==================== design 1
## src/rtl/stream_source_if.sv

```systemverilog
// Command and output-beat signals of stream_source, bundled with the source (master)
// and consumer/commander (slave) views.
interface stream_source_if #(
   parameter int unsigned DATA_W       = 32,
   parameter int unsigned NUM_ELEMENTS = 4,
   parameter int unsigned COUNT_W      = 32
);
   logic                           cmd_valid;
   logic                           cmd_ready;
   logic [DATA_W-1:0]              cmd_start;
   logic [DATA_W-1:0]              cmd_stride;
   logic [COUNT_W-1:0]             cmd_count;
   logic                           out_valid;
   logic                           out_ready;
   logic [NUM_ELEMENTS*DATA_W-1:0] out_data;
   logic [NUM_ELEMENTS-1:0]        out_keep;
   logic                           out_last;
   logic                           done;

   modport master (
      input  cmd_valid, cmd_start, cmd_stride, cmd_count, out_ready,
      output cmd_ready, out_valid, out_data, out_keep, out_last, done
   );

   modport slave (
      output cmd_valid, cmd_start, cmd_stride, cmd_count, out_ready,
      input  cmd_ready, out_valid, out_data, out_keep, out_last, done
   );
endinterface

```

## src/rtl/stream_source.sv

```systemverilog
// Emits start + g*stride for g in [0, count) as NUM_ELEMENTS-lane beats with keep/last,
// one command at a time.
module stream_source #(
   parameter int unsigned DATA_W       = 32,
   parameter int unsigned NUM_ELEMENTS = 4,
   parameter int unsigned COUNT_W      = 32
) (
   input logic             clk,
   input logic             rst,
   stream_source_if.master bus
);
   typedef enum logic [0:0] {StIdle, StRun} state_e;

   state_e                         state_q, state_d;
   logic [DATA_W-1:0]              lane_q [NUM_ELEMENTS];
   logic [DATA_W-1:0]              lane_d [NUM_ELEMENTS];
   logic [DATA_W-1:0]              seq_lane [NUM_ELEMENTS];
   logic [DATA_W-1:0]              seq_step, step_q, step_d;
   logic [COUNT_W-1:0]             rem_q, rem_d;
   logic [NUM_ELEMENTS*DATA_W-1:0] data_q, data_d;
   logic [NUM_ELEMENTS-1:0]        keep_q, keep_d;
   logic                           last_q, last_d;
   logic                           done_q, done_d;
   logic                           cmd_ready, accept, beat_hs, load;

   assign cmd_ready = (state_q == StIdle) && !rst;
   assign accept    = bus.cmd_valid && cmd_ready;
   assign beat_hs   = (state_q == StRun) && bus.out_ready;

   assign bus.cmd_ready = cmd_ready;
   assign bus.out_valid = (state_q == StRun);
   assign bus.out_data  = data_q;
   assign bus.out_keep  = keep_q;
   assign bus.out_last  = last_q;
   assign bus.done      = done_q && !rst;

   // Lane seeds start + i*stride and the per-beat step N*stride, built from an adder chain.
   always_comb begin : seq_gen
      logic [DATA_W-1:0] acc;
      acc      = bus.cmd_start;
      seq_step = '0;
      for (int unsigned i = 0; i < NUM_ELEMENTS; i++) begin
         seq_lane[i] = acc;
         acc         = acc + bus.cmd_stride;
         seq_step    = seq_step + bus.cmd_stride;
      end
   end

   always_comb begin
      state_d = state_q;
      lane_d  = lane_q;
      step_d  = step_q;
      rem_d   = rem_q;
      data_d  = data_q;
      keep_d  = keep_q;
      last_d  = last_q;
      done_d  = 1'b0;
      load    = 1'b0;

      unique case (state_q)
         StIdle: begin
            if (accept) begin
               if (bus.cmd_count == '0) begin
                  done_d = 1'b1;
               end else begin
                  state_d = StRun;
                  lane_d  = seq_lane;
                  step_d  = seq_step;
                  rem_d   = bus.cmd_count;
                  load    = 1'b1;
               end
            end
         end
         StRun: begin
            if (beat_hs) begin
               if (last_q) begin
                  state_d = StIdle;
                  done_d  = 1'b1;
                  data_d  = '0;
                  keep_d  = '0;
                  last_d  = 1'b0;
               end else begin
                  // Not last means rem_q > NUM_ELEMENTS, so this cannot underflow.
                  rem_d = rem_q - COUNT_W'(NUM_ELEMENTS);
                  for (int unsigned i = 0; i < NUM_ELEMENTS; i++) begin
                     lane_d[i] = lane_q[i] + step_q;
                  end
                  load = 1'b1;
               end
            end
         end
         default: state_d = StIdle;
      endcase

      if (load) begin
         for (int unsigned i = 0; i < NUM_ELEMENTS; i++) begin
            keep_d[i]                   = COUNT_W'(i) < rem_d;
            data_d[i*DATA_W +: DATA_W] = keep_d[i] ? lane_d[i] : '0;
         end
         last_d = rem_d <= COUNT_W'(NUM_ELEMENTS);
      end
   end

   always_ff @(posedge clk) begin
      if (rst) begin
         state_q <= StIdle;
         step_q  <= '0;
         rem_q   <= '0;
         data_q  <= '0;
         keep_q  <= '0;
         last_q  <= 1'b0;
         done_q  <= 1'b0;
         for (int unsigned i = 0; i < NUM_ELEMENTS; i++) begin
            lane_q[i] <= '0;
         end
      end else begin
         state_q <= state_d;
         step_q  <= step_d;
         rem_q   <= rem_d;
         data_q  <= data_d;
         keep_q  <= keep_d;
         last_q  <= last_d;
         done_q  <= done_d;
         lane_q  <= lane_d;
      end
   end
endmodule

```

## src/flat_wrapper.sv

```systemverilog
// flat-port wrapper written by rule: the top's interface ports become plain ports
module stream_source_flat 
#(
   parameter int unsigned DATA_W       = 32,
   parameter int unsigned NUM_ELEMENTS = 4,
   parameter int unsigned COUNT_W      = 32
)
  (clk, rst, bus_cmd_valid, bus_cmd_start, bus_cmd_stride, bus_cmd_count, bus_out_ready, bus_cmd_ready, bus_out_valid, bus_out_data, bus_out_keep, bus_out_last, bus_done);
  stream_source_if #(.DATA_W(DATA_W), .NUM_ELEMENTS(NUM_ELEMENTS), .COUNT_W(COUNT_W)) bus_i ();
  input logic clk;
  input logic rst;
  input wire logic [$bits(bus_i.cmd_valid)-1:0] bus_cmd_valid;
  input wire logic [$bits(bus_i.cmd_start)-1:0] bus_cmd_start;
  input wire logic [$bits(bus_i.cmd_stride)-1:0] bus_cmd_stride;
  input wire logic [$bits(bus_i.cmd_count)-1:0] bus_cmd_count;
  input wire logic [$bits(bus_i.out_ready)-1:0] bus_out_ready;
  output wire logic [$bits(bus_i.cmd_ready)-1:0] bus_cmd_ready;
  output wire logic [$bits(bus_i.out_valid)-1:0] bus_out_valid;
  output wire logic [$bits(bus_i.out_data)-1:0] bus_out_data;
  output wire logic [$bits(bus_i.out_keep)-1:0] bus_out_keep;
  output wire logic [$bits(bus_i.out_last)-1:0] bus_out_last;
  output wire logic [$bits(bus_i.done)-1:0] bus_done;
  assign bus_i.cmd_valid = bus_cmd_valid;
  assign bus_i.cmd_start = bus_cmd_start;
  assign bus_i.cmd_stride = bus_cmd_stride;
  assign bus_i.cmd_count = bus_cmd_count;
  assign bus_i.out_ready = bus_out_ready;
  assign bus_cmd_ready = bus_i.cmd_ready;
  assign bus_out_valid = bus_i.out_valid;
  assign bus_out_data = bus_i.out_data;
  assign bus_out_keep = bus_i.out_keep;
  assign bus_out_last = bus_i.out_last;
  assign bus_done = bus_i.done;
  stream_source #(.DATA_W(DATA_W), .NUM_ELEMENTS(NUM_ELEMENTS), .COUNT_W(COUNT_W)) u_core (.clk(clk), .rst(rst), .bus(bus_i));
endmodule
```

## config.mk

```make
export PLATFORM = sky130hd
export DESIGN_NAME = stream_source_flat
export DESIGN_NICKNAME = d
export VERILOG_FILES = /design/src/rtl/stream_source_if.sv /design/src/rtl/stream_source.sv /design/src/flat_wrapper.sv
export SDC_FILE = /design/constraint.sdc
export NUM_CORES = 1
export LEC_CHECK = 0
export CELL_PAD_IN_SITES_DETAIL_PLACEMENT = 1
export CELL_PAD_IN_SITES_GLOBAL_PLACEMENT = 1
export CORE_MARGIN = 2
export CORE_UTILIZATION = 30
export CTS_BUF_LIST = sky130_fd_sc_hd__clkbuf_16
export CTS_CLUSTER_DIAMETER = 50
export DETAILED_ROUTE_END_ITERATION = 12
export PLACE_DENSITY_LB_ADDON = 0.1
export SYNTH_ARGS = -nofsm -noshare
export SYNTH_HDL_FRONTEND = slang
export SYNTH_SLANG_ARGS = --single-unit
```

## constraint.sdc

```tcl
create_clock -name clk -period 9.7 [get_ports clk]
set_input_delay 1.455 -clock clk [delete_from_list [all_inputs] [get_ports clk]]
set_output_delay 1.455 -clock clk [all_outputs]
set_load 0.1 [all_outputs]
```

Fig. 1: design 1, M2 wires
Bar = 100 um.
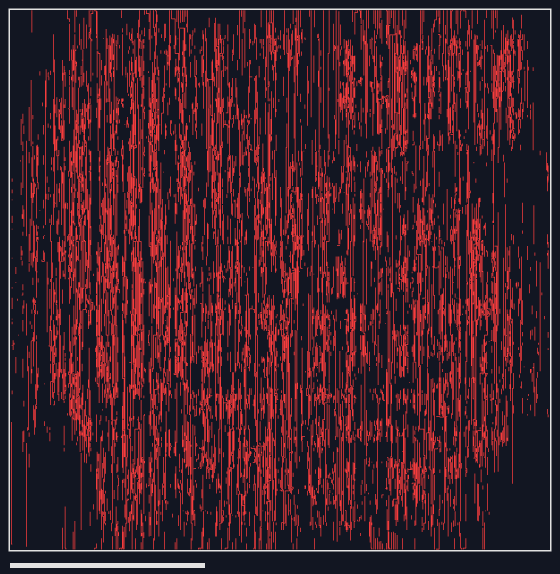
nets with wire on the layer	2923
share of all routed wire	48%
via count: 22400
GR Util met2: 41.6%
final WL: 93.3 mm

Fig. 2: design 1, signal wires on met3
Bar = 100 um.
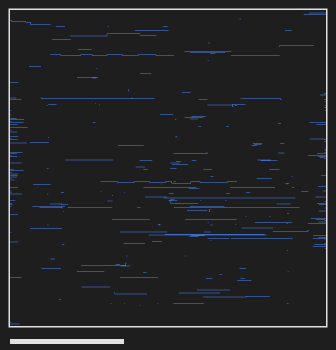
main direction	horizontal
wire length on this layer	3150 um
nets with wire on the layer	173
longest straight run	116 um
share of all routed wire	3.4%
GR Util met3: 2.64%

Fig. 3: design 1, the metal 4 layer
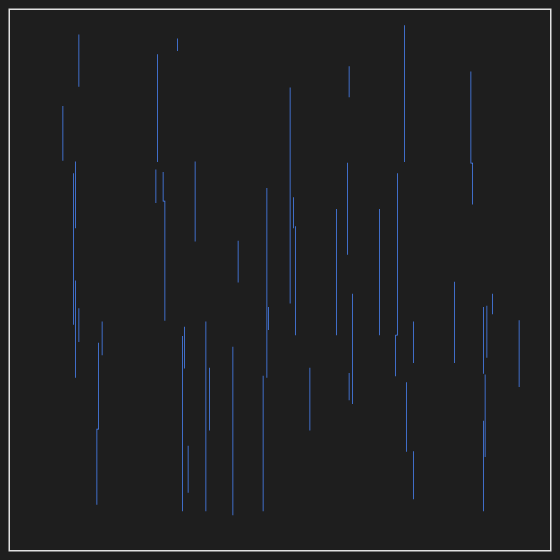
longest straight run	111 um
wire length on this layer	2110 um
main direction	vertical

==> qor.txt <==
Outcome - complete, no violations
Worst slew margin - 25.2%
GRT overflow - 0
Buf+Inv Stages, Crit Path - 2
Comb/total area - 54.9%
CTS Hold Bufs - 0
Top cell excl fill/tap - dfxtp_1
MI comb area - 15300 sq um
Wire length on met1 - 42.9 mm
Fill cell count - 8806
Top cells, area - dfxtp_1 (29%), ha_1 (12%), a21oi_1 (5.6%), a22o_1 (4.7%), xnor2_1 (4.5%)
Chip area - 77100 sq um
Number of enable flip-flop cells - 0
Least-Margin Pin Slew - 1.12 ns
Kind of critical path - in2reg
Clock tree buffer depth - 3
CP top delay family - AND-OR/OR-AND gates
Final hold vios - 0
Hold Path Stages - 2
Internal reg-to-reg setup slack - 4.43 ns
DRT iter0 DRCs - 1138
Data buffer area share - 9.44%
Global-route wire length before repair - 143 mm
Pre-CTS setup slack - 0.650 ns
GRT Total Usage - 23.6%
Met3 wire len - 3.15 mm
Post-Syn Nets - 3058
Non-Clock Inverter Count - 52
Number of setup violations in the final report - 0
Final WS setup - 1.20 ns
Floorplan utilization - 30.2%
# DRC - 0
N_diodes - 0
Seq/Total Area, Yosys - 29.0%
Critical path startpoint - bus_cmd_stride[0]
Initial antenna violation count - 0
CTS Buf Count - 59
Post_cts resized - 0
FF-to-FF End - u_core.bus.out_data[58]$_SDFFE_PP0P_
Hpwl dp - 69.7 mm
TritonRoute pass-1 iters - 5
Log Warnings - 33
Hold slack - 0.460 ns
Max cap viols - 0
Cell Type Count - 83
MI comb cells - 2236
Mux cell area share - 0.903%
Max-slew violation count - 0
FF/Latch Area - 6510 sq um
Clock buffer count - 59
Top routing layer used - met4
Setup crit end - u_core.bus.out_data[125]$_SDFFE_PP0P_
Clk network pwr share - 34.7%
Root Driver - clkbuf_16
Yosys cell count - 2738
CTS tree - built
HP Class - reg2reg
Top Consumer - combinational cells
Top cell category - logic gates
Vias/cell - 5.65
through the flow:
| step | power, mW | std cells |
|---|---|---|
| 6_report | 6.11 | 3964 |
| 5_1_grt | 6.46 | 3964 |
| 4_1_cts | 6.17 | 3964 |
| 3_5_place_dp | 4.01 | 3853 |
| 3_3_place_gp | 3.97 | 3853 |
| 2_1_floorplan | 3.30 | 2738 |
worst min-delay path by stage:
stage / startpoint / endpoint
after floorplan: u_core.lane_q[32]$_SDFF_PP0_ / u_core.lane_q[32]$_SDFF_PP0_
after global placement: u_core.lane_q[32]$_SDFF_PP0_ / u_core.lane_q[32]$_SDFF_PP0_
after detailed placement: u_core.bus.out_keep[3]$_SDFFE_PP0P_ / u_core.bus.out_keep[3]$_SDFFE_PP0P_
after CTS: u_core.bus.out_data[127]$_SDFFE_PP0P_ / u_core.bus.out_data[127]$_SDFFE_PP0P_
after global routing: u_core.bus.out_data[127]$_SDFFE_PP0P_ / u_core.bus.out_data[127]$_SDFFE_PP0P_
final: u_core.bus.out_data[127]$_SDFFE_PP0P_ / u_core.bus.out_data[127]$_SDFFE_PP0P_

==================== design 2
===== src/rtl/home_sequencer_if.sv =====
// Bus bundle between a controller and the homing sequencer.
//
// Request/acknowledge semantics: start is a one-cycle request that is
// accepted only when the sequencer is idle (busy=0) and abort is low; the
// acceptance is visible as busy=1 from the following cycle. While busy=1 any
// further start is dropped. done is a one-cycle completion pulse; fault is a
// sticky error flag cleared by the next accepted start. abort is a level that
// forces the sequencer back to idle on the next cycle.
interface home_sequencer_if;
  logic       start;
  logic       abort;
  logic       x_limit;
  logic       y_limit;
  logic       z_limit;
  logic [2:0] step;
  logic [2:0] dir;
  logic [2:0] enable_n;
  logic       busy;
  logic       done;
  logic       fault;
  logic [2:0] homed;

  // Controller / environment side
  modport master (
    output start, abort, x_limit, y_limit, z_limit,
    input  step, dir, enable_n, busy, done, fault, homed
  );

  // Sequencer side
  modport slave (
    input  start, abort, x_limit, y_limit, z_limit,
    output step, dir, enable_n, busy, done, fault, homed
  );
endinterface


===== src/rtl/home_sequencer.sv =====
// Three-axis homing sequencer for A4988-style stepper drivers.
// Homes Z, then X, then Y: seek toward the limit switch, back off a fixed
// number of steps, settle, move to the next axis. Bit order everywhere is
// bit0 = X, bit1 = Y, bit2 = Z.
module home_sequencer #(
  parameter int STEP_HALF     = 64,
  parameter int MAX_STEPS     = 4096,
  parameter int BACKOFF_STEPS = 16,
  parameter int SETTLE        = 256
) (
  input  logic             clk,
  input  logic             rst,
  home_sequencer_if.slave  bus,
  output logic [2:0]       state_o
);

  localparam int CNT_MAX = (MAX_STEPS > BACKOFF_STEPS) ? MAX_STEPS : BACKOFF_STEPS;
  localparam int CNT_W   = $clog2(CNT_MAX + 1);
  localparam int HALF_W  = $clog2(STEP_HALF + 1);
  localparam int SET_W   = $clog2(SETTLE + 1);

  localparam logic [HALF_W-1:0] HALF_LAST  = HALF_W'(STEP_HALF - 1);
  localparam logic [CNT_W-1:0]  SEEK_LIMIT = CNT_W'(MAX_STEPS);
  localparam logic [CNT_W-1:0]  BACK_LIMIT = CNT_W'(BACKOFF_STEPS);
  localparam logic [SET_W-1:0]  SET_LAST   = SET_W'(SETTLE - 1);

  // Axis pointer values, in homing order
  localparam logic [1:0] AX_Z = 2'd0;
  localparam logic [1:0] AX_X = 2'd1;
  localparam logic [1:0] AX_Y = 2'd2;

  typedef enum logic [2:0] {
    ST_IDLE    = 3'd0,
    ST_SEEK    = 3'd1,
    ST_BACKOFF = 3'd2,
    ST_SETTLE  = 3'd3,
    ST_DONE    = 3'd4,
    ST_FAULT   = 3'd5
  } state_e;

  state_e             state_q, state_d;
  logic [1:0]         axis_q, axis_d;
  logic [HALF_W-1:0]  half_q, half_d;
  logic               hi_q, hi_d;
  logic [CNT_W-1:0]   cnt_q, cnt_d;
  logic [SET_W-1:0]   settle_q, settle_d;
  logic [2:0]         homed_q, homed_d;
  logic               fault_q, fault_d;
  logic [2:0]         lim_meta_q, lim_s_q;

  logic [2:0]         axis_oh;
  logic               lim_act;
  logic               half_end;

  // Map the axis pointer onto the X/Y/Z pin bit.
  function automatic logic [2:0] axis_mask(input logic [1:0] a);
    case (a)
      AX_Z:    axis_mask = 3'b100;
      AX_X:    axis_mask = 3'b001;
      AX_Y:    axis_mask = 3'b010;
      default: axis_mask = 3'b000;
    endcase
  endfunction

  assign axis_oh  = axis_mask(axis_q);
  assign lim_act  = |(lim_s_q & axis_oh);
  assign half_end = (half_q == HALF_LAST);
  assign state_o  = state_q;

  // Two-flop synchronizers for the raw limit buttons.
  always_ff @(posedge clk) begin
    if (rst) begin
      lim_meta_q <= '0;
      lim_s_q    <= '0;
    end else begin
      lim_meta_q <= {bus.z_limit, bus.y_limit, bus.x_limit};
      lim_s_q    <= lim_meta_q;
    end
  end

  // State and datapath registers.
  always_ff @(posedge clk) begin
    if (rst) begin
      state_q  <= ST_IDLE;
      axis_q   <= AX_Z;
      half_q   <= '0;
      hi_q     <= 1'b0;
      cnt_q    <= '0;
      settle_q <= '0;
      homed_q  <= '0;
      fault_q  <= 1'b0;
    end else begin
      state_q  <= state_d;
      axis_q   <= axis_d;
      half_q   <= half_d;
      hi_q     <= hi_d;
      cnt_q    <= cnt_d;
      settle_q <= settle_d;
      homed_q  <= homed_d;
      fault_q  <= fault_d;
    end
  end

  // Next-state logic. A motion state starts with one low half period so dir
  // is stable before the first rising edge; every later decision is taken at
  // the end of a low half, so a limit never cuts a period short.
  always_comb begin
    state_d  = state_q;
    axis_d   = axis_q;
    half_d   = half_q;
    hi_d     = hi_q;
    cnt_d    = cnt_q;
    settle_d = settle_q;
    homed_d  = homed_q;
    fault_d  = fault_q;

    case (state_q)
      ST_IDLE: begin
        if (bus.start && !bus.abort) begin
          state_d = ST_SEEK;
          axis_d  = AX_Z;
          homed_d = '0;
          fault_d = 1'b0;
          half_d  = '0;
          hi_d    = 1'b0;
          cnt_d   = '0;
        end
      end

      ST_SEEK: begin
        if (half_end) begin
          half_d = '0;
          if (hi_q) begin
            hi_d = 1'b0;
          end else if (lim_act) begin
            state_d = ST_BACKOFF;
            cnt_d   = '0;
          end else if (cnt_q == SEEK_LIMIT) begin
            state_d = ST_FAULT;
            fault_d = 1'b1;
          end else begin
            hi_d  = 1'b1;
            cnt_d = cnt_q + 1'b1;
          end
        end else begin
          half_d = half_q + 1'b1;
        end
      end

      ST_BACKOFF: begin
        if (half_end) begin
          half_d = '0;
          if (hi_q) begin
            hi_d = 1'b0;
          end else if (cnt_q == BACK_LIMIT) begin
            if (lim_act) begin
              state_d = ST_FAULT;
              fault_d = 1'b1;
            end else begin
              homed_d  = homed_q | axis_oh;
              state_d  = ST_SETTLE;
              settle_d = '0;
            end
          end else begin
            hi_d  = 1'b1;
            cnt_d = cnt_q + 1'b1;
          end
        end else begin
          half_d = half_q + 1'b1;
        end
      end

      ST_SETTLE: begin
        if (settle_q == SET_LAST) begin
          if (axis_q == AX_Y) begin
            state_d = ST_DONE;
          end else begin
            axis_d  = axis_q + 2'd1;
            state_d = ST_SEEK;
            half_d  = '0;
            hi_d    = 1'b0;
            cnt_d   = '0;
          end
        end else begin
          settle_d = settle_q + 1'b1;
        end
      end

      ST_DONE:  state_d = ST_IDLE;
      ST_FAULT: state_d = ST_IDLE;
      default:  state_d = ST_IDLE;
    endcase

    // Abort wins over everything except reset; earned flags are kept.
    if (bus.abort && (state_q != ST_IDLE)) begin
      state_d  = ST_IDLE;
      half_d   = '0;
      hi_d     = 1'b0;
      cnt_d    = '0;
      settle_d = '0;
      homed_d  = homed_q;
      fault_d  = fault_q;
    end
  end

  // Output decode: only the moving axis is enabled and stepped.
  always_comb begin
    bus.step     = 3'b000;
    bus.dir      = 3'b000;
    bus.enable_n = 3'b111;
    bus.busy     = (state_q != ST_IDLE);
    bus.done     = (state_q == ST_DONE);
    bus.fault    = fault_q;
    bus.homed    = homed_q;
    case (state_q)
      ST_SEEK: begin
        bus.enable_n = ~axis_oh;
        bus.dir      = axis_oh;
        bus.step     = hi_q ? axis_oh : 3'b000;
      end
      ST_BACKOFF: begin
        bus.enable_n = ~axis_oh;
        bus.step     = hi_q ? axis_oh : 3'b000;
      end
      default: ;
    endcase
  end

endmodule


===== src/flat_wrapper.sv =====
// flat-port wrapper written by rule: the top's interface ports become plain ports
module home_sequencer_flat 
#(
  parameter int STEP_HALF     = 64,
  parameter int MAX_STEPS     = 4096,
  parameter int BACKOFF_STEPS = 16,
  parameter int SETTLE        = 256
)
  (clk, rst, state_o, bus_start, bus_abort, bus_x_limit, bus_y_limit, bus_z_limit, bus_step, bus_dir, bus_enable_n, bus_busy, bus_done, bus_fault, bus_homed);
  home_sequencer_if bus_i ();
  input  logic clk;
  input  logic rst;
  output logic [2:0] state_o;
  input wire logic [$bits(bus_i.start)-1:0] bus_start;
  input wire logic [$bits(bus_i.abort)-1:0] bus_abort;
  input wire logic [$bits(bus_i.x_limit)-1:0] bus_x_limit;
  input wire logic [$bits(bus_i.y_limit)-1:0] bus_y_limit;
  input wire logic [$bits(bus_i.z_limit)-1:0] bus_z_limit;
  output wire logic [$bits(bus_i.step)-1:0] bus_step;
  output wire logic [$bits(bus_i.dir)-1:0] bus_dir;
  output wire logic [$bits(bus_i.enable_n)-1:0] bus_enable_n;
  output wire logic [$bits(bus_i.busy)-1:0] bus_busy;
  output wire logic [$bits(bus_i.done)-1:0] bus_done;
  output wire logic [$bits(bus_i.fault)-1:0] bus_fault;
  output wire logic [$bits(bus_i.homed)-1:0] bus_homed;
  assign bus_i.start = bus_start;
  assign bus_i.abort = bus_abort;
  assign bus_i.x_limit = bus_x_limit;
  assign bus_i.y_limit = bus_y_limit;
  assign bus_i.z_limit = bus_z_limit;
  assign bus_step = bus_i.step;
  assign bus_dir = bus_i.dir;
  assign bus_enable_n = bus_i.enable_n;
  assign bus_busy = bus_i.busy;
  assign bus_done = bus_i.done;
  assign bus_fault = bus_i.fault;
  assign bus_homed = bus_i.homed;
  home_sequencer #(.STEP_HALF(STEP_HALF), .MAX_STEPS(MAX_STEPS), .BACKOFF_STEPS(BACKOFF_STEPS), .SETTLE(SETTLE)) u_core (.clk(clk), .rst(rst), .bus(bus_i), .state_o(state_o));
endmodule

===== config.mk =====
export PLATFORM = sky130hd
export DESIGN_NAME = home_sequencer_flat
export DESIGN_NICKNAME = d
export VERILOG_FILES = /design/src/rtl/home_sequencer_if.sv /design/src/rtl/home_sequencer.sv /design/src/flat_wrapper.sv
export SDC_FILE = /design/constraint.sdc
export NUM_CORES = 1
export LEC_CHECK = 0
export CAP_MARGIN = 20
export CORE_ASPECT_RATIO = 0.9
export CORE_MARGIN = 5
export CORE_UTILIZATION = 50
export DETAILED_ROUTE_END_ITERATION = 10
export PLACE_DENSITY = 0.71
export SKIP_CTS_REPAIR_TIMING = 1
export SYNTH_ARGS = -nofsm -noshare
export SYNTH_HDL_FRONTEND = slang
export SYNTH_SLANG_ARGS = --single-unit

===== constraint.sdc =====
create_clock -name clk -period 3.35 [get_ports clk]
set_input_delay 0.67 -clock clk [delete_from_list [all_inputs] [get_ports clk]]
set_output_delay 0.67 -clock clk [all_outputs]
set_load 0.01 [all_outputs]

Fig. 4: design 2, met1 routing
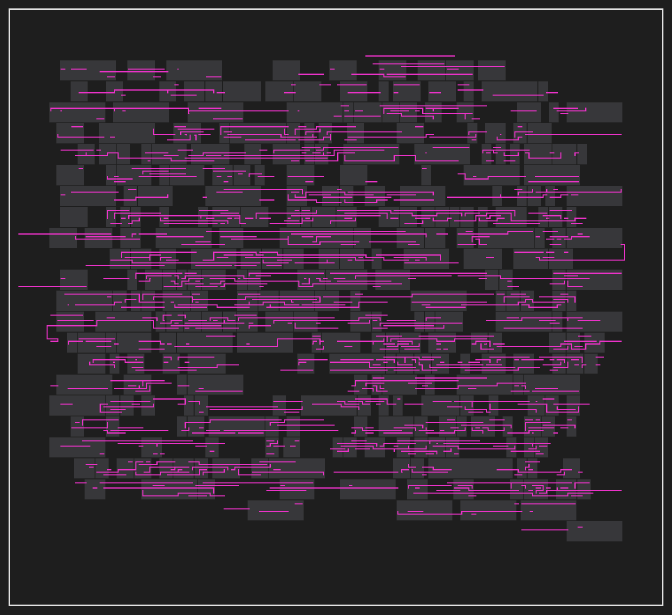
share of all routed wire	51%
wire length on this layer	2870 um
longest straight run	25.8 um
nets with wire on the layer	326
main direction	horizontal
GRT met1 Usage: 26.5%
final WL: 5.62 mm
via count: 2202

==> qor.txt <==
Outcome - complete, no violations
Die Wd - 84.7 um
Met3 wire len - 209 um
Non-Clock Inverter Count - 9
Max frequency - 321 MHz
Clk network pwr share - 28.8%
Reg2reg path depth - 11
Largest regs - u_core.cnt_q (13), u_core.settle_q (9), u_core.half_q (7)
Average size of a mapped cell - 8.45 sq um
Worst EP required - 2.68 ns
Clk latency late pin - 0.30 ns
Clock Sinks - 45
Root Driver - clkbuf_8
Leak - 1.09 nW
Fill cell count - 461
Largest net degree at the start of global routing - 17
Yosys Chip Area - 2510 sq um
Dominant kind of combinational cell - simple AND/OR/NAND/NOR gates
CP peak stage delay - 0.61 ns
Minimum clock period - 3.11 ns
CP arrival - 2.44 ns
DR WL/cell - 14.4 um
Total power - 1.47 mW
Cell-internal power - 0.996 mW
Synth Warn # - 0
Max cap viols - 0
Top routing layer used - met4
Crit-path cells - or2b_2 -> a21oi_2 -> and3_1 -> clkdlybuf4s50_1
Worst slew margin - 60.7%
HP Class - reg2reg
CTS Buf Count - 5
Switching share of power - 32.4%
Area growth syn-to-layout - 15.7%
==> Yosys cell counts (all sizes together), types with 2 or more instances <==
| cell | number | area [sq um] |
|---|---|---|
| nor3 | 8 | 45.0 |
| and4 | 2 | 20.0 |
| and3 | 14 | 88.8 |
| and2 | 6 | 41.3 |
| a31oi | 4 | 25.0 |
| a21o | 4 | 30.0 |
| xor2 | 2 | 17.5 |
| or3 | 2 | 17.5 |
| nor4 | 3 | 18.8 |
| a22oi | 2 | 15.0 |
| nor2 | 37 | 141 |
| nand3 | 18 | 95.1 |
| buf | 3 | 26.3 |
| clkbuf | 5 | 48.8 |
| o211a | 3 | 30.0 |
| dfxtp | 45 | 901 |
| nor2b | 10 | 62.6 |
| a21oi | 19 | 114 |
| xnor2 | 2 | 17.5 |
| mux2i | 3 | 30.0 |
| o41ai | 2 | 17.5 |
| o21ai | 23 | 126 |
| o31ai | 5 | 37.5 |
| nand2b | 4 | 25.0 |
| nand2 | 23 | 88.8 |
| nor3b | 3 | 27.5 |
| a211oi | 3 | 22.5 |
| o21a | 3 | 22.5 |
| inv | 9 | 33.8 |
| ha | 9 | 113 |
| nand3b | 2 | 15.0 |
| or2b | 3 | 25.0 |
| nand4 | 2 | 18.8 |

==================== design 3
Fig. 5: design 3, met1 routing
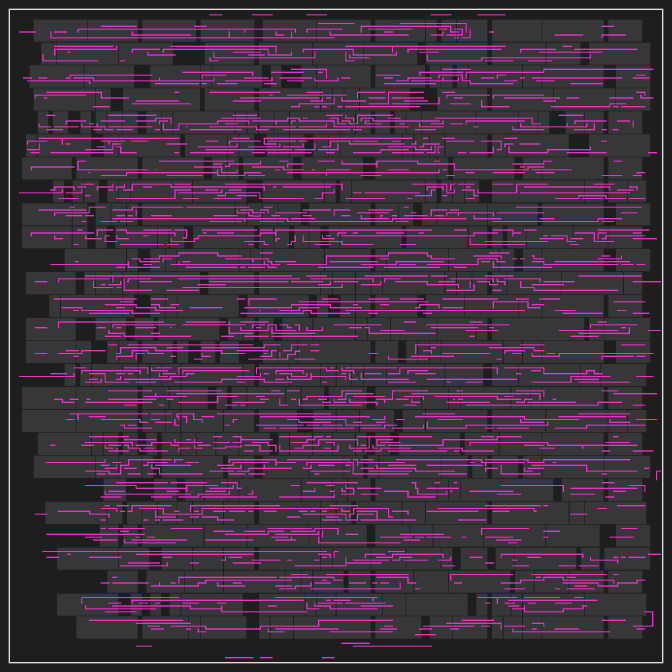
Fig. 6: design 3, M2 wires
Bar = 20 um.
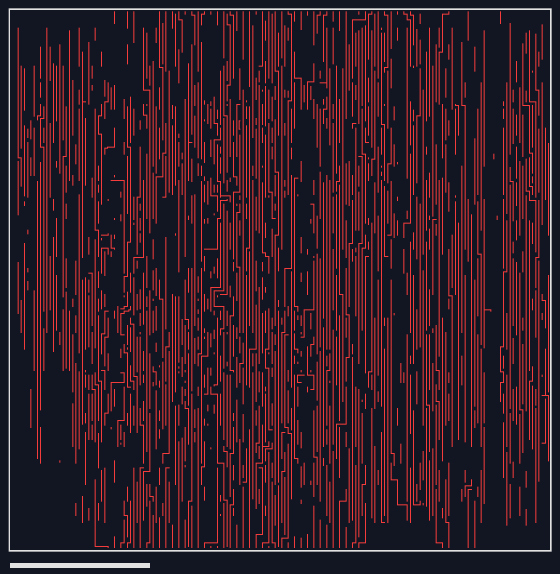
`config.mk`:
```
export PLATFORM = sky130hd
export DESIGN_NAME = fb_access_scheduler
export DESIGN_NICKNAME = d
export VERILOG_FILES = /design/src/rtl/led_matrix_pkg.sv /design/src/rtl/fb_clear_seq.sv /design/src/rtl/fb_access_scheduler.sv
export SDC_FILE = /design/constraint.sdc
export NUM_CORES = 1
export LEC_CHECK = 0
export CAP_MARGIN = 40
export CORE_UTILIZATION = 60
export CTS_BUF_LIST = sky130_fd_sc_hd__clkbuf_8
export CTS_CLUSTER_SIZE = 30
export DETAILED_ROUTE_END_ITERATION = 12
export DONT_BUFFER_PORTS = 1
export GPL_TIMING_DRIVEN = 0
export PLACE_DENSITY = 0.84
export SLEW_MARGIN = 10
export SYNTH_ARGS = -nofsm -noshare
export SYNTH_HDL_FRONTEND = slang
export SYNTH_SLANG_ARGS = --single-unit
```
`constraint.sdc`:
```
create_clock -name clk_25mhz -period 3.6 [get_ports clk_25mhz]
set_input_delay 1.08 -clock clk_25mhz [delete_from_list [all_inputs] [get_ports clk_25mhz]]
set_output_delay 1.08 -clock clk_25mhz [all_outputs]
set_load 0.1 [all_outputs]
```
`src/rtl/led_matrix_pkg.sv`:
```
// Shared constants and encodings for the LED-matrix frame buffer path:
// geometry, pixel width, RAM grant encoding and clear-sequencer states.
package led_matrix_pkg;

    localparam int ADDR_W       = 11;
    localparam int DATA_W       = 24;
    localparam int NUM_ROWS     = 32;
    localparam int NUM_COLS     = 64;
    localparam int STARVE_LIMIT = 16;

    typedef enum logic [1:0] {
        GNT_NONE  = 2'd0,
        GNT_SCAN  = 2'd1,
        GNT_CLEAR = 2'd2,
        GNT_HOST  = 2'd3
    } grant_e;

    typedef enum logic [1:0] {
        CLR_IDLE = 2'd0,
        CLR_FILL = 2'd1,
        CLR_DONE = 2'd2
    } clr_state_e;

endpackage

```
`src/rtl/fb_clear_seq.sv`:
```
// Clear-screen sequencer: walks every RAM word once with a latched colour,
// advancing only when the scheduler grants it the port.
module fb_clear_seq
    import led_matrix_pkg::*;
#(
    parameter int ADDR_W = led_matrix_pkg::ADDR_W,
    parameter int DATA_W = led_matrix_pkg::DATA_W
) (
    input  logic              clk,
    input  logic              rst,
    input  logic              clear_start,
    input  logic [DATA_W-1:0] clear_color,
    input  logic              grant_clear,
    output logic              clr_req,
    output logic [ADDR_W-1:0] clr_addr,
    output logic [DATA_W-1:0] clr_data,
    output logic              clear_busy,
    output logic              clear_done
);

    localparam logic [ADDR_W-1:0] LAST_ADDR = {ADDR_W{1'b1}};

    clr_state_e        state_q, state_d;
    logic [ADDR_W-1:0] addr_q,  addr_d;
    logic [DATA_W-1:0] color_q, color_d;

    // Next-state logic; the counter stops on the last word instead of wrapping.
    always_comb begin
        state_d = state_q;
        addr_d  = addr_q;
        color_d = color_q;
        case (state_q)
            CLR_IDLE: begin
                if (clear_start) begin
                    state_d = CLR_FILL;
                    addr_d  = '0;
                    color_d = clear_color;
                end else begin
                    state_d = CLR_IDLE;
                end
            end
            CLR_FILL: begin
                if (grant_clear) begin
                    if (addr_q == LAST_ADDR) begin
                        state_d = CLR_DONE;
                    end else begin
                        addr_d = addr_q + {{(ADDR_W-1){1'b0}}, 1'b1};
                    end
                end else begin
                    state_d = CLR_FILL;
                end
            end
            CLR_DONE: begin
                state_d = CLR_IDLE;
            end
            default: begin
                state_d = CLR_IDLE;
            end
        endcase
    end

    // State, address and colour registers.
    always_ff @(posedge clk) begin
        if (rst) begin
            state_q <= CLR_IDLE;
            addr_q  <= '0;
            color_q <= '0;
        end else begin
            state_q <= state_d;
            addr_q  <= addr_d;
            color_q <= color_d;
        end
    end

    assign clear_busy = (state_q == CLR_FILL);
    assign clear_done = (state_q == CLR_DONE);
    assign clr_req    = clear_busy;
    assign clr_addr   = addr_q;
    assign clr_data   = color_q;

endmodule

```
`src/rtl/fb_access_scheduler.sv`:
```
// Single-port image RAM arbiter: scan reads beat clear and host writes, except
// when a writer has been starved long enough to earn a forced slot.
module fb_access_scheduler
    import led_matrix_pkg::*;
#(
    parameter int ADDR_W       = led_matrix_pkg::ADDR_W,
    parameter int DATA_W       = led_matrix_pkg::DATA_W,
    parameter int STARVE_LIMIT = led_matrix_pkg::STARVE_LIMIT
) (
    input  logic              clk_25mhz,
    input  logic              rst,
    input  logic              scan_rd_req,
    output logic              scan_rd_ready,
    input  logic [ADDR_W-1:0] scan_addr,
    output logic              scan_rvalid,
    output logic [DATA_W-1:0] scan_rdata,
    input  logic              host_wr_valid,
    output logic              host_wr_ready,
    input  logic [ADDR_W-1:0] host_wr_addr,
    input  logic [DATA_W-1:0] host_wr_data,
    input  logic              clear_start,
    input  logic [DATA_W-1:0] clear_color,
    output logic              clear_busy,
    output logic              clear_done,
    output logic [ADDR_W-1:0] mem_addr,
    output logic              mem_rd,
    output logic              mem_we,
    output logic [DATA_W-1:0] mem_wdata,
    input  logic [DATA_W-1:0] mem_rdata
);

    localparam int CNT_W = $clog2(STARVE_LIMIT + 1);
    localparam logic [CNT_W-1:0] CNT_LIMIT = CNT_W'(STARVE_LIMIT);

    grant_e            grant;
    logic              clr_req;
    logic [ADDR_W-1:0] clr_addr;
    logic [DATA_W-1:0] clr_data;
    logic              host_pend;
    logic              writer_pend;
    logic              writer_gnt;
    logic              force_wr;

    logic [CNT_W-1:0]  starve_cnt_q,  starve_cnt_d;
    logic              rvalid_q,      rvalid_d;
    logic [DATA_W-1:0] rdata_q,       rdata_d;

    fb_clear_seq #(
        .ADDR_W (ADDR_W),
        .DATA_W (DATA_W)
    ) u_clear_seq (
        .clk         (clk_25mhz),
        .rst         (rst),
        .clear_start (clear_start),
        .clear_color (clear_color),
        .grant_clear (grant == GNT_CLEAR),
        .clr_req     (clr_req),
        .clr_addr    (clr_addr),
        .clr_data    (clr_data),
        .clear_busy  (clear_busy),
        .clear_done  (clear_done)
    );

    // Host is locked out for the whole fill so a clear can never overwrite it.
    assign host_pend   = host_wr_valid & ~clr_req;
    assign writer_pend = clr_req | host_pend;
    assign writer_gnt  = (grant == GNT_CLEAR) || (grant == GNT_HOST);
    assign force_wr    = writer_pend && (starve_cnt_q == CNT_LIMIT);

    // Per-cycle grant; nothing touches the RAM while reset is asserted.
    always_comb begin
        grant = GNT_NONE;
        if (rst) begin
            grant = GNT_NONE;
        end else if (force_wr) begin
            grant = clr_req ? GNT_CLEAR : GNT_HOST;
        end else if (scan_rd_req) begin
            grant = GNT_SCAN;
        end else if (clr_req) begin
            grant = GNT_CLEAR;
        end else if (host_pend) begin
            grant = GNT_HOST;
        end else begin
            grant = GNT_NONE;
        end
    end

    // RAM port decode from the winning requester.
    always_comb begin
        mem_addr  = '0;
        mem_rd    = 1'b0;
        mem_we    = 1'b0;
        mem_wdata = '0;
        case (grant)
            GNT_SCAN: begin
                mem_rd   = 1'b1;
                mem_addr = scan_addr;
            end
            GNT_CLEAR: begin
                mem_we    = 1'b1;
                mem_addr  = clr_addr;
                mem_wdata = clr_data;
            end
            GNT_HOST: begin
                mem_we    = 1'b1;
                mem_addr  = host_wr_addr;
                mem_wdata = host_wr_data;
            end
            default: begin
                mem_rd = 1'b0;
                mem_we = 1'b0;
            end
        endcase
    end

    assign scan_rd_ready = (grant == GNT_SCAN);
    assign host_wr_ready = (grant == GNT_HOST);

    // RAM data arrives the cycle after the accept, so rdata bypasses the hold
    // register on the rvalid cycle and the hold register keeps it afterwards.
    assign scan_rvalid = rvalid_q & ~rst;
    assign scan_rdata  = scan_rvalid ? mem_rdata : rdata_q;

    // Starvation counter and scan pipeline next-state.
    always_comb begin
        starve_cnt_d = '0;
        rvalid_d     = scan_rd_ready;
        rdata_d      = scan_rdata;
        if (writer_pend && !writer_gnt && (starve_cnt_q != CNT_LIMIT)) begin
            starve_cnt_d = starve_cnt_q + {{(CNT_W-1){1'b0}}, 1'b1};
        end else if (writer_pend && !writer_gnt) begin
            starve_cnt_d = starve_cnt_q;
        end else begin
            starve_cnt_d = '0;
        end
    end

    // Scheduler registers.
    always_ff @(posedge clk_25mhz) begin
        if (rst) begin
            starve_cnt_q <= '0;
            rvalid_q     <= 1'b0;
            rdata_q      <= '0;
        end else begin
            starve_cnt_q <= starve_cnt_d;
            rvalid_q     <= rvalid_d;
            rdata_q      <= rdata_d;
        end
    end

endmodule

```
==> qor.txt <==
FF-to-FF End - rvalid_q$_SDFF_PP0_
RePlAce Congestion - 0.842
Peak supply drop - 0.000393 V
Crit start category - flop
Reg2reg path depth - 6
Io pins - 165
Hold EP - u_clear_seq.clr_data[5]$_SDFFE_PP0P_
Buffers, non-clock - 53
Main synth FF type - dfxtp_1
Global-route wire length before repair - 14.9 mm
Failing checks - negative setup slack
Area growth syn-to-layout - 45.3%
Taps Inserted - 72
Yosys cell count - 424
XOR/XNOR Area Share - 0.773%
Number of setup violations in the final report - 38
Final WS setup - -0.880 ns
Top Consumer - the clock network
Worst Setup End Kind - primary output
GRT Total Usage - 32.3%
CTS Hold Bufs - 0
Die Wd - 77.2 um
Mux cell area share - 11.8%
Worst path slowest cell - nor2_4
Fill cell count - 202
Outcome - finished, violations left
Dpl cells - 504
About Fig. 5:
share of all routed wire	33%
longest straight run	33.6 um
nets with wire on the layer	494
GRT met1 Usage: 36.8%
final WL: 13.7 mm
via count: 3749

About Fig. 6:
nets with wire on the layer	521
wire length on this layer	6560 um
longest straight run	43.5 um
main direction	vertical
GR Util met2: 55.7%

==> registers in the layout, summed over array words and instances (netlist names) <==
register              count
rdata_q                  24
rvalid_q                  1
starve_cnt_q              5
u_clear_seq.clr_addr     11
u_clear_seq.clr_data     24
u_clear_seq.state_q       2
==> metrics by stage <==
step | utilization, % | hold WS (ns) | area (sq um) | setup TNS (ns) | total power, mW
after global routing | 90.2 | 0.484 | 4940 | -12.58 | 2.39
after detailed placement | 74.1 | 0.443 | 4060 | -11.27 | 1.40
after CTS | 79.9 | 0.453 | 4370 | -13.23 | 2.22
after global placement | 71.9 | 0.439 | 3940 | -14.45 | 1.38
final | 90.2 | 0.457 | 4940 | -12.00 | 2.35
after floorplan | - | 0.430 | 3840 | -3.69 | 1.34
==> what timing repair did <==
| item | CTS | global route |
|---|---|---|
| gates resized | 8 | 100 |
| setup buffers | 4 | 7 |
| cloned | 0 | 3 |
| pin swaps | 24 | 55 |
| setup endpoints to repair | 47 | 57 |
==> routing by layer <==
layer | track usage (%) | part of all wire (%) | vias to the layer above
met4 | 14.9 | 7.2 | 0
met5 | 0 | 0 | -
li1 | - | - | 1559
met1 | 36.8 | 33 | 1727
met2 | 55.7 | 48 | 353
met3 | 8.69 | 12 | 110

==================== design 4
<file path="src/rtl/fg_pkg.sv">
// Shared defaults and types for the DDS phase accumulator and its FTW shadow register.
package fg_pkg;

  localparam int unsigned ACC_W_DEF     = 16;
  localparam int unsigned ADDR_W_DEF    = 8;
  localparam logic [31:0] FTW_RESET_DEF = 32'h0000_0100;

  // Byte lanes on the write bus
  localparam int unsigned LANE_W    = 8;
  localparam logic [2:0]  LANE_FTW0 = 3'd0;
  localparam logic [2:0]  LANE_FTW1 = 3'd1;

  typedef logic [ACC_W_DEF-1:0] ftw_t;

  function automatic int unsigned lane_count(input int unsigned acc_w);
    return acc_w / LANE_W;
  endfunction

endpackage

</file>
<file path="src/rtl/ftw_shadow_reg.sv">
// Byte-lane FTW shadow register with atomic commit to the active FTW and a pending flag.
// With PHASE_OFFSET_EN defined, lane ACC_W/8 also holds a committed phase offset.
module ftw_shadow_reg
  import fg_pkg::*;
#(
  parameter int unsigned ACC_W     = ACC_W_DEF,
`ifdef PHASE_OFFSET_EN
  parameter int unsigned ADDR_W    = ADDR_W_DEF,
`endif
  parameter logic [31:0] FTW_RESET = FTW_RESET_DEF
) (
  input  logic              clk,
  input  logic              rst_n,
  input  logic              wr_en,
  input  logic [2:0]        wr_sel,
  input  logic [7:0]        data_in,
  input  logic              commit,
  output logic [ACC_W-1:0]  ftw_active,
`ifdef PHASE_OFFSET_EN
  output logic [ADDR_W-1:0] offset_active,
`endif
  output logic              pending
);

  localparam int unsigned NumLanes = lane_count(ACC_W);
  localparam logic [ACC_W-1:0] FtwInit = FTW_RESET[ACC_W-1:0];

  logic [ACC_W-1:0] shadow_q, shadow_d;
  logic [ACC_W-1:0] active_q, active_d;
  logic             pending_q, pending_d;
  logic             lane_hit;

`ifdef PHASE_OFFSET_EN
  logic [ADDR_W-1:0] off_shadow_q, off_shadow_d;
  logic [ADDR_W-1:0] off_active_q, off_active_d;
`endif

  always_comb begin
    shadow_d = shadow_q;
    lane_hit = 1'b0;
    for (int i = 0; i < NumLanes; i++) begin
      if (wr_en && (wr_sel == 3'(i))) begin
        shadow_d[i*LANE_W +: LANE_W] = data_in;
        lane_hit                     = 1'b1;
      end
    end
`ifdef PHASE_OFFSET_EN
    off_shadow_d = off_shadow_q;
    if (wr_en && (wr_sel == 3'(NumLanes))) begin
      off_shadow_d = ADDR_W'(data_in);
      lane_hit     = 1'b1;
    end
    off_active_d = commit ? off_shadow_d : off_active_q;
`endif
    // A write in the commit cycle is merged into the committed value
    active_d = commit ? shadow_d : active_q;
    if (commit) begin
      pending_d = 1'b0;
    end else if (lane_hit) begin
      pending_d = 1'b1;
    end else begin
      pending_d = pending_q;
    end
  end

  always_ff @(posedge clk) begin
    if (!rst_n) begin
      shadow_q     <= FtwInit;
      active_q     <= FtwInit;
      pending_q    <= 1'b0;
`ifdef PHASE_OFFSET_EN
      off_shadow_q <= '0;
      off_active_q <= '0;
`endif
    end else begin
      shadow_q     <= shadow_d;
      active_q     <= active_d;
      pending_q    <= pending_d;
`ifdef PHASE_OFFSET_EN
      off_shadow_q <= off_shadow_d;
      off_active_q <= off_active_d;
`endif
    end
  end

  assign ftw_active = active_q;
  assign pending    = pending_q;
`ifdef PHASE_OFFSET_EN
  assign offset_active = off_active_q;
`endif

endmodule

</file>
<file path="src/rtl/phase_accumulator.sv">
// DDS phase accumulator: adds the active FTW each enabled cycle, registers the LUT address
// and overflow pulse. Optional phase offset on the address is enabled by PHASE_OFFSET_EN.
module phase_accumulator
  import fg_pkg::*;
#(
  parameter int unsigned ACC_W     = ACC_W_DEF,
  parameter int unsigned ADDR_W    = ADDR_W_DEF,
  parameter logic [31:0] FTW_RESET = FTW_RESET_DEF
) (
  input  logic              clk,
  input  logic              rst_n,
  input  logic              ena,
  input  logic              wr_en,
  input  logic [2:0]        wr_sel,
  input  logic [7:0]        data_in,
  input  logic              commit,
  input  logic              sync,
  output logic [ADDR_W-1:0] addr,
  output logic              wrap,
  output logic              pending
);

  logic [ACC_W-1:0]  ftw_active;
  logic [ACC_W-1:0]  acc_q, acc_d;
  logic [ACC_W:0]    sum;
  logic [ADDR_W-1:0] addr_q, addr_d;
  logic              wrap_q, wrap_d;

`ifdef PHASE_OFFSET_EN
  logic [ADDR_W-1:0] offset_active;
`endif

  ftw_shadow_reg #(
    .ACC_W         (ACC_W),
`ifdef PHASE_OFFSET_EN
    .ADDR_W        (ADDR_W),
`endif
    .FTW_RESET     (FTW_RESET)
  ) u_ftw_shadow_reg (
    .clk           (clk),
    .rst_n         (rst_n),
    .wr_en         (wr_en),
    .wr_sel        (wr_sel),
    .data_in       (data_in),
    .commit        (commit),
    .ftw_active    (ftw_active),
`ifdef PHASE_OFFSET_EN
    .offset_active (offset_active),
`endif
    .pending       (pending)
  );

  always_comb begin
    sum    = {1'b0, acc_q} + {1'b0, ftw_active};
    acc_d  = acc_q;
    wrap_d = 1'b0;
    if (sync) begin
      acc_d = '0;
    end else if (ena) begin
      acc_d  = sum[ACC_W-1:0];
      wrap_d = sum[ACC_W];
    end
    // Recomputing from acc_d covers hold, sync and advance uniformly
`ifdef PHASE_OFFSET_EN
    addr_d = acc_d[ACC_W-1 -: ADDR_W] + offset_active;
`else
    addr_d = acc_d[ACC_W-1 -: ADDR_W];
`endif
  end

  always_ff @(posedge clk) begin
    if (!rst_n) begin
      acc_q  <= '0;
      addr_q <= '0;
      wrap_q <= 1'b0;
    end else begin
      acc_q  <= acc_d;
      addr_q <= addr_d;
      wrap_q <= wrap_d;
    end
  end

  assign addr = addr_q;
  assign wrap = wrap_q;

endmodule

</file>
<file path="config.mk">
export PLATFORM = sky130hd
export DESIGN_NAME = phase_accumulator
export DESIGN_NICKNAME = d
export VERILOG_FILES = /design/src/rtl/fg_pkg.sv /design/src/rtl/ftw_shadow_reg.sv /design/src/rtl/phase_accumulator.sv
export SDC_FILE = /design/constraint.sdc
export NUM_CORES = 1
export LEC_CHECK = 0
export ABC_CLOCK_PERIOD_IN_PS = 3400
export CAP_MARGIN = 20
export CELL_PAD_IN_SITES_DETAIL_PLACEMENT = 2
export CELL_PAD_IN_SITES_GLOBAL_PLACEMENT = 2
export CORE_UTILIZATION = 38
export CTS_BUF_LIST = sky130_fd_sc_hd__clkbuf_16
export DETAILED_ROUTE_END_ITERATION = 16
export PLACE_DENSITY = 0.95
export SKIP_LAST_GASP = 1
export SYNTH_ARGS = -nofsm -noshare
export SYNTH_HDL_FRONTEND = slang
export SYNTH_HIERARCHICAL = 1
export SYNTH_SLANG_ARGS = --single-unit
</file>
<file path="constraint.sdc">
create_clock -name clk -period 3.4 [get_ports clk]
set_input_delay 0.68 -clock clk [delete_from_list [all_inputs] [get_ports clk]]
set_output_delay 0.68 -clock clk [all_outputs]
set_load 0.01 [all_outputs]
</file>
Fig. 7: design 4, met1 routing
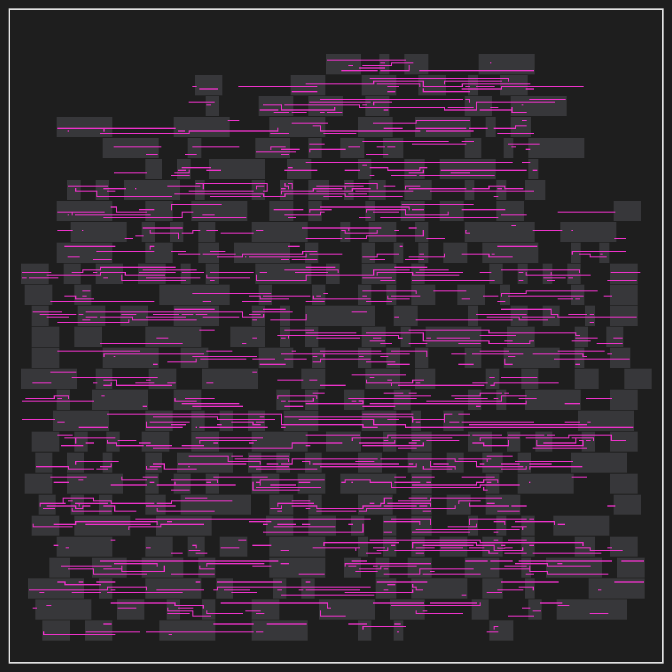
share of all routed wire	44%
nets with wire on the layer	301
longest straight run	30.4 um
main direction	horizontal
GRT met1 Usage: 28.5%
final WL: 7.90 mm
via count: 2175

==> qor.txt <==
Root Driver - clkbuf_16
Final hold vios - 0
Mux cell area share - 8.89%
Yosys adder share - 8.51%
CP top delay family - AND-OR/OR-AND gates
Worst-path clk slew - 0.07 ns
Average size of a mapped cell - 9.21 sq um
N_diodes - 0
Top Consumer - registers
# DRC - 2
Switching share of power - 26.8%
Outcome - finished, violations left
Core Region - 6460 sq um
H-tree levels - 2
Critical path depth - 8
Period utilization - 67.9%
CP peak stage delay - 0.41 ns
Initial antenna violation count - 0
Failing checks - design-rule violations
## layer usage
layer	up-vias	wire length (um)	GRT usage, %
met5	-	0	0
met3	13	315	4.62
met1	1082	3470	28.5
met2	44	3960	42.1
li1	1036	-	-
met4	0	156	9.86
## registers in the layout, summed over array words and instances, names as in the netlist
name and cells:
u_ftw_shadow_reg/ftw_active 16, u_ftw_shadow_reg/pending 1, wrap 1, u_ftw_shadow_reg/shadow_q 16
acc_q 16
## metrics by stage
| step | utilization (%) | setup WS, ns | cells | hold WS, ns |
|---|---|---|---|---|
| 6_report | 46.3 | 1.09 | 375 | 0.491 |
| 5_1_grt | 46.3 | 0.903 | 375 | 0.522 |
| 4_1_cts | 46.3 | 1.12 | 375 | 0.492 |
| 3_5_place_dp | 44.1 | 1.08 | 367 | 0.481 |
| 3_3_place_gp | 44.1 | 1.13 | 367 | 0.465 |
| 2_1_floorplan | - | 1.51 | 281 | 0.443 |
## layout make-up
class	count	area, sq um	area share, %
clock buffer	5	125	4.18
clock inverter	3	20.0	0.669
inverter	3	11.3	0.376
multi-input combinational	207	1450	48.4
sequential	50	1000	33.5
tap	77	96.3	3.22
timing repair buffer	30	290	9.70

==================== design 5
Fig. 8: design 5, the metal 4 layer
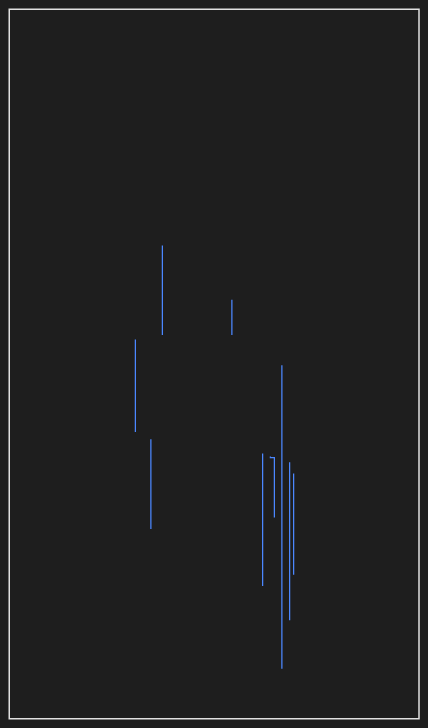
Fig. 9: design 5, clock nets
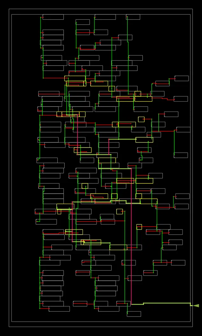
===== config.mk =====
export PLATFORM = sky130hd
export DESIGN_NAME = acpi_result_writer
export DESIGN_NICKNAME = d
export VERILOG_FILES = /design/src/rtl/acpi_pkg.sv /design/src/rtl/acpi_wr_fifo.sv /design/src/rtl/acpi_result_writer.sv
export SDC_FILE = /design/constraint.sdc
export NUM_CORES = 1
export LEC_CHECK = 0
export ABC_CLOCK_PERIOD_IN_PS = 4500
export CORE_ASPECT_RATIO = 1.75
export CORE_UTILIZATION = 39
export DETAILED_ROUTE_END_ITERATION = 10
export HOLD_SLACK_MARGIN = 0.1
export PLACE_DENSITY_LB_ADDON = 0.3
export SETUP_SLACK_MARGIN = 0.2
export SLEW_MARGIN = 20
export SYNTH_ARGS = -nofsm -noshare
export SYNTH_HDL_FRONTEND = slang
export SYNTH_HIERARCHICAL = 1
export SYNTH_SLANG_ARGS = --single-unit

===== constraint.sdc =====
create_clock -name clk -period 4.5 [get_ports clk]
set_input_delay 0.45 -clock clk [delete_from_list [all_inputs] [get_ports clk]]
set_output_delay 0.45 -clock clk [all_outputs]
set_load 0.02 [all_outputs]

===== src/rtl/acpi_pkg.sv =====
// Shared types and defaults for the ACPI result writer.
// Holds the default pixel/address widths, the writer FSM state enum,
// the FIFO entry layout and a saturating counter helper.
package acpi_pkg;

  localparam int ACPI_DATA_WIDTH = 8;
  localparam int ACPI_ADDRESS    = 14;
  localparam int PIX_CNT_WIDTH   = 15;

  typedef enum logic [1:0] {
    IDLE  = 2'd0,
    WRITE = 2'd1,
    DONE  = 2'd2
  } acpi_state_t;

  typedef struct packed {
    logic [ACPI_ADDRESS-1:0]    addr;
    logic [ACPI_DATA_WIDTH-1:0] data;
  } acpi_entry_t;

  // Increment that sticks at the all-ones value instead of wrapping.
  function automatic logic [PIX_CNT_WIDTH-1:0] sat_inc(input logic [PIX_CNT_WIDTH-1:0] v);
    return (&v) ? v : v + 1'b1;
  endfunction

endpackage


===== src/rtl/acpi_wr_fifo.sv =====
// Small power-of-two FIFO buffering {addr, data} pixel entries.
// Pointers carry one extra wrap bit so full and empty are distinguishable.
// A push on a full FIFO is accepted only when a pop happens in the same
// cycle; otherwise it is rejected and push_ok stays low.
// Besides the head entry it also exposes the entry behind the head so the
// writer can chain writes without a bubble.
module acpi_wr_fifo
  import acpi_pkg::*;
#(
  parameter int WIDTH = ACPI_ADDRESS + ACPI_DATA_WIDTH,
  parameter int DEPTH = 4
) (
  input  logic             clk,
  input  logic             rst,
  input  logic             push,
  input  logic [WIDTH-1:0] push_data,
  input  logic             pop,
  output logic             push_ok,
  output logic             empty,
  output logic             has_next,
  output logic [WIDTH-1:0] head_data,
  output logic [WIDTH-1:0] next_data
);

  localparam int PW = $clog2(DEPTH);

  logic [PW:0]      wr_ptr_q, wr_ptr_d;
  logic [PW:0]      rd_ptr_q, rd_ptr_d;
  logic [WIDTH-1:0] mem_q [DEPTH];
  logic [WIDTH-1:0] mem_d [DEPTH];
  logic [PW:0]      count;
  logic             full;
  logic             pop_ok;
  logic [PW-1:0]    next_idx;

  assign count     = wr_ptr_q - rd_ptr_q;
  assign empty     = (count == '0);
  assign full      = (count == (PW+1)'(DEPTH));
  assign has_next  = (count >= (PW+1)'(2));
  assign pop_ok    = pop && !empty;
  assign push_ok   = push && (!full || pop_ok);
  assign next_idx  = rd_ptr_q[PW-1:0] + PW'(1);
  assign head_data = mem_q[rd_ptr_q[PW-1:0]];
  assign next_data = mem_q[next_idx];

  // Advance pointers and write the storage slot for accepted pushes.
  always_comb begin
    wr_ptr_d = wr_ptr_q;
    rd_ptr_d = rd_ptr_q;
    mem_d    = mem_q;
    if (push_ok) begin
      mem_d[wr_ptr_q[PW-1:0]] = push_data;
      wr_ptr_d = wr_ptr_q + (PW+1)'(1);
    end
    if (pop_ok) begin
      rd_ptr_d = rd_ptr_q + (PW+1)'(1);
    end
  end

  // Pointer registers clear on reset; storage contents do not need it.
  always_ff @(posedge clk) begin
    if (!rst) begin
      wr_ptr_q <= '0;
      rd_ptr_q <= '0;
    end else begin
      wr_ptr_q <= wr_ptr_d;
      rd_ptr_q <= rd_ptr_d;
    end
    mem_q <= mem_d;
  end

endmodule


===== src/rtl/acpi_result_writer.sv =====
// Result writer for the ACPI demosaic core.
// Buffers strobed pixels in acpi_wr_fifo, drains them into the result SRAM
// over a wr_en/wr_ack handshake, counts committed pixels and raises done
// once finish has been seen and the buffer is empty.
// Optional feature: define ACPI_WR_CHECKSUM_EN to add a 16-bit running
// checksum output of all acknowledged write data.
module acpi_result_writer
  import acpi_pkg::*;
#(
  parameter int DATA_WIDTH  = ACPI_DATA_WIDTH,
  parameter int ADDRESS     = ACPI_ADDRESS,
  parameter int FIFO_DEPTH  = 4,
  parameter int PIXEL_COUNT = 8192
) (
  input  logic                  clk,
  input  logic                  rst,
  input  logic [ADDRESS-1:0]    acpi_addr,
  input  logic                  acpi_valid,
  input  logic [DATA_WIDTH-1:0] acpi_data,
  input  logic                  acpi_finish,
  output logic                  wr_en,
  output logic [ADDRESS-1:0]    wr_addr,
  output logic [DATA_WIDTH-1:0] wr_data,
  input  logic                  wr_ack,
  output logic [14:0]           pix_count,
  output logic                  overflow,
  output logic                  count_err,
  output logic                  done
`ifdef ACPI_WR_CHECKSUM_EN
  ,
  output logic [15:0]           checksum
`endif
);

  localparam int EW = ADDRESS + DATA_WIDTH;
  localparam logic [PIX_CNT_WIDTH-1:0] PIX_TARGET = PIX_CNT_WIDTH'(PIXEL_COUNT);

  acpi_state_t             state_q, state_d;
  logic                    wr_en_q, wr_en_d;
  logic [ADDRESS-1:0]      wr_addr_q, wr_addr_d;
  logic [DATA_WIDTH-1:0]   wr_data_q, wr_data_d;
  logic [PIX_CNT_WIDTH-1:0] pix_count_q, pix_count_d;
  logic                    overflow_q, overflow_d;
  logic                    count_err_q, count_err_d;
  logic                    done_q, done_d;
  logic                    finish_seen_q, finish_seen_d;

  logic                    fifo_push;
  logic                    fifo_pop;
  logic                    fifo_push_ok;
  logic                    fifo_empty;
  logic                    fifo_has_next;
  logic [EW-1:0]           fifo_head;
  logic [EW-1:0]           fifo_next;

  // Pixels arriving after the frame is done are refused; a pop is an
  // acknowledged write, which only happens while a write is outstanding.
  assign fifo_push = acpi_valid && (state_q != DONE);
  assign fifo_pop  = (state_q == WRITE) && wr_ack;

  acpi_wr_fifo #(
    .WIDTH (EW),
    .DEPTH (FIFO_DEPTH)
  ) u_fifo (
    .clk       (clk),
    .rst       (rst),
    .push      (fifo_push),
    .push_data ({acpi_addr, acpi_data}),
    .pop       (fifo_pop),
    .push_ok   (fifo_push_ok),
    .empty     (fifo_empty),
    .has_next  (fifo_has_next),
    .head_data (fifo_head),
    .next_data (fifo_next)
  );

  // Writer FSM next state plus counters and sticky flags.
  always_comb begin
    state_d       = state_q;
    wr_en_d       = wr_en_q;
    wr_addr_d     = wr_addr_q;
    wr_data_d     = wr_data_q;
    pix_count_d   = pix_count_q;
    count_err_d   = count_err_q;
    done_d        = done_q;
    finish_seen_d = finish_seen_q | acpi_finish;
    overflow_d    = overflow_q | (acpi_valid & ~fifo_push_ok);

    case (state_q)
      IDLE: begin
        if (!fifo_empty) begin
          wr_en_d                = 1'b1;
          {wr_addr_d, wr_data_d} = fifo_head;
          state_d                = WRITE;
        end else if (finish_seen_q) begin
          state_d     = DONE;
          done_d      = 1'b1;
          count_err_d = (pix_count_q != PIX_TARGET);
        end
      end
      WRITE: begin
        if (wr_ack) begin
          pix_count_d = sat_inc(pix_count_q);
          if (fifo_has_next) begin
            {wr_addr_d, wr_data_d} = fifo_next;
          end else begin
            wr_en_d = 1'b0;
            state_d = IDLE;
          end
        end
      end
      DONE: begin
        done_d = 1'b1;
      end
      default: begin
        state_d = IDLE;
        wr_en_d = 1'b0;
      end
    endcase
  end

  // Register the FSM and every output; reset abandons any pending write.
  always_ff @(posedge clk) begin
    if (!rst) begin
      state_q       <= IDLE;
      wr_en_q       <= 1'b0;
      wr_addr_q     <= '0;
      wr_data_q     <= '0;
      pix_count_q   <= '0;
      overflow_q    <= 1'b0;
      count_err_q   <= 1'b0;
      done_q        <= 1'b0;
      finish_seen_q <= 1'b0;
    end else begin
      state_q       <= state_d;
      wr_en_q       <= wr_en_d;
      wr_addr_q     <= wr_addr_d;
      wr_data_q     <= wr_data_d;
      pix_count_q   <= pix_count_d;
      overflow_q    <= overflow_d;
      count_err_q   <= count_err_d;
      done_q        <= done_d;
      finish_seen_q <= finish_seen_d;
    end
  end

  assign wr_en     = wr_en_q;
  assign wr_addr   = wr_addr_q;
  assign wr_data   = wr_data_q;
  assign pix_count = pix_count_q;
  assign overflow  = overflow_q;
  assign count_err = count_err_q;
  assign done      = done_q;

`ifdef ACPI_WR_CHECKSUM_EN
  logic [15:0] checksum_q, checksum_d;

  // Accumulate data of every acknowledged write; no acks occur in DONE.
  always_comb begin
    checksum_d = checksum_q;
    if (fifo_pop) begin
      checksum_d = checksum_q + 16'(wr_data_q);
    end
  end

  // Checksum register.
  always_ff @(posedge clk) begin
    if (!rst) begin
      checksum_q <= '0;
    end else begin
      checksum_q <= checksum_d;
    end
  end

  assign checksum = checksum_q;
`endif

endmodule


==> qor.txt <==
Outcome - complete, no violations
Buf+Inv Stages, Crit Path - 2
Top cells excl fill/tap - edfxtp_1 (88), clkdlybuf4s50_1 (67), dfxtp_1 (49), mux4_2 (44), nor2_1 (34)
Leak - 2.49 nW
Internal reg-to-reg setup slack - 1.41 ns
RSZ-0062 raised after global routing - no
Max cap viols - 0
HP Start - done$_SDFFE_PN0P_
MI comb cells - 245
Mapped Cells - 420
Clock tree buffer depth - 2
Buffers, non-clock - 76
Area after DPL - 7060 sq um
Hpwl dp - 8.58 mm
DR WL/cell - 18.6 um
Syn Std Cell Area - 6200 sq um
Worst slew margin - 35.0%
Hold slack - 0.470 ns
Synth Warn # - 6
Post-synth regs - 138
FF-to-FF End - wr_addr[5]$_SDFFE_PN0P_
Flop share of the area - 47.8%
Crit-path cells - inv_1 -> ha_1 -> fa_1 -> xor3_1 -> nor2_1 -> or2_2 -> a21oi_4 -> buf_4 -> nor2_1 -> a211oi_1
Max-slew violation count - 0
Largest net degree at the start of global routing - 48
Kind of critical path - reg2reg
RR Startpoint - u_fifo/wr_ptr_q[0]$_SDFFE_PN0P_
Top cells, area - edfxtp_1 (43%), dfxtp_1 (16%), mux4_2 (16%), mux2i_1 (4.8%), a211oi_1 (2.9%)
Yosys Chip Area - 6200 sq um
Dpl cells - 658
Share of layout cells above drive strength 1 - 19.2%
CTS Hold Bufs - 0
Vias/cell - 5.49
Crit start category - flop
PortBufs - 67
Max frequency - 324 MHz
Data buffer area share - 9.68%
Main synth FF type - edfxtp_1
Die Y - 169 um
Worst-path clk slew - 0.06 ns
Largest area contributor in the netlist - edfxtp_1
Floorplan utilization - 40.1%
Number of setup violations in the final report - 0
Post-synthesis simple-gate area fraction - 8.83%
Yosys top cell by instances - edfxtp_1
Notes on Fig. 8 above:
nets with wire on the layer	6
longest straight run	72.1 um
final WL: 12.8 mm
via count: 3788

Notes on Fig. 9 above:
Clock Sinks: 138
Clock Power: 1.32 mW
clock skew: 0.00930 ns
Flop Count: 138
clk latency late pin: 0.41 ns

-- registers in the layout (all words and copies together) (netlist names) --
name	flops
wr_addr	14
u_fifo/wr_ptr_q	3
wr_data	8
u_fifo/rd_ptr_q	3
pix_count	15
state_q	2
overflow	1
u_fifo/mem_q	88
finish_seen_q	1
wr_en	1
done	1
count_err	1
-- metal layers --
metal | vias to the layer above | GRT usage, % | part of all wire (%)
met5 | - | 0 | 0
met4 | 0 | 7.10 | 2.0
met3 | 20 | 3.92 | 3.1
met2 | 85 | 31.7 | 57
met1 | 1884 | 16.9 | 38
li1 | 1799 | - | -
-- how the worst max path moves through the flow --
stage,endpoint
after global routing,wr_addr[5]$_SDFFE_PN0P_
after CTS,wr_addr[5]$_SDFFE_PN0P_
final,wr_addr[5]$_SDFFE_PN0P_
after global placement,wr_addr[4]$_SDFFE_PN0P_
after floorplan,u_fifo/mem_q[0]$_DFFE_PP_
after detailed placement,wr_addr[5]$_SDFFE_PN0P_
-- power by group --
| part | internal, mW | switching [mW] |
|---|---|---|
| Combinational | 0.432 | 0.491 |
| Sequential | 1.53 | 0.103 |
| Clock | 0.772 | 0.545 |

==================== design 6
Fig. 10: design 6, met1 routing
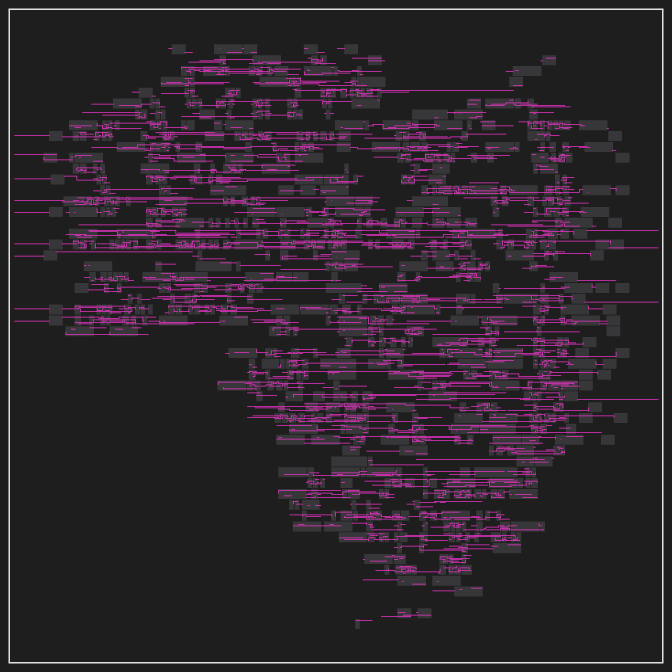
File: config.mk
export PLATFORM = sky130hd
export DESIGN_NAME = dist_display
export DESIGN_NICKNAME = d
export VERILOG_FILES = /design/src/rtl/dist_display_pkg.sv /design/src/rtl/bin2bcd_seq.sv /design/src/rtl/dist_display.sv
export SDC_FILE = /design/constraint.sdc
export NUM_CORES = 1
export LEC_CHECK = 0
export ABC_AREA = 1
export CORE_MARGIN = 8
export CORE_UTILIZATION = 25
export DETAILED_ROUTE_END_ITERATION = 7
export GPL_TIMING_DRIVEN = 0
export PLACE_DENSITY = 0.47
export SYNTH_ARGS = -nofsm -noshare
export SYNTH_HDL_FRONTEND = slang
export SYNTH_SLANG_ARGS = --single-unit
export TNS_END_PERCENT = 20
File: constraint.sdc
create_clock -name Clk -period 3.9 [get_ports Clk]
set_clock_uncertainty 0.1 [all_clocks]
set_input_delay 0.78 -clock Clk [delete_from_list [all_inputs] [get_ports Clk]]
set_output_delay 0.78 -clock Clk [all_outputs]
set_load 0.02 [all_outputs]
File: src/rtl/dist_display_pkg.sv
// rtl/dist_display_pkg.sv - shared FSM encodings, digit count and seven-segment constants
package dist_display_pkg;

    typedef enum logic [1:0] {
        S_IDLE  = 2'd0,
        S_SHIFT = 2'd1,
        S_DONE  = 2'd2
    } state_t;

    localparam int NUM_DIGITS = 5;

    // Active-low segments ordered {g,f,e,d,c,b,a}
    localparam logic [6:0] SEG_0     = 7'b1000000;
    localparam logic [6:0] SEG_1     = 7'b1111001;
    localparam logic [6:0] SEG_2     = 7'b0100100;
    localparam logic [6:0] SEG_3     = 7'b0110000;
    localparam logic [6:0] SEG_4     = 7'b0011001;
    localparam logic [6:0] SEG_5     = 7'b0010010;
    localparam logic [6:0] SEG_6     = 7'b0000010;
    localparam logic [6:0] SEG_7     = 7'b1111000;
    localparam logic [6:0] SEG_8     = 7'b0000000;
    localparam logic [6:0] SEG_9     = 7'b0010000;
    localparam logic [6:0] SEG_BLANK = 7'b1111111;

    function automatic logic [6:0] seg_decode(input logic [3:0] nib);
        case (nib)
            4'd0:    seg_decode = SEG_0;
            4'd1:    seg_decode = SEG_1;
            4'd2:    seg_decode = SEG_2;
            4'd3:    seg_decode = SEG_3;
            4'd4:    seg_decode = SEG_4;
            4'd5:    seg_decode = SEG_5;
            4'd6:    seg_decode = SEG_6;
            4'd7:    seg_decode = SEG_7;
            4'd8:    seg_decode = SEG_8;
            4'd9:    seg_decode = SEG_9;
            default: seg_decode = SEG_BLANK;
        endcase
    endfunction

endpackage

File: src/rtl/bin2bcd_seq.sv
// rtl/bin2bcd_seq.sv - change-triggered sequential 16-bit binary to 5-digit BCD converter
module bin2bcd_seq
    import dist_display_pkg::*;
(
    input  logic        clk,
    input  logic        rst,
    input  logic [15:0] d,
    output logic [19:0] bcd,
    output logic        valid,
    output logic        busy
);

    state_t      state;
    state_t      state_nxt;
    logic [15:0] d_last;
    logic [15:0] sh;
    logic [19:0] acc;
    logic [19:0] acc_adj;
    logic [3:0]  cnt;

    always_ff @(posedge clk) begin
        if (rst) begin
            state <= S_IDLE;
        end else begin
            state <= state_nxt;
        end
    end

    always_comb begin
        state_nxt = state;
        case (state)
            S_IDLE:  if (d != d_last) state_nxt = S_SHIFT;
            S_SHIFT: if (cnt == 4'd15) state_nxt = S_DONE;
            S_DONE:  state_nxt = S_IDLE;
            default: state_nxt = S_IDLE;
        endcase
    end

    // Add-3 on every nibble >= 5 before the shift; nibble wrap cannot occur
    always_comb begin
        acc_adj = acc;
        for (int i = 0; i < NUM_DIGITS; i++) begin
            if (acc[4*i +: 4] >= 4'd5) acc_adj[4*i +: 4] = acc[4*i +: 4] + 4'd3;
        end
    end

    always_ff @(posedge clk) begin
        if (rst) begin
            d_last <= '0;
            sh     <= '0;
            acc    <= '0;
            cnt    <= '0;
            bcd    <= '0;
            valid  <= 1'b0;
        end else begin
            valid <= 1'b0;
            case (state)
                S_IDLE: begin
                    if (d != d_last) begin
                        d_last <= d;
                        sh     <= d;
                        acc    <= '0;
                        cnt    <= '0;
                    end
                end
                S_SHIFT: begin
                    acc <= {acc_adj[18:0], sh[15]};
                    sh  <= {sh[14:0], 1'b0};
                    cnt <= cnt + 4'd1;
                end
                S_DONE: begin
                    bcd   <= acc;
                    valid <= 1'b1;
                end
                default: ;
            endcase
        end
    end

    assign busy = (state != S_IDLE);

endmodule

File: src/rtl/dist_display.sv
// rtl/dist_display.sv - rangefinder distance to multiplexed 5-digit seven-segment display; DIST_DISPLAY_BLANK_EN enables leading-zero blanking
module dist_display
    import dist_display_pkg::*;
#(
    parameter int SCAN_DIV = 50000
) (
    input  logic        Clk,
    input  logic        Rst,
    input  logic [15:0] D,
    output logic [19:0] Bcd,
    output logic        Valid,
    output logic        Busy,
    output logic [4:0]  An,
    output logic [6:0]  Seg
);

    localparam logic [15:0] PRE_MAX = 16'(SCAN_DIV - 1);
    localparam logic [2:0]  IDX_MAX = 3'(NUM_DIGITS - 1);

    logic [15:0] pre;
    logic [2:0]  idx;
    logic [3:0]  digit;
    logic [6:0]  seg_nxt;

    bin2bcd_seq u_conv (
        .clk   (Clk),
        .rst   (Rst),
        .d     (D),
        .bcd   (Bcd),
        .valid (Valid),
        .busy  (Busy)
    );

    always_comb begin
        digit = Bcd[3:0];
        case (idx)
            3'd1:    digit = Bcd[7:4];
            3'd2:    digit = Bcd[11:8];
            3'd3:    digit = Bcd[15:12];
            3'd4:    digit = Bcd[19:16];
            default: digit = Bcd[3:0];
        endcase
    end

`ifdef DIST_DISPLAY_BLANK_EN
    logic [4:0] lead_zero;

    // A digit is blanked only if it and every higher digit are zero; ones digit always shows
    always_comb begin
        lead_zero[4] = (Bcd[19:16] == 4'd0);
        lead_zero[3] = lead_zero[4] && (Bcd[15:12] == 4'd0);
        lead_zero[2] = lead_zero[3] && (Bcd[11:8] == 4'd0);
        lead_zero[1] = lead_zero[2] && (Bcd[7:4] == 4'd0);
        lead_zero[0] = 1'b0;
    end

    always_comb begin
        seg_nxt = seg_decode(digit);
        if (lead_zero[idx]) seg_nxt = SEG_BLANK;
    end
`else
    always_comb begin
        seg_nxt = seg_decode(digit);
    end
`endif

    always_ff @(posedge Clk) begin
        if (Rst) begin
            pre <= '0;
            idx <= '0;
            An  <= 5'b11110;
            Seg <= SEG_0;
        end else begin
            if (pre == PRE_MAX) begin
                pre <= '0;
                idx <= (idx == IDX_MAX) ? 3'd0 : idx + 3'd1;
            end else begin
                pre <= pre + 16'd1;
            end
            An  <= ~(5'b00001 << idx);
            Seg <= seg_nxt;
        end
    end

endmodule

==> qor.txt <==
Synth async-reset ratio - 0%
Seq pwr - 1.17 mW
Outcome - complete, no violations
H-tree levels - 3
Power Dens Cells - 356 nW/um^2
Flop share of the area - 33.4%
Mapped Cells - 759
N_diodes - 0
Least-Margin Pin Slew - 0.688 ns
Die Y - 164 um
Top-area cell type share of the netlist area - 40.5%
Global-route wire length before repair - 23.7 mm
Share of layout cells above drive strength 1 - 8.37%
Critical path depth - 4
Die Wd - 164 um
Yosys Chip Area - 5440 sq um
CTS Hold Bufs - 0
Log Warnings - 36
Root Driver - clkbuf_16
Hold EP - pre[0]$_SDFF_PP0_
GRT Total Usage - 11.0%
Worst-path clk slew - 0.07 ns
Postcts setup bufs - 0
Post_cts resized - 0
Notes on Fig. 10 above:
share of all routed wire	51%
main direction	horizontal
longest straight run	50.6 um
via count: 4944
final WL: 14.3 mm
GRT met1 Usage: 15.0%

-- metal layers --
metal	global-route usage, %	vias up	wire length (um)
li1	-	2612	-
met1	15.0	2230	7220
met2	16.8	88	6200
met3	2.32	14	651
met4	3.47	0	209
met5	0	-	0
-- cells in the final DEF, fill, tap and decap left out, types with 3 or more instances in the layout --
| master | count |
|---|---|
| nor2_1 | 33 |
| nand2_2 | 6 |
| o211ai_1 | 3 |
| nand3_2 | 10 |
| nor2_2 | 6 |
| a21oi_1 | 88 |
| nand4_1 | 9 |
| o22ai_1 | 3 |
| clkbuf_16 | 9 |
| clkdlybuf4s50_1 | 50 |
| buf_2 | 8 |
| nor3_1 | 8 |
| o21ai_0 | 59 |
| clkbuf_1 | 16 |
| a21oi_2 | 8 |
| inv_1 | 88 |
| ha_1 | 20 |
| o21a_1 | 3 |
| xor2_1 | 4 |
| o21ai_1 | 8 |
| inv_2 | 4 |
| nand2_1 | 167 |
| nand3_1 | 76 |
| buf_6 | 5 |
| dfxtp_1 | 110 |
| a31oi_1 | 3 |

==================== design 7
--- src/rtl/mux_tree_pipe.sv ---
// Pipelined N_IN:1 channel selector: GROUP:1 leaf muxes, then a group select, each registered.
// Optional auto-scan select source is built only when MUX_TREE_AUTO_SCAN_EN is defined.
module mux_tree_pipe #(
    parameter int unsigned N_IN   = 16,
    parameter int unsigned DATA_W = 1,
    parameter int unsigned GROUP  = 8,
    parameter int unsigned SEL_W  = $clog2(N_IN)
) (
    input  logic                   clk,
    input  logic                   rst,
    input  logic [N_IN*DATA_W-1:0] in,
    input  logic [SEL_W-1:0]       select,
    input  logic                   in_valid,
    output logic                   in_ready,
    input  logic                   scan_mode,
    output logic [DATA_W-1:0]      out,
    output logic [SEL_W-1:0]       out_sel,
    output logic                   out_err,
    output logic                   out_valid,
    input  logic                   out_ready
);

    localparam int unsigned GSEL_W = $clog2(GROUP);
    localparam int unsigned NG     = (N_IN + GROUP - 1) / GROUP;
    localparam int unsigned HI_W   = (SEL_W > GSEL_W) ? (SEL_W - GSEL_W) : 1;
    localparam int unsigned PAD_W  = NG * GROUP * DATA_W;
    localparam logic [SEL_W:0] N_IN_EXT = (SEL_W + 1)'(N_IN);

    // Handshake: each stage loads when it is empty or its consumer is draining it.
    logic s1_valid_q;
    logic s2_load;
    logic s1_load;
    logic accept;

    assign s2_load  = !out_valid || out_ready;
    assign s1_load  = !s1_valid_q || s2_load;
    assign in_ready = s1_load;
    assign accept   = in_valid && in_ready;

    // Select source for the beat being accepted.
    logic [SEL_W-1:0] eff_sel;
    logic             eff_err;
    logic             sel_oob;

    assign sel_oob = {1'b0, select} >= N_IN_EXT;

`ifdef MUX_TREE_AUTO_SCAN_EN
    localparam logic [SEL_W-1:0] LAST_CH = SEL_W'(N_IN - 1);

    logic [SEL_W-1:0] scan_ptr_q;

    always_ff @(posedge clk or posedge rst) begin
        if (rst) begin
            scan_ptr_q <= '0;
        end else if (accept && scan_mode) begin
            scan_ptr_q <= (scan_ptr_q == LAST_CH) ? '0 : scan_ptr_q + 1'b1;
        end
    end

    // Scanned beats always address a real channel, so they never flag an error.
    assign eff_sel = scan_mode ? scan_ptr_q : select;
    assign eff_err = scan_mode ? 1'b0 : sel_oob;
`else
    logic unused_scan_mode;

    assign unused_scan_mode = scan_mode;
    assign eff_sel          = select;
    assign eff_err          = sel_oob;
`endif

    // Leaf stage: zero padding makes channels beyond N_IN read as 0.
    logic [PAD_W-1:0]  in_pad;
    logic [GSEL_W-1:0] sel_lo;
    logic [HI_W-1:0]   sel_hi;
    logic [DATA_W-1:0] grp_d [NG];

    assign in_pad = PAD_W'(in);
    assign sel_lo = GSEL_W'(eff_sel);
    assign sel_hi = HI_W'(eff_sel >> GSEL_W);

    always_comb begin
        for (int unsigned g = 0; g < NG; g++) begin
            grp_d[g] = in_pad[(g * GROUP + 32'(sel_lo)) * DATA_W +: DATA_W];
        end
    end

    logic [DATA_W-1:0] grp_q [NG];
    logic [SEL_W-1:0]  s1_sel_q;
    logic [HI_W-1:0]   s1_hi_q;
    logic              s1_err_q;

    always_ff @(posedge clk or posedge rst) begin
        if (rst) begin
            s1_valid_q <= 1'b0;
            s1_sel_q   <= '0;
            s1_hi_q    <= '0;
            s1_err_q   <= 1'b0;
            for (int unsigned g = 0; g < NG; g++) begin
                grp_q[g] <= '0;
            end
        end else if (s1_load) begin
            s1_valid_q <= in_valid;
            if (in_valid) begin
                s1_sel_q <= eff_sel;
                s1_hi_q  <= sel_hi;
                s1_err_q <= eff_err;
                for (int unsigned g = 0; g < NG; g++) begin
                    grp_q[g] <= grp_d[g];
                end
            end
        end
    end

    // Group-select stage; an out-of-range high index matches no group and yields 0.
    logic [DATA_W-1:0] s2_data;

    always_comb begin
        s2_data = '0;
        for (int unsigned g = 0; g < NG; g++) begin
            if (32'(s1_hi_q) == g) begin
                s2_data = grp_q[g];
            end
        end
        if (s1_err_q) begin
            s2_data = '0;
        end
    end

    always_ff @(posedge clk or posedge rst) begin
        if (rst) begin
            out_valid <= 1'b0;
            out       <= '0;
            out_sel   <= '0;
            out_err   <= 1'b0;
        end else if (s2_load) begin
            out_valid <= s1_valid_q;
            if (s1_valid_q) begin
                out     <= s2_data;
                out_sel <= s1_sel_q;
                out_err <= s1_err_q;
            end
        end
    end

endmodule

--- config.mk ---
export PLATFORM = sky130hd
export DESIGN_NAME = mux_tree_pipe
export DESIGN_NICKNAME = d
export VERILOG_FILES = /design/src/rtl/mux_tree_pipe.sv
export SDC_FILE = /design/constraint.sdc
export NUM_CORES = 1
export LEC_CHECK = 0
export CAP_MARGIN = 20
export CORE_MARGIN = 1
export CORE_UTILIZATION = 38
export CTS_CLUSTER_DIAMETER = 30
export DETAILED_ROUTE_END_ITERATION = 10
export PLACE_DENSITY = 0.77
export SLEW_MARGIN = 30
export SYNTH_ARGS = -nofsm -noshare
export SYNTH_HDL_FRONTEND = slang
export SYNTH_SLANG_ARGS = --single-unit
export TNS_END_PERCENT = 10
--- constraint.sdc ---
create_clock -name clk -period 1.2 [get_ports clk]
set_input_delay 0.24 -clock clk [delete_from_list [all_inputs] [get_ports clk]]
set_output_delay 0.24 -clock clk [all_outputs]
set_load 0.01 [all_outputs]
Fig. 11: design 7, met1 routing
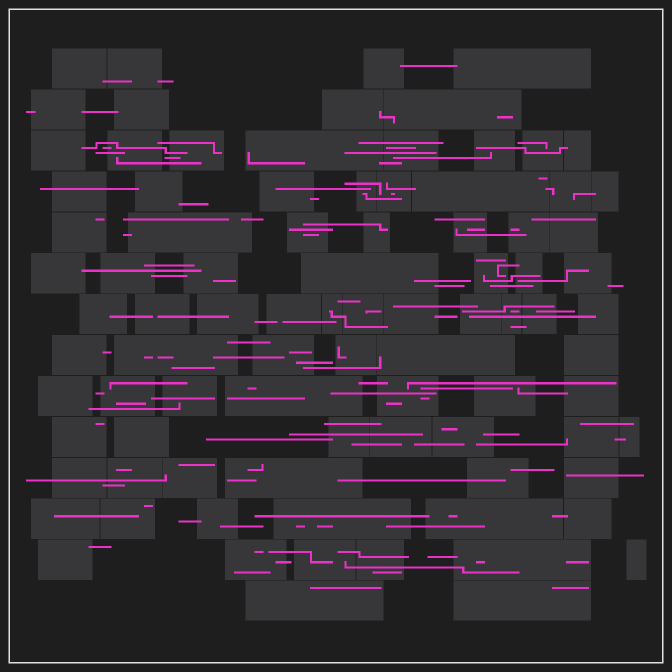
wire length on this layer	437 um
nets with wire on the layer	83
longest straight run	13.8 um
main direction	horizontal
share of all routed wire	38%
GRT met1 Usage: 14.9%
via count: 516
final WL: 1.16 mm

Fig. 12: design 7, M2 wires
Bar = 10 um.
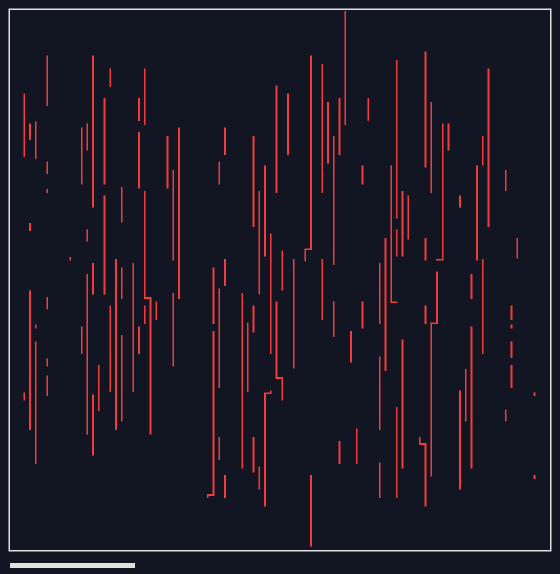
wire length on this layer	619 um
main direction	vertical
share of all routed wire	53%
nets with wire on the layer	100
longest straight run	15.5 um
GR Util met2: 27.3%

==> qor.txt <==
Reg2reg path depth - 4
Period utilization - 97.1%
Max cap viols - 0
Outcome - finished, violations left
Postcts setup bufs - 0
Main synth FF type - dfrtp_1
# DRC - 4
RSZ-0062 raised after global routing - no
Worst path slowest cell - dfrtp_1
List of most frequent post-synthesis cells - dfrtp_1 (13), mux2i_1 (11), mux2_2 (8)
Top routing layer used - met3
Largest area contributor in the netlist - dfrtp_1
Worst EP required - 0.96 ns
RR Startpoint - out_valid$_DFFE_PP0P_
PortBufs - 30
Aoi/oai-family share of the synthesized area - 1.73%
Die Y - 43.3 um
Top cells, area - dfrtp_1 (50%), mux2i_1 (17%), mux2_2 (14%), mux4_2 (6.9%), nand2b_1 (2.9%)
CTS Buf Count - 3
DRT iter0 DRCs - 6
Clk latency late pin - 0.27 ns
Yosys adder share - 0%
Crit-path cells - dlygate4sd2_1
Hpwl dp - 1.02 mm
Initial antenna violation count - 0
Finished Core Util - 66.9%
Post-Syn Nets - 73
# nets final - 115
Average size of a mapped cell - 13.5 sq um
Failing checks - design-rule violations
Mux cell area share - 37.8%
TritonRoute pass-1 iters - 7
H-tree levels - 1
-- stage by stage --
stage | cells | hold WS (ns) | setup slack [ns] | instance area, sq um
6_report | 105 | 0.264 | 0.0343 | 1040
5_1_grt | 105 | 0.293 | 0.000200 | 1040
4_1_cts | 105 | 0.265 | 0.0159 | 1030
3_5_place_dp | 101 | 0.493 | -0.441 | 1020
3_3_place_gp | 101 | 0.486 | -0.413 | 1020
2_1_floorplan | 48 | 0.117 | -0.0116 | 652
-- report_power, final --
| part | switching, mW | total, mW | internal, mW |
|---|---|---|---|
| registers | 0.0417 | 0.565 | 0.523 |
| clock network | 0.130 | 0.253 | 0.123 |
| logic | 0.132 | 0.367 | 0.235 |
-- layout make-up --
class	count	area share, %
Timing Repair Buffer	39	34.2
Sequential cell	13	31.2
Multi-Input combinational cell	30	28.9
Clock buffer	3	2.16
Tap cell	16	1.92
Inverter	3	1.08
Clock inverter	1	0.480
-- state kept, by name (all words and copies together) (netlist names) --
name / count
out_valid: 1
grp_q: 2
out_sel: 4
out: 1
s1_sel_q: 4
s1_valid_q: 1

==================== design 8
Fig. 13: design 8, met1 routing
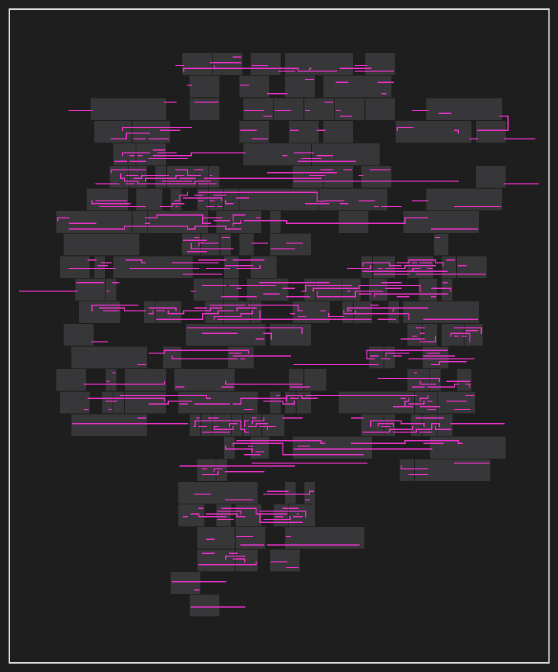
Fig. 14: design 8, M2 wires
Bar = 20 um.
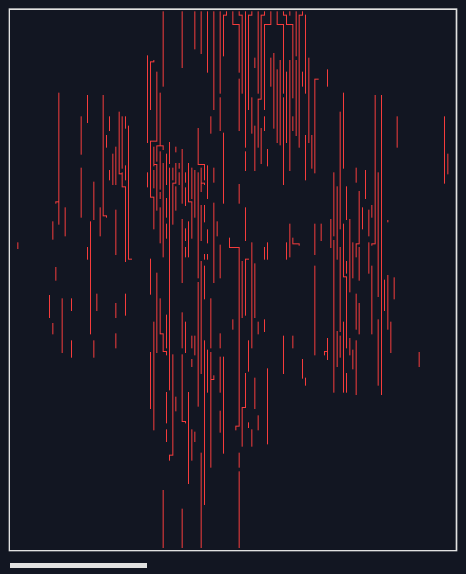
Fig. 15: design 8, signal wires on met3
Bar = 20 um.
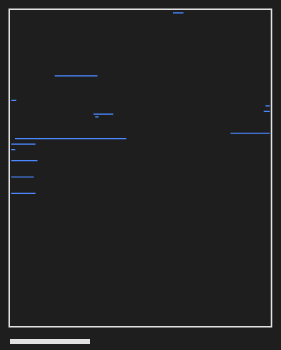
$ cat src/rtl/frog_pkg.sv
// Shared types and sizing for the frog controller: grid dimension, coordinate type, FSM states.
package frog_pkg;

  localparam int unsigned GRID_DIM = 16;
  localparam int unsigned COORD_W  = 4;

  typedef logic [COORD_W-1:0] coord_t;

  typedef enum logic [1:0] {
    PLAY   = 2'd0,
    DEAD   = 2'd1,
    FROZEN = 2'd2
  } state_t;

endpackage

$ cat src/rtl/frog_ctrl_edge_detect.sv
// One-bit rising-edge detector; history register samples every cycle regardless of game state.
module edge_detect (
  input  logic clock,
  input  logic reset,
  input  logic sig_i,
  output logic rise_c
);

  logic prev_q;

  always_ff @(posedge clock or posedge reset) begin
    if (reset) begin
      prev_q <= 1'b0;
    end else begin
      prev_q <= sig_i;
    end
  end

  assign rise_c = sig_i & ~prev_q;

endmodule

$ cat src/rtl/frog_ctrl.sv
// Frog position/lifecycle controller: button moves, collision dwell, goal scoring, game-over freeze.
module frog_ctrl
  import frog_pkg::*;
#(
  parameter coord_t      START_ROW      = 4'd15,
  parameter coord_t      START_COL      = 4'd7,
  parameter coord_t      GOAL_ROW       = 4'd0,
  parameter int unsigned RESPAWN_CYCLES = 8
) (
  input  logic                clock,
  input  logic                reset,
  input  logic                up,
  input  logic                down,
  input  logic                left,
  input  logic                right,
  input  logic [GRID_DIM-1:0] row_hazard,
  input  logic                game_over,
  output logic [COORD_W-1:0]  frog_row,
  output logic [COORD_W-1:0]  frog_col,
  output logic                win,
  output logic                lose
);

  localparam int unsigned CNT_W = 4;
  localparam logic [CNT_W-1:0] CNT_TERM = CNT_W'(RESPAWN_CYCLES - 1);
  localparam coord_t EDGE_MAX = COORD_W'(GRID_DIM - 1);

  state_t          state_q, state_d;
  coord_t          row_q, row_d, col_q, col_d;
  coord_t          mv_row, mv_col;
  logic [CNT_W-1:0] cnt_q, cnt_d;
  logic            win_q, win_d, lose_q, lose_d;
  logic            up_rise, down_rise, left_rise, right_rise;

  edge_detect u_ed_up    (.clock(clock), .reset(reset), .sig_i(up),    .rise_c(up_rise));
  edge_detect u_ed_down  (.clock(clock), .reset(reset), .sig_i(down),  .rise_c(down_rise));
  edge_detect u_ed_left  (.clock(clock), .reset(reset), .sig_i(left),  .rise_c(left_rise));
  edge_detect u_ed_right (.clock(clock), .reset(reset), .sig_i(right), .rise_c(right_rise));

  // Candidate move: only the highest-priority edge acts, even if it is blocked by the border.
  always_comb begin
    mv_row = row_q;
    mv_col = col_q;
    if (up_rise) begin
      if (row_q != '0) mv_row = row_q - COORD_W'(1);
    end else if (down_rise) begin
      if (row_q != EDGE_MAX) mv_row = row_q + COORD_W'(1);
    end else if (left_rise) begin
      if (col_q != '0) mv_col = col_q - COORD_W'(1);
    end else if (right_rise) begin
      if (col_q != EDGE_MAX) mv_col = col_q + COORD_W'(1);
    end
  end

  always_comb begin
    state_d = state_q;
    row_d   = row_q;
    col_d   = col_q;
    cnt_d   = cnt_q;
    win_d   = 1'b0;
    lose_d  = 1'b0;
    if (game_over) begin
      state_d = FROZEN;
      cnt_d   = '0;
    end else begin
      case (state_q)
        PLAY: begin
          if (row_hazard[col_q]) begin
            lose_d  = 1'b1;
            state_d = DEAD;
            cnt_d   = '0;
          end else if (row_q == GOAL_ROW) begin
            win_d = 1'b1;
            row_d = START_ROW;
            col_d = START_COL;
          end else begin
            row_d = mv_row;
            col_d = mv_col;
          end
        end
        DEAD: begin
          if (cnt_q == CNT_TERM) begin
            state_d = PLAY;
            cnt_d   = '0;
            row_d   = START_ROW;
            col_d   = START_COL;
          end else begin
            cnt_d = cnt_q + CNT_W'(1);
          end
        end
        FROZEN: state_d = FROZEN;
        default: state_d = PLAY;
      endcase
    end
  end

  always_ff @(posedge clock or posedge reset) begin
    if (reset) begin
      state_q <= PLAY;
      row_q   <= START_ROW;
      col_q   <= START_COL;
      cnt_q   <= '0;
      win_q   <= 1'b0;
      lose_q  <= 1'b0;
    end else begin
      state_q <= state_d;
      row_q   <= row_d;
      col_q   <= col_d;
      cnt_q   <= cnt_d;
      win_q   <= win_d;
      lose_q  <= lose_d;
    end
  end

  assign frog_row = row_q;
  assign frog_col = col_q;
  assign win      = win_q;
  assign lose     = lose_q;

endmodule

$ cat config.mk
export PLATFORM = sky130hd
export DESIGN_NAME = frog_ctrl
export DESIGN_NICKNAME = d
export VERILOG_FILES = /design/src/rtl/frog_pkg.sv /design/src/rtl/frog_ctrl_edge_detect.sv /design/src/rtl/frog_ctrl.sv
export SDC_FILE = /design/constraint.sdc
export NUM_CORES = 1
export LEC_CHECK = 0
export ABC_CLOCK_PERIOD_IN_PS = 2720
export CAP_MARGIN = 20
export CORE_ASPECT_RATIO = 1.25
export CORE_MARGIN = 5
export CORE_UTILIZATION = 35
export DETAILED_ROUTE_END_ITERATION = 10
export PLACE_DENSITY = 0.59
export SYNTH_ARGS = -nofsm -noshare
export SYNTH_HDL_FRONTEND = slang
export SYNTH_HIERARCHICAL = 1
export SYNTH_SLANG_ARGS = --single-unit
$ cat constraint.sdc
create_clock -name clock -period 2.72 [get_ports clock]
set_input_delay 0.272 -clock clock [delete_from_list [all_inputs] [get_ports clock]]
set_output_delay 0.272 -clock clock [all_outputs]
set_load 0.01 [all_outputs]
==> qor.txt <==
Clock Sinks - 20
Peak supply drop - 0.000265 V
Crit start category - flop
FF-to-FF End - frog_col[1]$_DFFE_PP1P_
Least-Margin Pin Slew - 0.733 ns
Reg2reg path depth - 5
Pre-CTS setup slack - 0.158 ns
Dpl cells - 198
RR Startpoint - frog_col[1]$_DFFE_PP1P_
Yosys cell count - 128
CTS tree - built
Post_cts resized - 0
Largest net degree at the start of global routing - 17
Total power - 0.918 mW
Worst path slowest cell - dfstp_2
List of most frequent post-synthesis cells - inv_1 (14), dfrtp_1 (13), nor2_1 (13)
Crit-path cells - mux4_2 -> mux4_2 -> and2_4 -> or2_4 -> mux2_4
# rows - 25
PortBufs - 32
Buf+Inv Stages, Crit Path - 0
# DRC - 0
Leak - 0.737 nW
Mux cell area share - 10.4%
Post-route cell area - 1720 sq um
HP Class - in2async
Core Region - 3720 sq um
Max cap viols - 0
CTS Buf Count - 3
DRT iter0 DRCs - 50
N_diodes - 0
Finished Core Util - 46.3%
Log Warnings - 26
Final WS setup - 0.156 ns
Number of enable flip-flop cells - 0
GRT Total Usage - 12.8%
Hold slack - 0.251 ns
Syn Std Cell Area - 1320 sq um
Outcome - complete, no violations
Synth Warn # - 6
MI comb area - 737 sq um
Post-Layout Cell Count - 202
Floorplan utilization - 35.4%
Root Driver - clkbuf_8
CP peak stage delay - 0.67 ns
CP top delay family - multiplexers
Mapped Cells - 128
Chip area - 5100 sq um
Worst EP required - 2.91 ns
## Picture notes: Fig. 13
nets with wire on the layer	173
longest straight run	19.8 um
wire length on this layer	1240 um
main direction	horizontal
share of all routed wire	41%
final WL: 3.03 mm
GRT met1 Usage: 14.2%
via count: 1081

## Picture notes: Fig. 14
main direction	vertical
share of all routed wire	56%
wire length on this layer	1680 um
nets with wire on the layer	168
GR Util met2: 24.3%

## Picture notes: Fig. 15
wire length on this layer	81.0 um
nets with wire on the layer	12
share of all routed wire	2.7%
longest straight run	27.4 um
GR Util met3: 2.43%

cells by family after synthesis:
family,count (synthesis)
simple gates,45
buf+inv,17
xor+xnor,3
mux,7
compound gates,29
flops,20
fa+ha+maj,7
flip-flops by register name (all words and copies together) (netlist names):
signal             cells
cnt_q                  4
frog_col               4
frog_row               4
state_q                2
lose                   1
u_ed_down/prev_q       1
u_ed_left/prev_q       1
u_ed_right/prev_q      1
u_ed_up/prev_q         1
win                    1
routing by layer:
layer / global-route usage, % / share of wire, % / vias up
li1: - / - / 534
met4: 3.59 / 0.63 / 0
met1: 14.2 / 41 / 528
met2: 24.3 / 56 / 15
met5: 0 / 0 / -
met3: 2.43 / 2.6 / 4
where the power goes:
part | leakage [nW] | total (mW) | internal (mW) | switching, mW
Sequential | 0.236 | 0.404 | 0.347 | 0.0567
Clock | 0.0228 | 0.199 | 0.104 | 0.0950
Combinational | 0.478 | 0.315 | 0.178 | 0.137
cell type report:
| type | instances | area share, % |
|---|---|---|
| Tap cell | 40 | 2.91 |
| Clock buffer | 4 | 2.62 |
| Timing Repair Buffer | 33 | 19.0 |
| Sequential cell | 20 | 29.6 |
| Multi-Input combinational cell | 91 | 42.8 |
| Inverter | 14 | 3.05 |

==================== design 9
Fig. 16: design 9, met1 routing
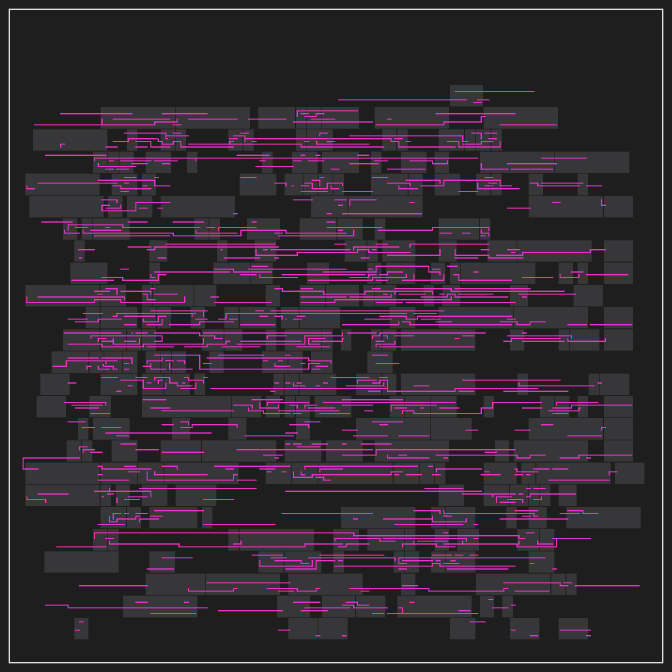
--- src/rtl/dtc_vote_accum.sv ---
// Majority-vote accumulator for decision-tree class predictions.
// Counts per-class votes over a window of WINDOW samples (or until flush) and emits the winner.
module dtc_vote_accum #(
    parameter int WINDOW = 16,
    parameter int CNT_W  = 5
) (
    input  logic             clk,
    input  logic             rst_n,
    input  logic             in_valid,
    input  logic [1:0]       in_class,
    output logic             in_ready,
    input  logic             flush,
    output logic             out_valid,
    output logic [1:0]       out_class,
    output logic [CNT_W-1:0] out_votes,
    output logic [CNT_W-1:0] out_samples,
    input  logic             out_ready
);

    localparam logic [0:0] ACCUM = 1'b0;
    localparam logic [0:0] EMIT  = 1'b1;

    logic [0:0]       state;
    logic [CNT_W-1:0] cnt [4];
    logic [CNT_W-1:0] cnt_nxt [4];
    logic [CNT_W-1:0] nsamp;
    logic [CNT_W-1:0] nsamp_nxt;
    logic             accept;
    logic             close;
    logic [1:0]       win_class;
    logic [CNT_W-1:0] win_votes;

    assign in_ready  = (state == ACCUM);
    assign out_valid = (state == EMIT);
    assign accept    = in_valid && in_ready;

    // Post-update counts feed both the window-close decision and the registered result.
    always_comb begin
        nsamp_nxt = nsamp + CNT_W'(accept);
        for (int i = 0; i < 4; i++) begin
            cnt_nxt[i] = cnt[i] + CNT_W'(accept && (in_class == 2'(i)));
        end
        win_class = 2'd0;
        win_votes = cnt_nxt[0];
        // Strict greater-than keeps the lowest index on ties.
        for (int i = 1; i < 4; i++) begin
            if (cnt_nxt[i] > win_votes) begin
                win_class = 2'(i);
                win_votes = cnt_nxt[i];
            end
        end
        close = (state == ACCUM) &&
                ((accept && (nsamp_nxt == CNT_W'(WINDOW))) ||
                 (flush && (nsamp_nxt != '0)));
    end

    always_ff @(posedge clk or negedge rst_n) begin
        if (!rst_n) begin
            state       <= ACCUM;
            nsamp       <= '0;
            out_class   <= 2'd0;
            out_votes   <= '0;
            out_samples <= '0;
            for (int i = 0; i < 4; i++) begin
                cnt[i] <= '0;
            end
        end else begin
            case (state)
                ACCUM: begin
                    if (accept) begin
                        nsamp <= nsamp_nxt;
                        for (int i = 0; i < 4; i++) begin
                            cnt[i] <= cnt_nxt[i];
                        end
                    end
                    if (close) begin
                        state       <= EMIT;
                        out_class   <= win_class;
                        out_votes   <= win_votes;
                        out_samples <= nsamp_nxt;
                    end
                end
                default: begin
                    if (out_ready) begin
                        state <= ACCUM;
                        nsamp <= '0;
                        for (int i = 0; i < 4; i++) begin
                            cnt[i] <= '0;
                        end
                    end
                end
            endcase
        end
    end

endmodule

--- config.mk ---
export PLATFORM = sky130hd
export DESIGN_NAME = dtc_vote_accum
export DESIGN_NICKNAME = d
export VERILOG_FILES = /design/src/rtl/dtc_vote_accum.sv
export SDC_FILE = /design/constraint.sdc
export NUM_CORES = 1
export LEC_CHECK = 0
export CAP_MARGIN = 40
export CORE_MARGIN = 1.5
export CORE_UTILIZATION = 40
export CTS_CLUSTER_DIAMETER = 50
export DETAILED_ROUTE_END_ITERATION = 7
export GPL_TIMING_DRIVEN = 0
export SETUP_SLACK_MARGIN = 0.5
export SLEW_MARGIN = 20
export SYNTH_ARGS = -nofsm -noshare
export SYNTH_HDL_FRONTEND = slang
export SYNTH_SLANG_ARGS = --single-unit
--- constraint.sdc ---
create_clock -name clk -period 14.45 [get_ports clk]
set_clock_uncertainty 0.15 [all_clocks]
set_input_delay 3.6125 -clock clk [delete_from_list [all_inputs] [get_ports clk]]
set_output_delay 3.6125 -clock clk [all_outputs]
set_load 0.005 [all_outputs]
==> qor.txt <==
Largest net degree at the start of global routing - 29
Post-Syn Nets - 279
Core Region - 5610 sq um
Wire length on met1 - 2.71 mm
Mapped Cells - 248
DRT iter0 DRCs - 86
Yosys top cell by instances - dfrtp_1
Hold slack - 0.330 ns
Yosys Chip Area - 2360 sq um
Pre-CTS setup slack - 4.27 ns
Critical path startpoint - in_valid
Outcome - complete, no violations
Number of enable flip-flop cells - 0
Logic gate share of total power - 64.7%
Setup TNS - 0 ns
Seq/Total Area, Yosys - 40.3%
Clock tree buffer depth - 2
GRT Total Usage - 18.1%
Notes on Fig. 16 above:
share of all routed wire	51%
main direction	horizontal
longest straight run	46.9 um
nets with wire on the layer	280
wire length on this layer	2710 um
via count: 1899
final WL: 5.32 mm
GRT met1 Usage: 25.0%

layout make-up:
class                           instances  area (sq um)  share of cell area [%]
Multi-Input combinational cell        189          1320                    47.6
Sequential cell                        38           951                    34.2
Timing Repair Buffer                   21           215                    7.74
Tap cell                               72          90.1                    3.24
Clock buffer                            6          82.6                    2.97
Inverter                               13          48.8                    1.76
Buffer                                  8          40.0                    1.44
Clock inverter                          1          30.0                    1.08
registers in the layout (all words and copies together) (netlist names):
name and cells:
cnt 20, out_valid 1, out_samples 5, out_votes 5, out_class 2, nsamp 5
final timing paths:
path / end / slack, ns / depth (start not counted)
min: out_votes[4]$_DFFE_PN0P_ / 0.33 / 2
min in group asynchronous: cnt[16]$_DFFE_PN0P_ / 3.04 / 1
max reg2reg: out_votes[0]$_DFFE_PN0P_ / 7.80 / 28
min reg2reg: out_votes[4]$_DFFE_PN0P_ / 0.33 / 2
max in group asynchronous: out_votes[0]$_DFFE_PN0P_ / 10.69 / 2
max: out_votes[0]$_DFFE_PN0P_ / 4.54 / 28
worst min-delay path, stage by stage (launching register included):
cell and delay (ns):
dfrtp_1 0.34, nand2_1 0.05, o21ai_0 0.06

==================== design 10
Fig. 17: design 10, met1 routing
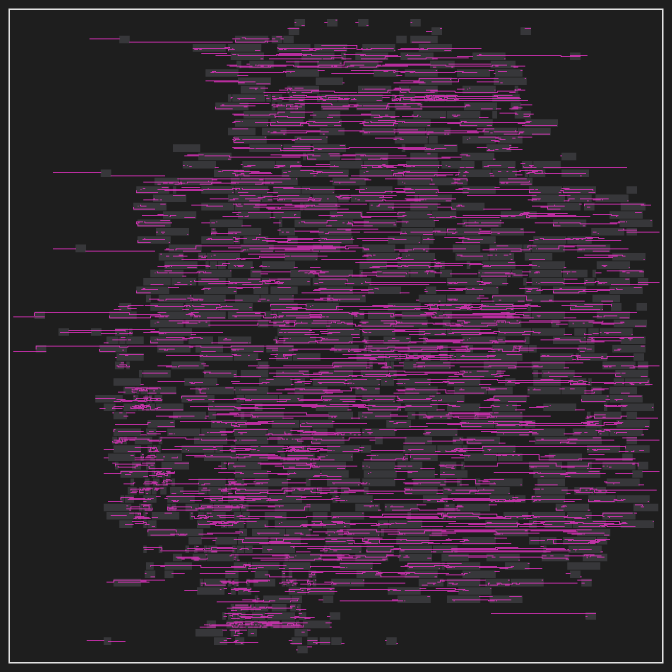
Fig. 18: design 10, M2 wires
Bar = 50 um.
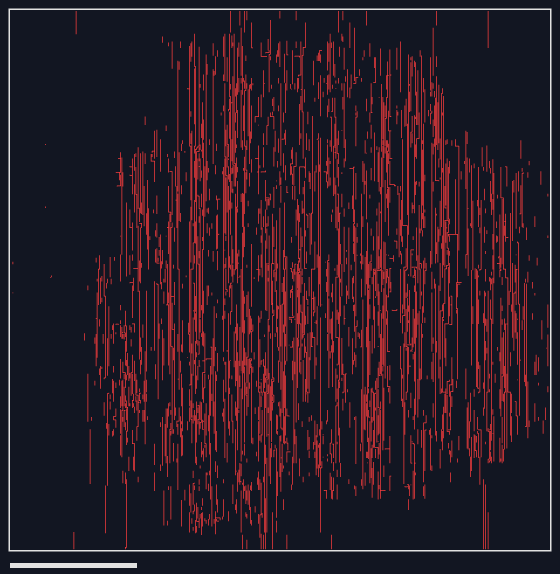
Fig. 19: design 10, signal wires on met3
Bar = 50 um.
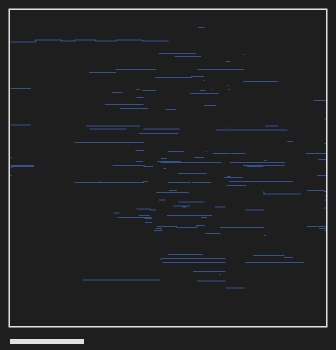
## src/rtl/disp_stream_pkg.sv

```systemverilog
// disp_stream_pkg: pixel record and framing defaults shared by the disparity stream producer and collector
package disp_stream_pkg;
    localparam int DEF_DECIMATE_FACTOR = 2;
    localparam int DEF_FRAME_W = 240;
    localparam int DEF_LINES_PER_BUF = 24;
    localparam int PIX_DISP_W = 8;
    localparam int PIX_CW = $clog2(DEF_DECIMATE_FACTOR + 1);
    typedef struct packed {
        logic [PIX_CW-1:0]     count;
        logic [7:0]            conf;
        logic [PIX_DISP_W-1:0] disp;
        logic                  sol;
        logic                  eol;
        logic                  eof;
    } pix_t;
endpackage

```

## src/rtl/sync_fifo.sv

```systemverilog
// sync_fifo: first-word fall-through FIFO with a registered read port and occupancy count
module sync_fifo #(
    parameter int WIDTH = 8,
    parameter int DEPTH = 16,
    localparam int AW = $clog2(DEPTH),
    localparam int LW = $clog2(DEPTH + 1)
) (
    input  logic             clk,
    input  logic             reset_n,
    input  logic             wr_en,
    input  logic [WIDTH-1:0] wr_data,
    input  logic             rd_en,
    output logic [WIDTH-1:0] rd_data,
    output logic             rd_valid,
    output logic [LW-1:0]    count
);
    logic [WIDTH-1:0] mem [DEPTH];
    logic [AW-1:0] wr_ptr, rd_ptr, rd_idx;
    logic pop, push, load;
    assign pop = rd_en && rd_valid;
    // the head already sits in rd_data, so a full FIFO can take a write into its slot while it pops
    assign push = wr_en && (count != LW'(DEPTH) || pop);
    assign rd_idx = rd_ptr + AW'(pop);
    assign load = pop ? count > LW'(1) : !rd_valid && count != '0;
    always_ff @(posedge clk) begin
        if (push) mem[wr_ptr] <= wr_data;
    end
    always_ff @(posedge clk or negedge reset_n) begin
        if (!reset_n) begin
            wr_ptr <= '0;
            rd_ptr <= '0;
            count <= '0;
            rd_data <= '0;
            rd_valid <= 1'b0;
        end else begin
            if (push) wr_ptr <= wr_ptr + 1'b1;
            rd_ptr <= rd_idx;
            count <= count + LW'(push) - LW'(pop);
            if (load) rd_data <= mem[rd_idx];
            rd_valid <= pop ? count > LW'(1) : rd_valid || count != '0;
        end
    end
endmodule

```

## src/rtl/disp_stream_collector.sv

```systemverilog
// disp_stream_collector: sums decimated XOR bit groups into per-pixel counts, frames them
// and buffers them as a valid/ready pixel stream with almost-full back-pressure
module disp_stream_collector
    import disp_stream_pkg::*;
#(
    parameter int DECIMATE_FACTOR = DEF_DECIMATE_FACTOR,
    parameter int FRAME_W = DEF_FRAME_W,
    parameter int LINES_PER_BUF = DEF_LINES_PER_BUF,
    parameter int DISP_W = PIX_DISP_W,
    parameter int FIFO_DEPTH = 16,
    parameter int AF_MARGIN = 4,
    localparam int CW = $clog2(DECIMATE_FACTOR + 1)
) (
    input  logic              clk,
    input  logic              reset_n,
    input  logic              pix_stream_data,
    input  logic              pix_stream_valid,
    input  logic [7:0]        conf_in,
    input  logic [DISP_W-1:0] disp_in,
    output logic              fifo_almost_full,
    output logic              out_valid,
    input  logic              out_ready,
    output logic [CW-1:0]     out_count,
    output logic [7:0]        out_conf,
    output logic [DISP_W-1:0] out_disp,
    output logic              out_sol,
    output logic              out_eol,
    output logic              out_eof,
    output logic              overflow
);
    localparam int BW = DECIMATE_FACTOR > 1 ? $clog2(DECIMATE_FACTOR) : 1;
    localparam int XW = FRAME_W > 1 ? $clog2(FRAME_W) : 1;
    localparam int YW = LINES_PER_BUF > 1 ? $clog2(LINES_PER_BUF) : 1;
    localparam int LW = $clog2(FIFO_DEPTH + 1);

    if (AF_MARGIN < 2) begin : g_af_margin_check
        $error("AF_MARGIN must be at least 2 to absorb producer stall latency");
    end
    if (DISP_W != PIX_DISP_W || CW != PIX_CW) begin : g_pix_layout_check
        $error("DISP_W and DECIMATE_FACTOR must match the pix_t layout");
    end

    logic [BW-1:0] beat_idx;
    logic [CW-1:0] acc, sum;
    logic [XW-1:0] col;
    logic [YW-1:0] line;
    logic [LW-1:0] level, level_next;
    logic push, pop, drop, last_col, last_line;
    pix_t din, dout;

    assign sum = (beat_idx == '0 ? '0 : acc) + CW'(pix_stream_data);
    assign push = pix_stream_valid && beat_idx == BW'(DECIMATE_FACTOR - 1);
    assign last_col = col == XW'(FRAME_W - 1);
    assign last_line = line == YW'(LINES_PER_BUF - 1);
    assign din = '{count: sum, conf: conf_in, disp: disp_in,
                   sol: col == '0, eol: last_col, eof: last_col && last_line};
    assign pop = out_valid && out_ready;
    assign drop = push && level == LW'(FIFO_DEPTH) && !pop;
    assign level_next = level + LW'(push && !drop) - LW'(pop);

    // position advances even on a dropped pixel so framing stays aligned with the producer
    always_ff @(posedge clk or negedge reset_n) begin
        if (!reset_n) begin
            beat_idx <= '0;
            acc <= '0;
            col <= '0;
            line <= '0;
            fifo_almost_full <= 1'b0;
            overflow <= 1'b0;
        end else begin
            if (pix_stream_valid) begin
                beat_idx <= push ? '0 : beat_idx + 1'b1;
                acc <= sum;
            end
            if (push) begin
                col <= last_col ? '0 : col + 1'b1;
                if (last_col) line <= last_line ? '0 : line + 1'b1;
            end
            fifo_almost_full <= level_next >= LW'(FIFO_DEPTH - AF_MARGIN);
            overflow <= overflow | drop;
        end
    end

    sync_fifo #(.WIDTH($bits(pix_t)), .DEPTH(FIFO_DEPTH)) u_fifo (
        .clk(clk),
        .reset_n(reset_n),
        .wr_en(push),
        .wr_data(din),
        .rd_en(out_ready),
        .rd_data(dout),
        .rd_valid(out_valid),
        .count(level)
    );

    assign out_count = dout.count;
    assign out_conf = dout.conf;
    assign out_disp = dout.disp;
    assign out_sol = dout.sol;
    assign out_eol = dout.eol;
    assign out_eof = dout.eof;
endmodule
```

## config.mk

```make
export PLATFORM = sky130hd
export DESIGN_NAME = disp_stream_collector
export DESIGN_NICKNAME = d
export VERILOG_FILES = /design/src/rtl/disp_stream_pkg.sv /design/src/rtl/sync_fifo.sv /design/src/rtl/disp_stream_collector.sv
export SDC_FILE = /design/constraint.sdc
export NUM_CORES = 1
export LEC_CHECK = 0
export CAP_MARGIN = 20
export CORE_UTILIZATION = 35
export DETAILED_ROUTE_END_ITERATION = 12
export GPL_ROUTABILITY_DRIVEN = 0
export GPL_TIMING_DRIVEN = 0
export PLACE_DENSITY = 0.58
export SETUP_SLACK_MARGIN = 0.05
export SLEW_MARGIN = 30
export SYNTH_ARGS = -nofsm -noshare
export SYNTH_HDL_FRONTEND = slang
export SYNTH_SLANG_ARGS = --single-unit
```

## constraint.sdc

```tcl
create_clock -name clk -period 5.05 [get_ports clk]
set_input_delay 1.2625 -clock clk [delete_from_list [all_inputs] [get_ports clk]]
set_output_delay 1.2625 -clock clk [all_outputs]
set_load 0.01 [all_outputs]
```

==> qor.txt <==
MI comb area - 3830 sq um
CTS Hold Bufs - 0
Post-Layout Cell Count - 1492
Post-route cell area - 18400 sq um
Share of layout cells above drive strength 1 - 28.8%
Reg with most FFs - u_fifo.mem
Largest net degree at the start of global routing - 36
Vias/cell - 5.00
Met3 wire len - 1.68 mm
Yosys Chip Area - 15500 sq um
Max cap viols - 0
Hold slack - 0.483 ns
Average size of a mapped cell - 20.8 sq um
# DRC - 0
Outcome - complete, no violations
Cell Type Count - 46
GRT Total Usage - 15.6%
Least-Margin Pin Slew - 0.876 ns
Top cells, area - edfxtp_1 (65%), mux4_2 (12%), dfrtp_1 (8.6%), mux2i_1 (2.7%), a221oi_2 (1.9%)
Area growth syn-to-layout - 18.9%
Number of setup violations in the final report - 0
Post_cts resized - 0
Synth Warn # - 0
H-tree levels - 2
Peak supply drop - 0.000414 V
Wire length on met1 - 14.6 mm
XOR/XNOR Area Share - 1.20%
Clk latency late pin - 0.53 ns
CTS Buf Count - 41
RR Startpoint - u_fifo.count[2]$_DFF_PN0_
Mapped Cells - 743
Mux cell area share - 15.2%
Initial antenna violation count - 0
# rows - 76
Post-Syn Nets - 786
HP Start - overflow$_DFF_PN0_
RSZ-0062 raised after global routing - no
Top cell excl fill/tap - edfxtp_1
Clock skew - 0.0166 ns
CP arrival - 4.03 ns
Max reg flops - 336
Max-slew violation count - 0
Postcts setup bufs - 0
Area after DPL - 17100 sq um
Final WS setup - 1.27 ns
Chip area - 45000 sq um
Largest area contributor in the netlist - edfxtp_1
Top routing layer used - met4
Seq/Total Area, Yosys - 73.8%
Post-synthesis simple-gate area fraction - 3.23%
N_diodes - 0
Die Wd - 212 um
Crit-path cells - clkdlybuf4s50_1 -> nand2_1 -> inv_1 -> nand2_1 -> inv_2 -> nand2_1 -> nor3b_2 -> buf_4 -> buf_4 -> buf_4
Clock tree buffer depth - 3
Yosys cell count - 743
Worst Setup End Kind - flop
Hold EP - overflow$_DFF_PN0_
Minimum clock period - 3.78 ns
Floorplan utilization - 35.7%
DR WL/cell - 22.6 um
Yosys adder share - 1.88%
Finished Core Util - 42.4%
About Fig. 17:
share of all routed wire	43%
wire length on this layer	14600 um
main direction	horizontal
nets with wire on the layer	882
longest straight run	68.5 um
GRT met1 Usage: 21.4%
final WL: 33.7 mm
via count: 7453

About Fig. 18:
longest straight run	86.2 um
main direction	vertical
share of all routed wire	50%
GR Util met2: 26.1%

About Fig. 19:
main direction	horizontal
nets with wire on the layer	69
GR Util met3: 2.44%

[synthesized netlist by cell type, drive strengths merged]
master and instances:
a211oi 1, a21boi 2, a21o 2, a21oi 3, a221oi 21, and2 10
and2b 1, and3 2, and3b 1, buf 26, clkbuf 5, dfrtp 53
edfxtp 336, fa 2, ha 20, inv 22, mux2 4, mux2i 42
mux4 84, nand2 12, nand2b 2, nand3 8, nand4 4, nand4b 1
nor2 35, nor3 4, nor3b 4, nor4 2, nor4b 4, o21ai 8
o21bai 1, o31ai 1, o32ai 1, xnor2 12, xor2 7
[power by group]
part	switching [mW]	internal [mW]	leakage, nW
clock	1.19	1.68	0.627
sequential	0.180	3.92	3.66
combinational	2.25	1.99	2.10
total	3.61	7.59	6.39
[cell type report]
| class | instances | area share (%) |
|---|---|---|
| timing repair buffer | 88 | 4.56 |
| sequential | 389 | 62.1 |
| clock inverter | 11 | 0.456 |
| inverter | 22 | 0.449 |
| buffer | 31 | 1.13 |
| clock buffer | 65 | 6.52 |
| tap | 585 | 3.98 |
| multi-input combinational | 301 | 20.8 |
[worst max-delay path, delay by kind of cell]
kind                   cells  cell delay (ns)
buffers and inverters      6             1.61
AND/OR/NAND/NOR            4             1.14

==================== design 11
Fig. 20: design 11, met1 routing
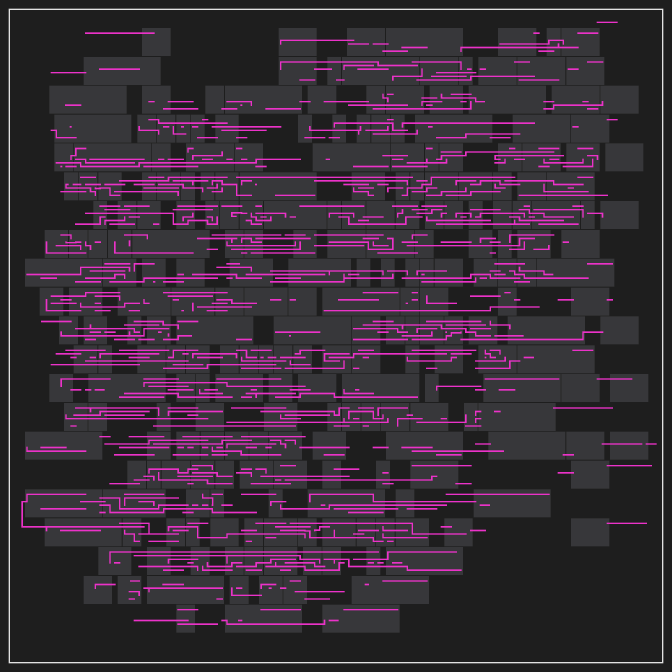
### config.mk
export PLATFORM = sky130hd
export DESIGN_NAME = companion_action_player
export DESIGN_NICKNAME = d
export VERILOG_FILES = /design/src/rtl/companion_action_player.sv
export SDC_FILE = /design/constraint.sdc
export NUM_CORES = 1
export LEC_CHECK = 0
export CORE_UTILIZATION = 56
export CTS_CLUSTER_DIAMETER = 200
export DETAILED_ROUTE_END_ITERATION = 6
export PLACE_DENSITY = 0.87
export SYNTH_ARGS = -nofsm -noshare
export SYNTH_HDL_FRONTEND = slang
export SYNTH_SLANG_ARGS = --single-unit
### constraint.sdc
create_clock -name clk -period 2.8 [get_ports clk]
set_clock_uncertainty 0.05 [all_clocks]
set_input_delay 0.56 -clock clk [delete_from_list [all_inputs] [get_ports clk]]
set_output_delay 0.56 -clock clk [all_outputs]
set_load 0.005 [all_outputs]
### src/rtl/companion_action_player.sv
// Executor side of the exec/exec_status handshake: latches a care action on an exec rising edge and plays its animation frame by frame.
// Optional macro COMPANION_ABORT_EN: an exec falling edge during playback aborts the animation.
module companion_action_player #(
  parameter int CLOCK_FREQ   = 50_000_000,
  parameter int FRAME_RATE   = 10,
  parameter int FEED_FRAMES  = 8,
  parameter int PLAY_FRAMES  = 8,
  parameter int CLEAN_FRAMES = 24
) (
  input  logic       clk,
  input  logic       rst,
  input  logic       exec,
  input  logic [1:0] selected,
  output logic       exec_status,
  output logic       anim_active,
  output logic [1:0] anim_action,
  output logic [4:0] frame_index,
  output logic [6:0] sprite_addr,
  output logic       frame_strobe
);

  localparam int TICKS_DIV = CLOCK_FREQ / FRAME_RATE;
  localparam int TICKS     = (TICKS_DIV < 1) ? 1 : TICKS_DIV;
  localparam int TW        = (TICKS > 1) ? $clog2(TICKS) : 1;
  localparam logic [TW-1:0] TICK_LAST = TW'(TICKS - 1);

  typedef enum logic {
    S_IDLE,
    S_RUN
  } state_t;

  state_t          r_state;
  logic            r_exec_q;
  logic [TW-1:0]   r_timer;
  logic            r_exec_status;
  logic            r_anim_active;
  logic [1:0]      r_anim_action;
  logic [4:0]      r_frame_index;
  logic            r_frame_strobe;

  logic            w_start;
  logic [4:0]      w_last;

  assign w_start = exec & ~r_exec_q;

`ifdef COMPANION_ABORT_EN
  logic            w_fall;
  assign w_fall = ~exec & r_exec_q;
`endif

  // Index of the final frame for the action currently being played.
  always_comb begin
    w_last = 5'd0;
    case (r_anim_action)
      2'b01:   w_last = 5'(FEED_FRAMES - 1);
      2'b10:   w_last = 5'(PLAY_FRAMES - 1);
      2'b11:   w_last = 5'(CLEAN_FRAMES - 1);
      default: w_last = 5'd0;
    endcase
  end

  always_ff @(posedge clk) begin
    if (!rst) begin
      r_state        <= S_IDLE;
      r_exec_q       <= 1'b1;
      r_timer        <= '0;
      r_exec_status  <= 1'b1;
      r_anim_active  <= 1'b0;
      r_anim_action  <= 2'b00;
      r_frame_index  <= 5'd0;
      r_frame_strobe <= 1'b0;
    end else begin
      r_exec_q       <= exec;
      r_frame_strobe <= 1'b0;
      case (r_state)
        S_IDLE: begin
          if (w_start && (selected != 2'b00)) begin
            r_state        <= S_RUN;
            r_anim_action  <= selected;
            r_frame_index  <= 5'd0;
            r_timer        <= '0;
            r_exec_status  <= 1'b0;
            r_anim_active  <= 1'b1;
            r_frame_strobe <= 1'b1;
          end
        end
        S_RUN: begin
`ifdef COMPANION_ABORT_EN
          if (w_fall) begin
            r_state       <= S_IDLE;
            r_exec_status <= 1'b1;
            r_anim_active <= 1'b0;
            r_anim_action <= 2'b00;
            r_frame_index <= 5'd0;
            r_timer       <= '0;
          end else
`endif
          if (r_timer == TICK_LAST) begin
            r_timer <= '0;
            if (r_frame_index < w_last) begin
              r_frame_index  <= r_frame_index + 5'd1;
              r_frame_strobe <= 1'b1;
            end else begin
              // Last frame has had its full duration; hand the handshake back.
              r_state       <= S_IDLE;
              r_exec_status <= 1'b1;
              r_anim_active <= 1'b0;
              r_anim_action <= 2'b00;
              r_frame_index <= 5'd0;
            end
          end else begin
            r_timer <= r_timer + 1'b1;
          end
        end
        default: r_state <= S_IDLE;
      endcase
    end
  end

  assign exec_status  = r_exec_status;
  assign anim_active  = r_anim_active;
  assign anim_action  = r_anim_action;
  assign frame_index  = r_frame_index;
  assign frame_strobe = r_frame_strobe;
  assign sprite_addr  = {r_anim_action, r_frame_index};

endmodule

==> qor.txt <==
Outcome - complete, no violations
Dpl cells - 290
Global-route wire length before repair - 7.56 mm
Top cell category - logic gates
Most used routing layer - met2
DRT iter0 DRCs - 130
Top cell excl fill/tap - dfxtp_1
Power Dens Cells - 414 nW/um^2
Least-Margin Pin Slew - 0.463 ns
Area growth syn-to-layout - 12.5%
Core Region - 3360 sq um
FF/Latch Area - 701 sq um
# nets final - 261
Routed met2 length - 2.36 mm
Final WS setup - 0.484 ns
Wire length on met1 - 2.02 mm
Post-Layout Cell Count - 298
Internal reg-to-reg setup slack - 0.48 ns
Notes on Fig. 20 above:
nets with wire on the layer	241
longest straight run	25.3 um
share of all routed wire	43%
main direction	horizontal
GRT met1 Usage: 34.6%
via count: 1862
final WL: 4.69 mm

## worst max-delay path, cell delays in order, from the launching register on
cell and delay, ns:
dfxtp_1 0.44, ha_1 0.29, and4_1 0.30, nand3_1 0.29, o21bai_2 0.32, buf_4 0.21
nor3_1 0.06, a211o_1 0.26
## synth_stat cells (2+ instances only)
library cell / count
a211o_1: 2
o31a_1: 2
or4_1: 2
a41oi_1: 2
dfxtp_1: 35
o32ai_1: 2
xnor2_1: 2
o21ai_0: 7
nand4_1: 5
mux2i_1: 3
nand3_1: 15
clkbuf_1: 6
or3_1: 3
buf_6: 2
buf_4: 8
inv_1: 7
and3_1: 3
nand2_1: 22
buf_2: 2
nor2_1: 11
and2_1: 4
o21ai_1: 8
ha_1: 5
nand2b_1: 5
a31oi_1: 9
a41oi_2: 2
nor4b_1: 2
nor3_1: 2
nor4_1: 3
and4_1: 4
a21oi_1: 22
or4_4: 2
a21o_1: 5
xor2_1: 2
## power groups by stage
stage	Sequential (mW)	Clock (mW)	Combinational (mW)
2_1_floorplan	0.529	0	0.0844
3_3_place_gp	0.534	0	0.121
3_5_place_dp	0.535	0	0.124
4_1_cts	0.523	0.278	0.124
5_1_grt	0.525	0.304	0.138
6_report	0.523	0.276	0.125


==> layout pictures side by side <==
Clock nets.
(a)
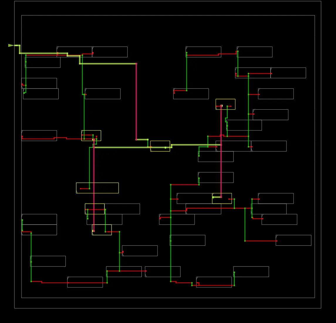
(b)
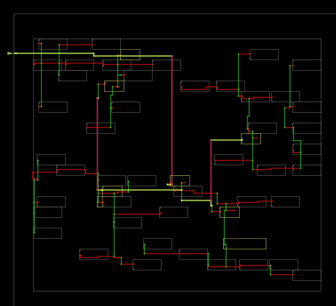
(c)
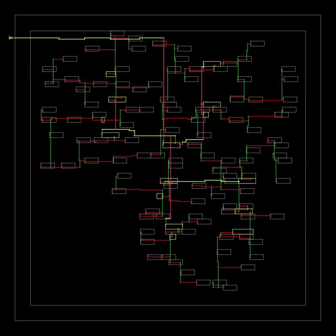
(d)
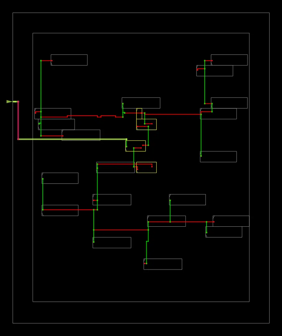
(e)
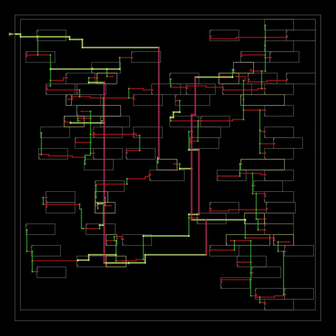
(f)
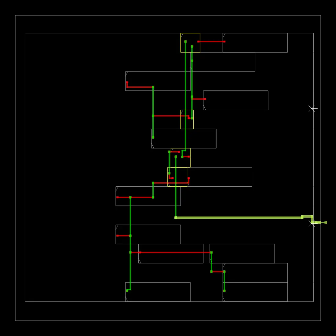
The one with the fewest sequential cells is (f).
The one with the most sequential cells is (c).
| picture | from |
|---|---|
| (b) | design 2 |
| (d) | design 8 |
| (a) | design 9 |
| (c) | design 6 |
| (e) | design 3 |
| (f) | design 7 |


==> notes/layouts.md <==
Pictures saved along the way, in no particular order.

Routed metal per tile.
Plate I
Bar = 20 um. 12 x 12 tiles, from dark purple (low) to yellow (high), scaled to the fullest tile. Values are wire area over tile area, all layers added.
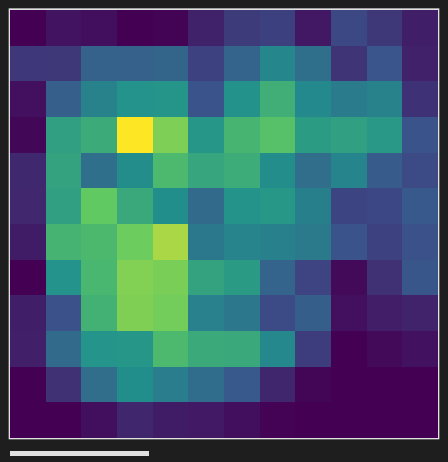
Plate II
Bar = 20 um. 17 x 15 tiles, from dark purple (low) to yellow (high), scaled to the fullest tile. Values are wire area over tile area, all layers added.
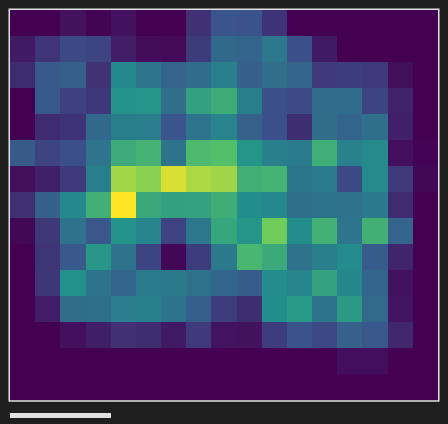
Plate III
Bar = 20 um. 13 x 16 tiles, from dark purple (low) to yellow (high), scaled to the fullest tile. Values are wire area over tile area, all layers added.
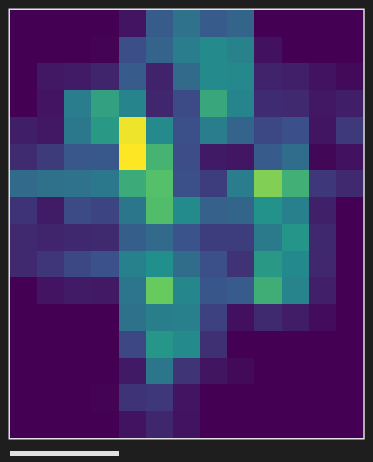
Plate IV
Bar = 10 um. 9 x 9 tiles, from dark purple (low) to yellow (high), scaled to the fullest tile. Values are wire area over tile area, all layers added.
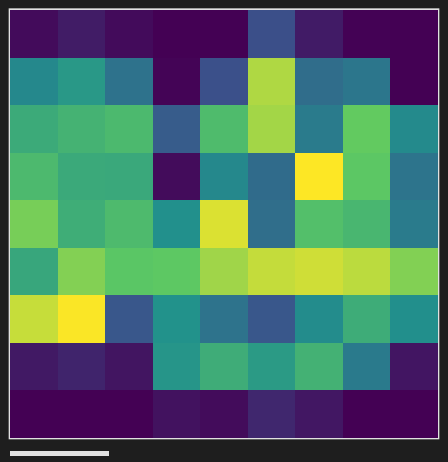
Plate V
Bar = 20 um. 17 x 17 tiles, from dark purple (low) to yellow (high), scaled to the fullest tile. Values are wire area over tile area, all layers added.
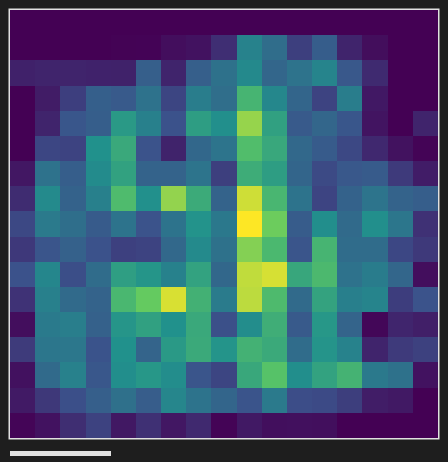
Plate VI
Bar = 20 um. 16 x 16 tiles, from dark purple (low) to yellow (high), scaled to the fullest tile. Values are wire area over tile area, all layers added.
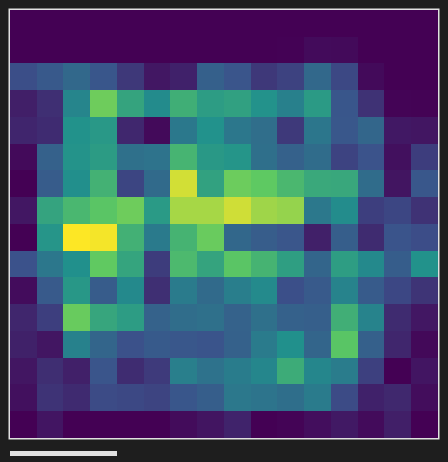
- smallest die: Plate IV
design 7 -> Plate IV
design 2 -> Plate II
design 11 -> Plate I
design 9 -> Plate VI
design 8 -> Plate III
design 4 -> Plate V

Key to Plate V:
nearly empty tiles	14%
densest ninth of the die	center
mean over tiles	0.17

Power and IR drop assume default switching activity.
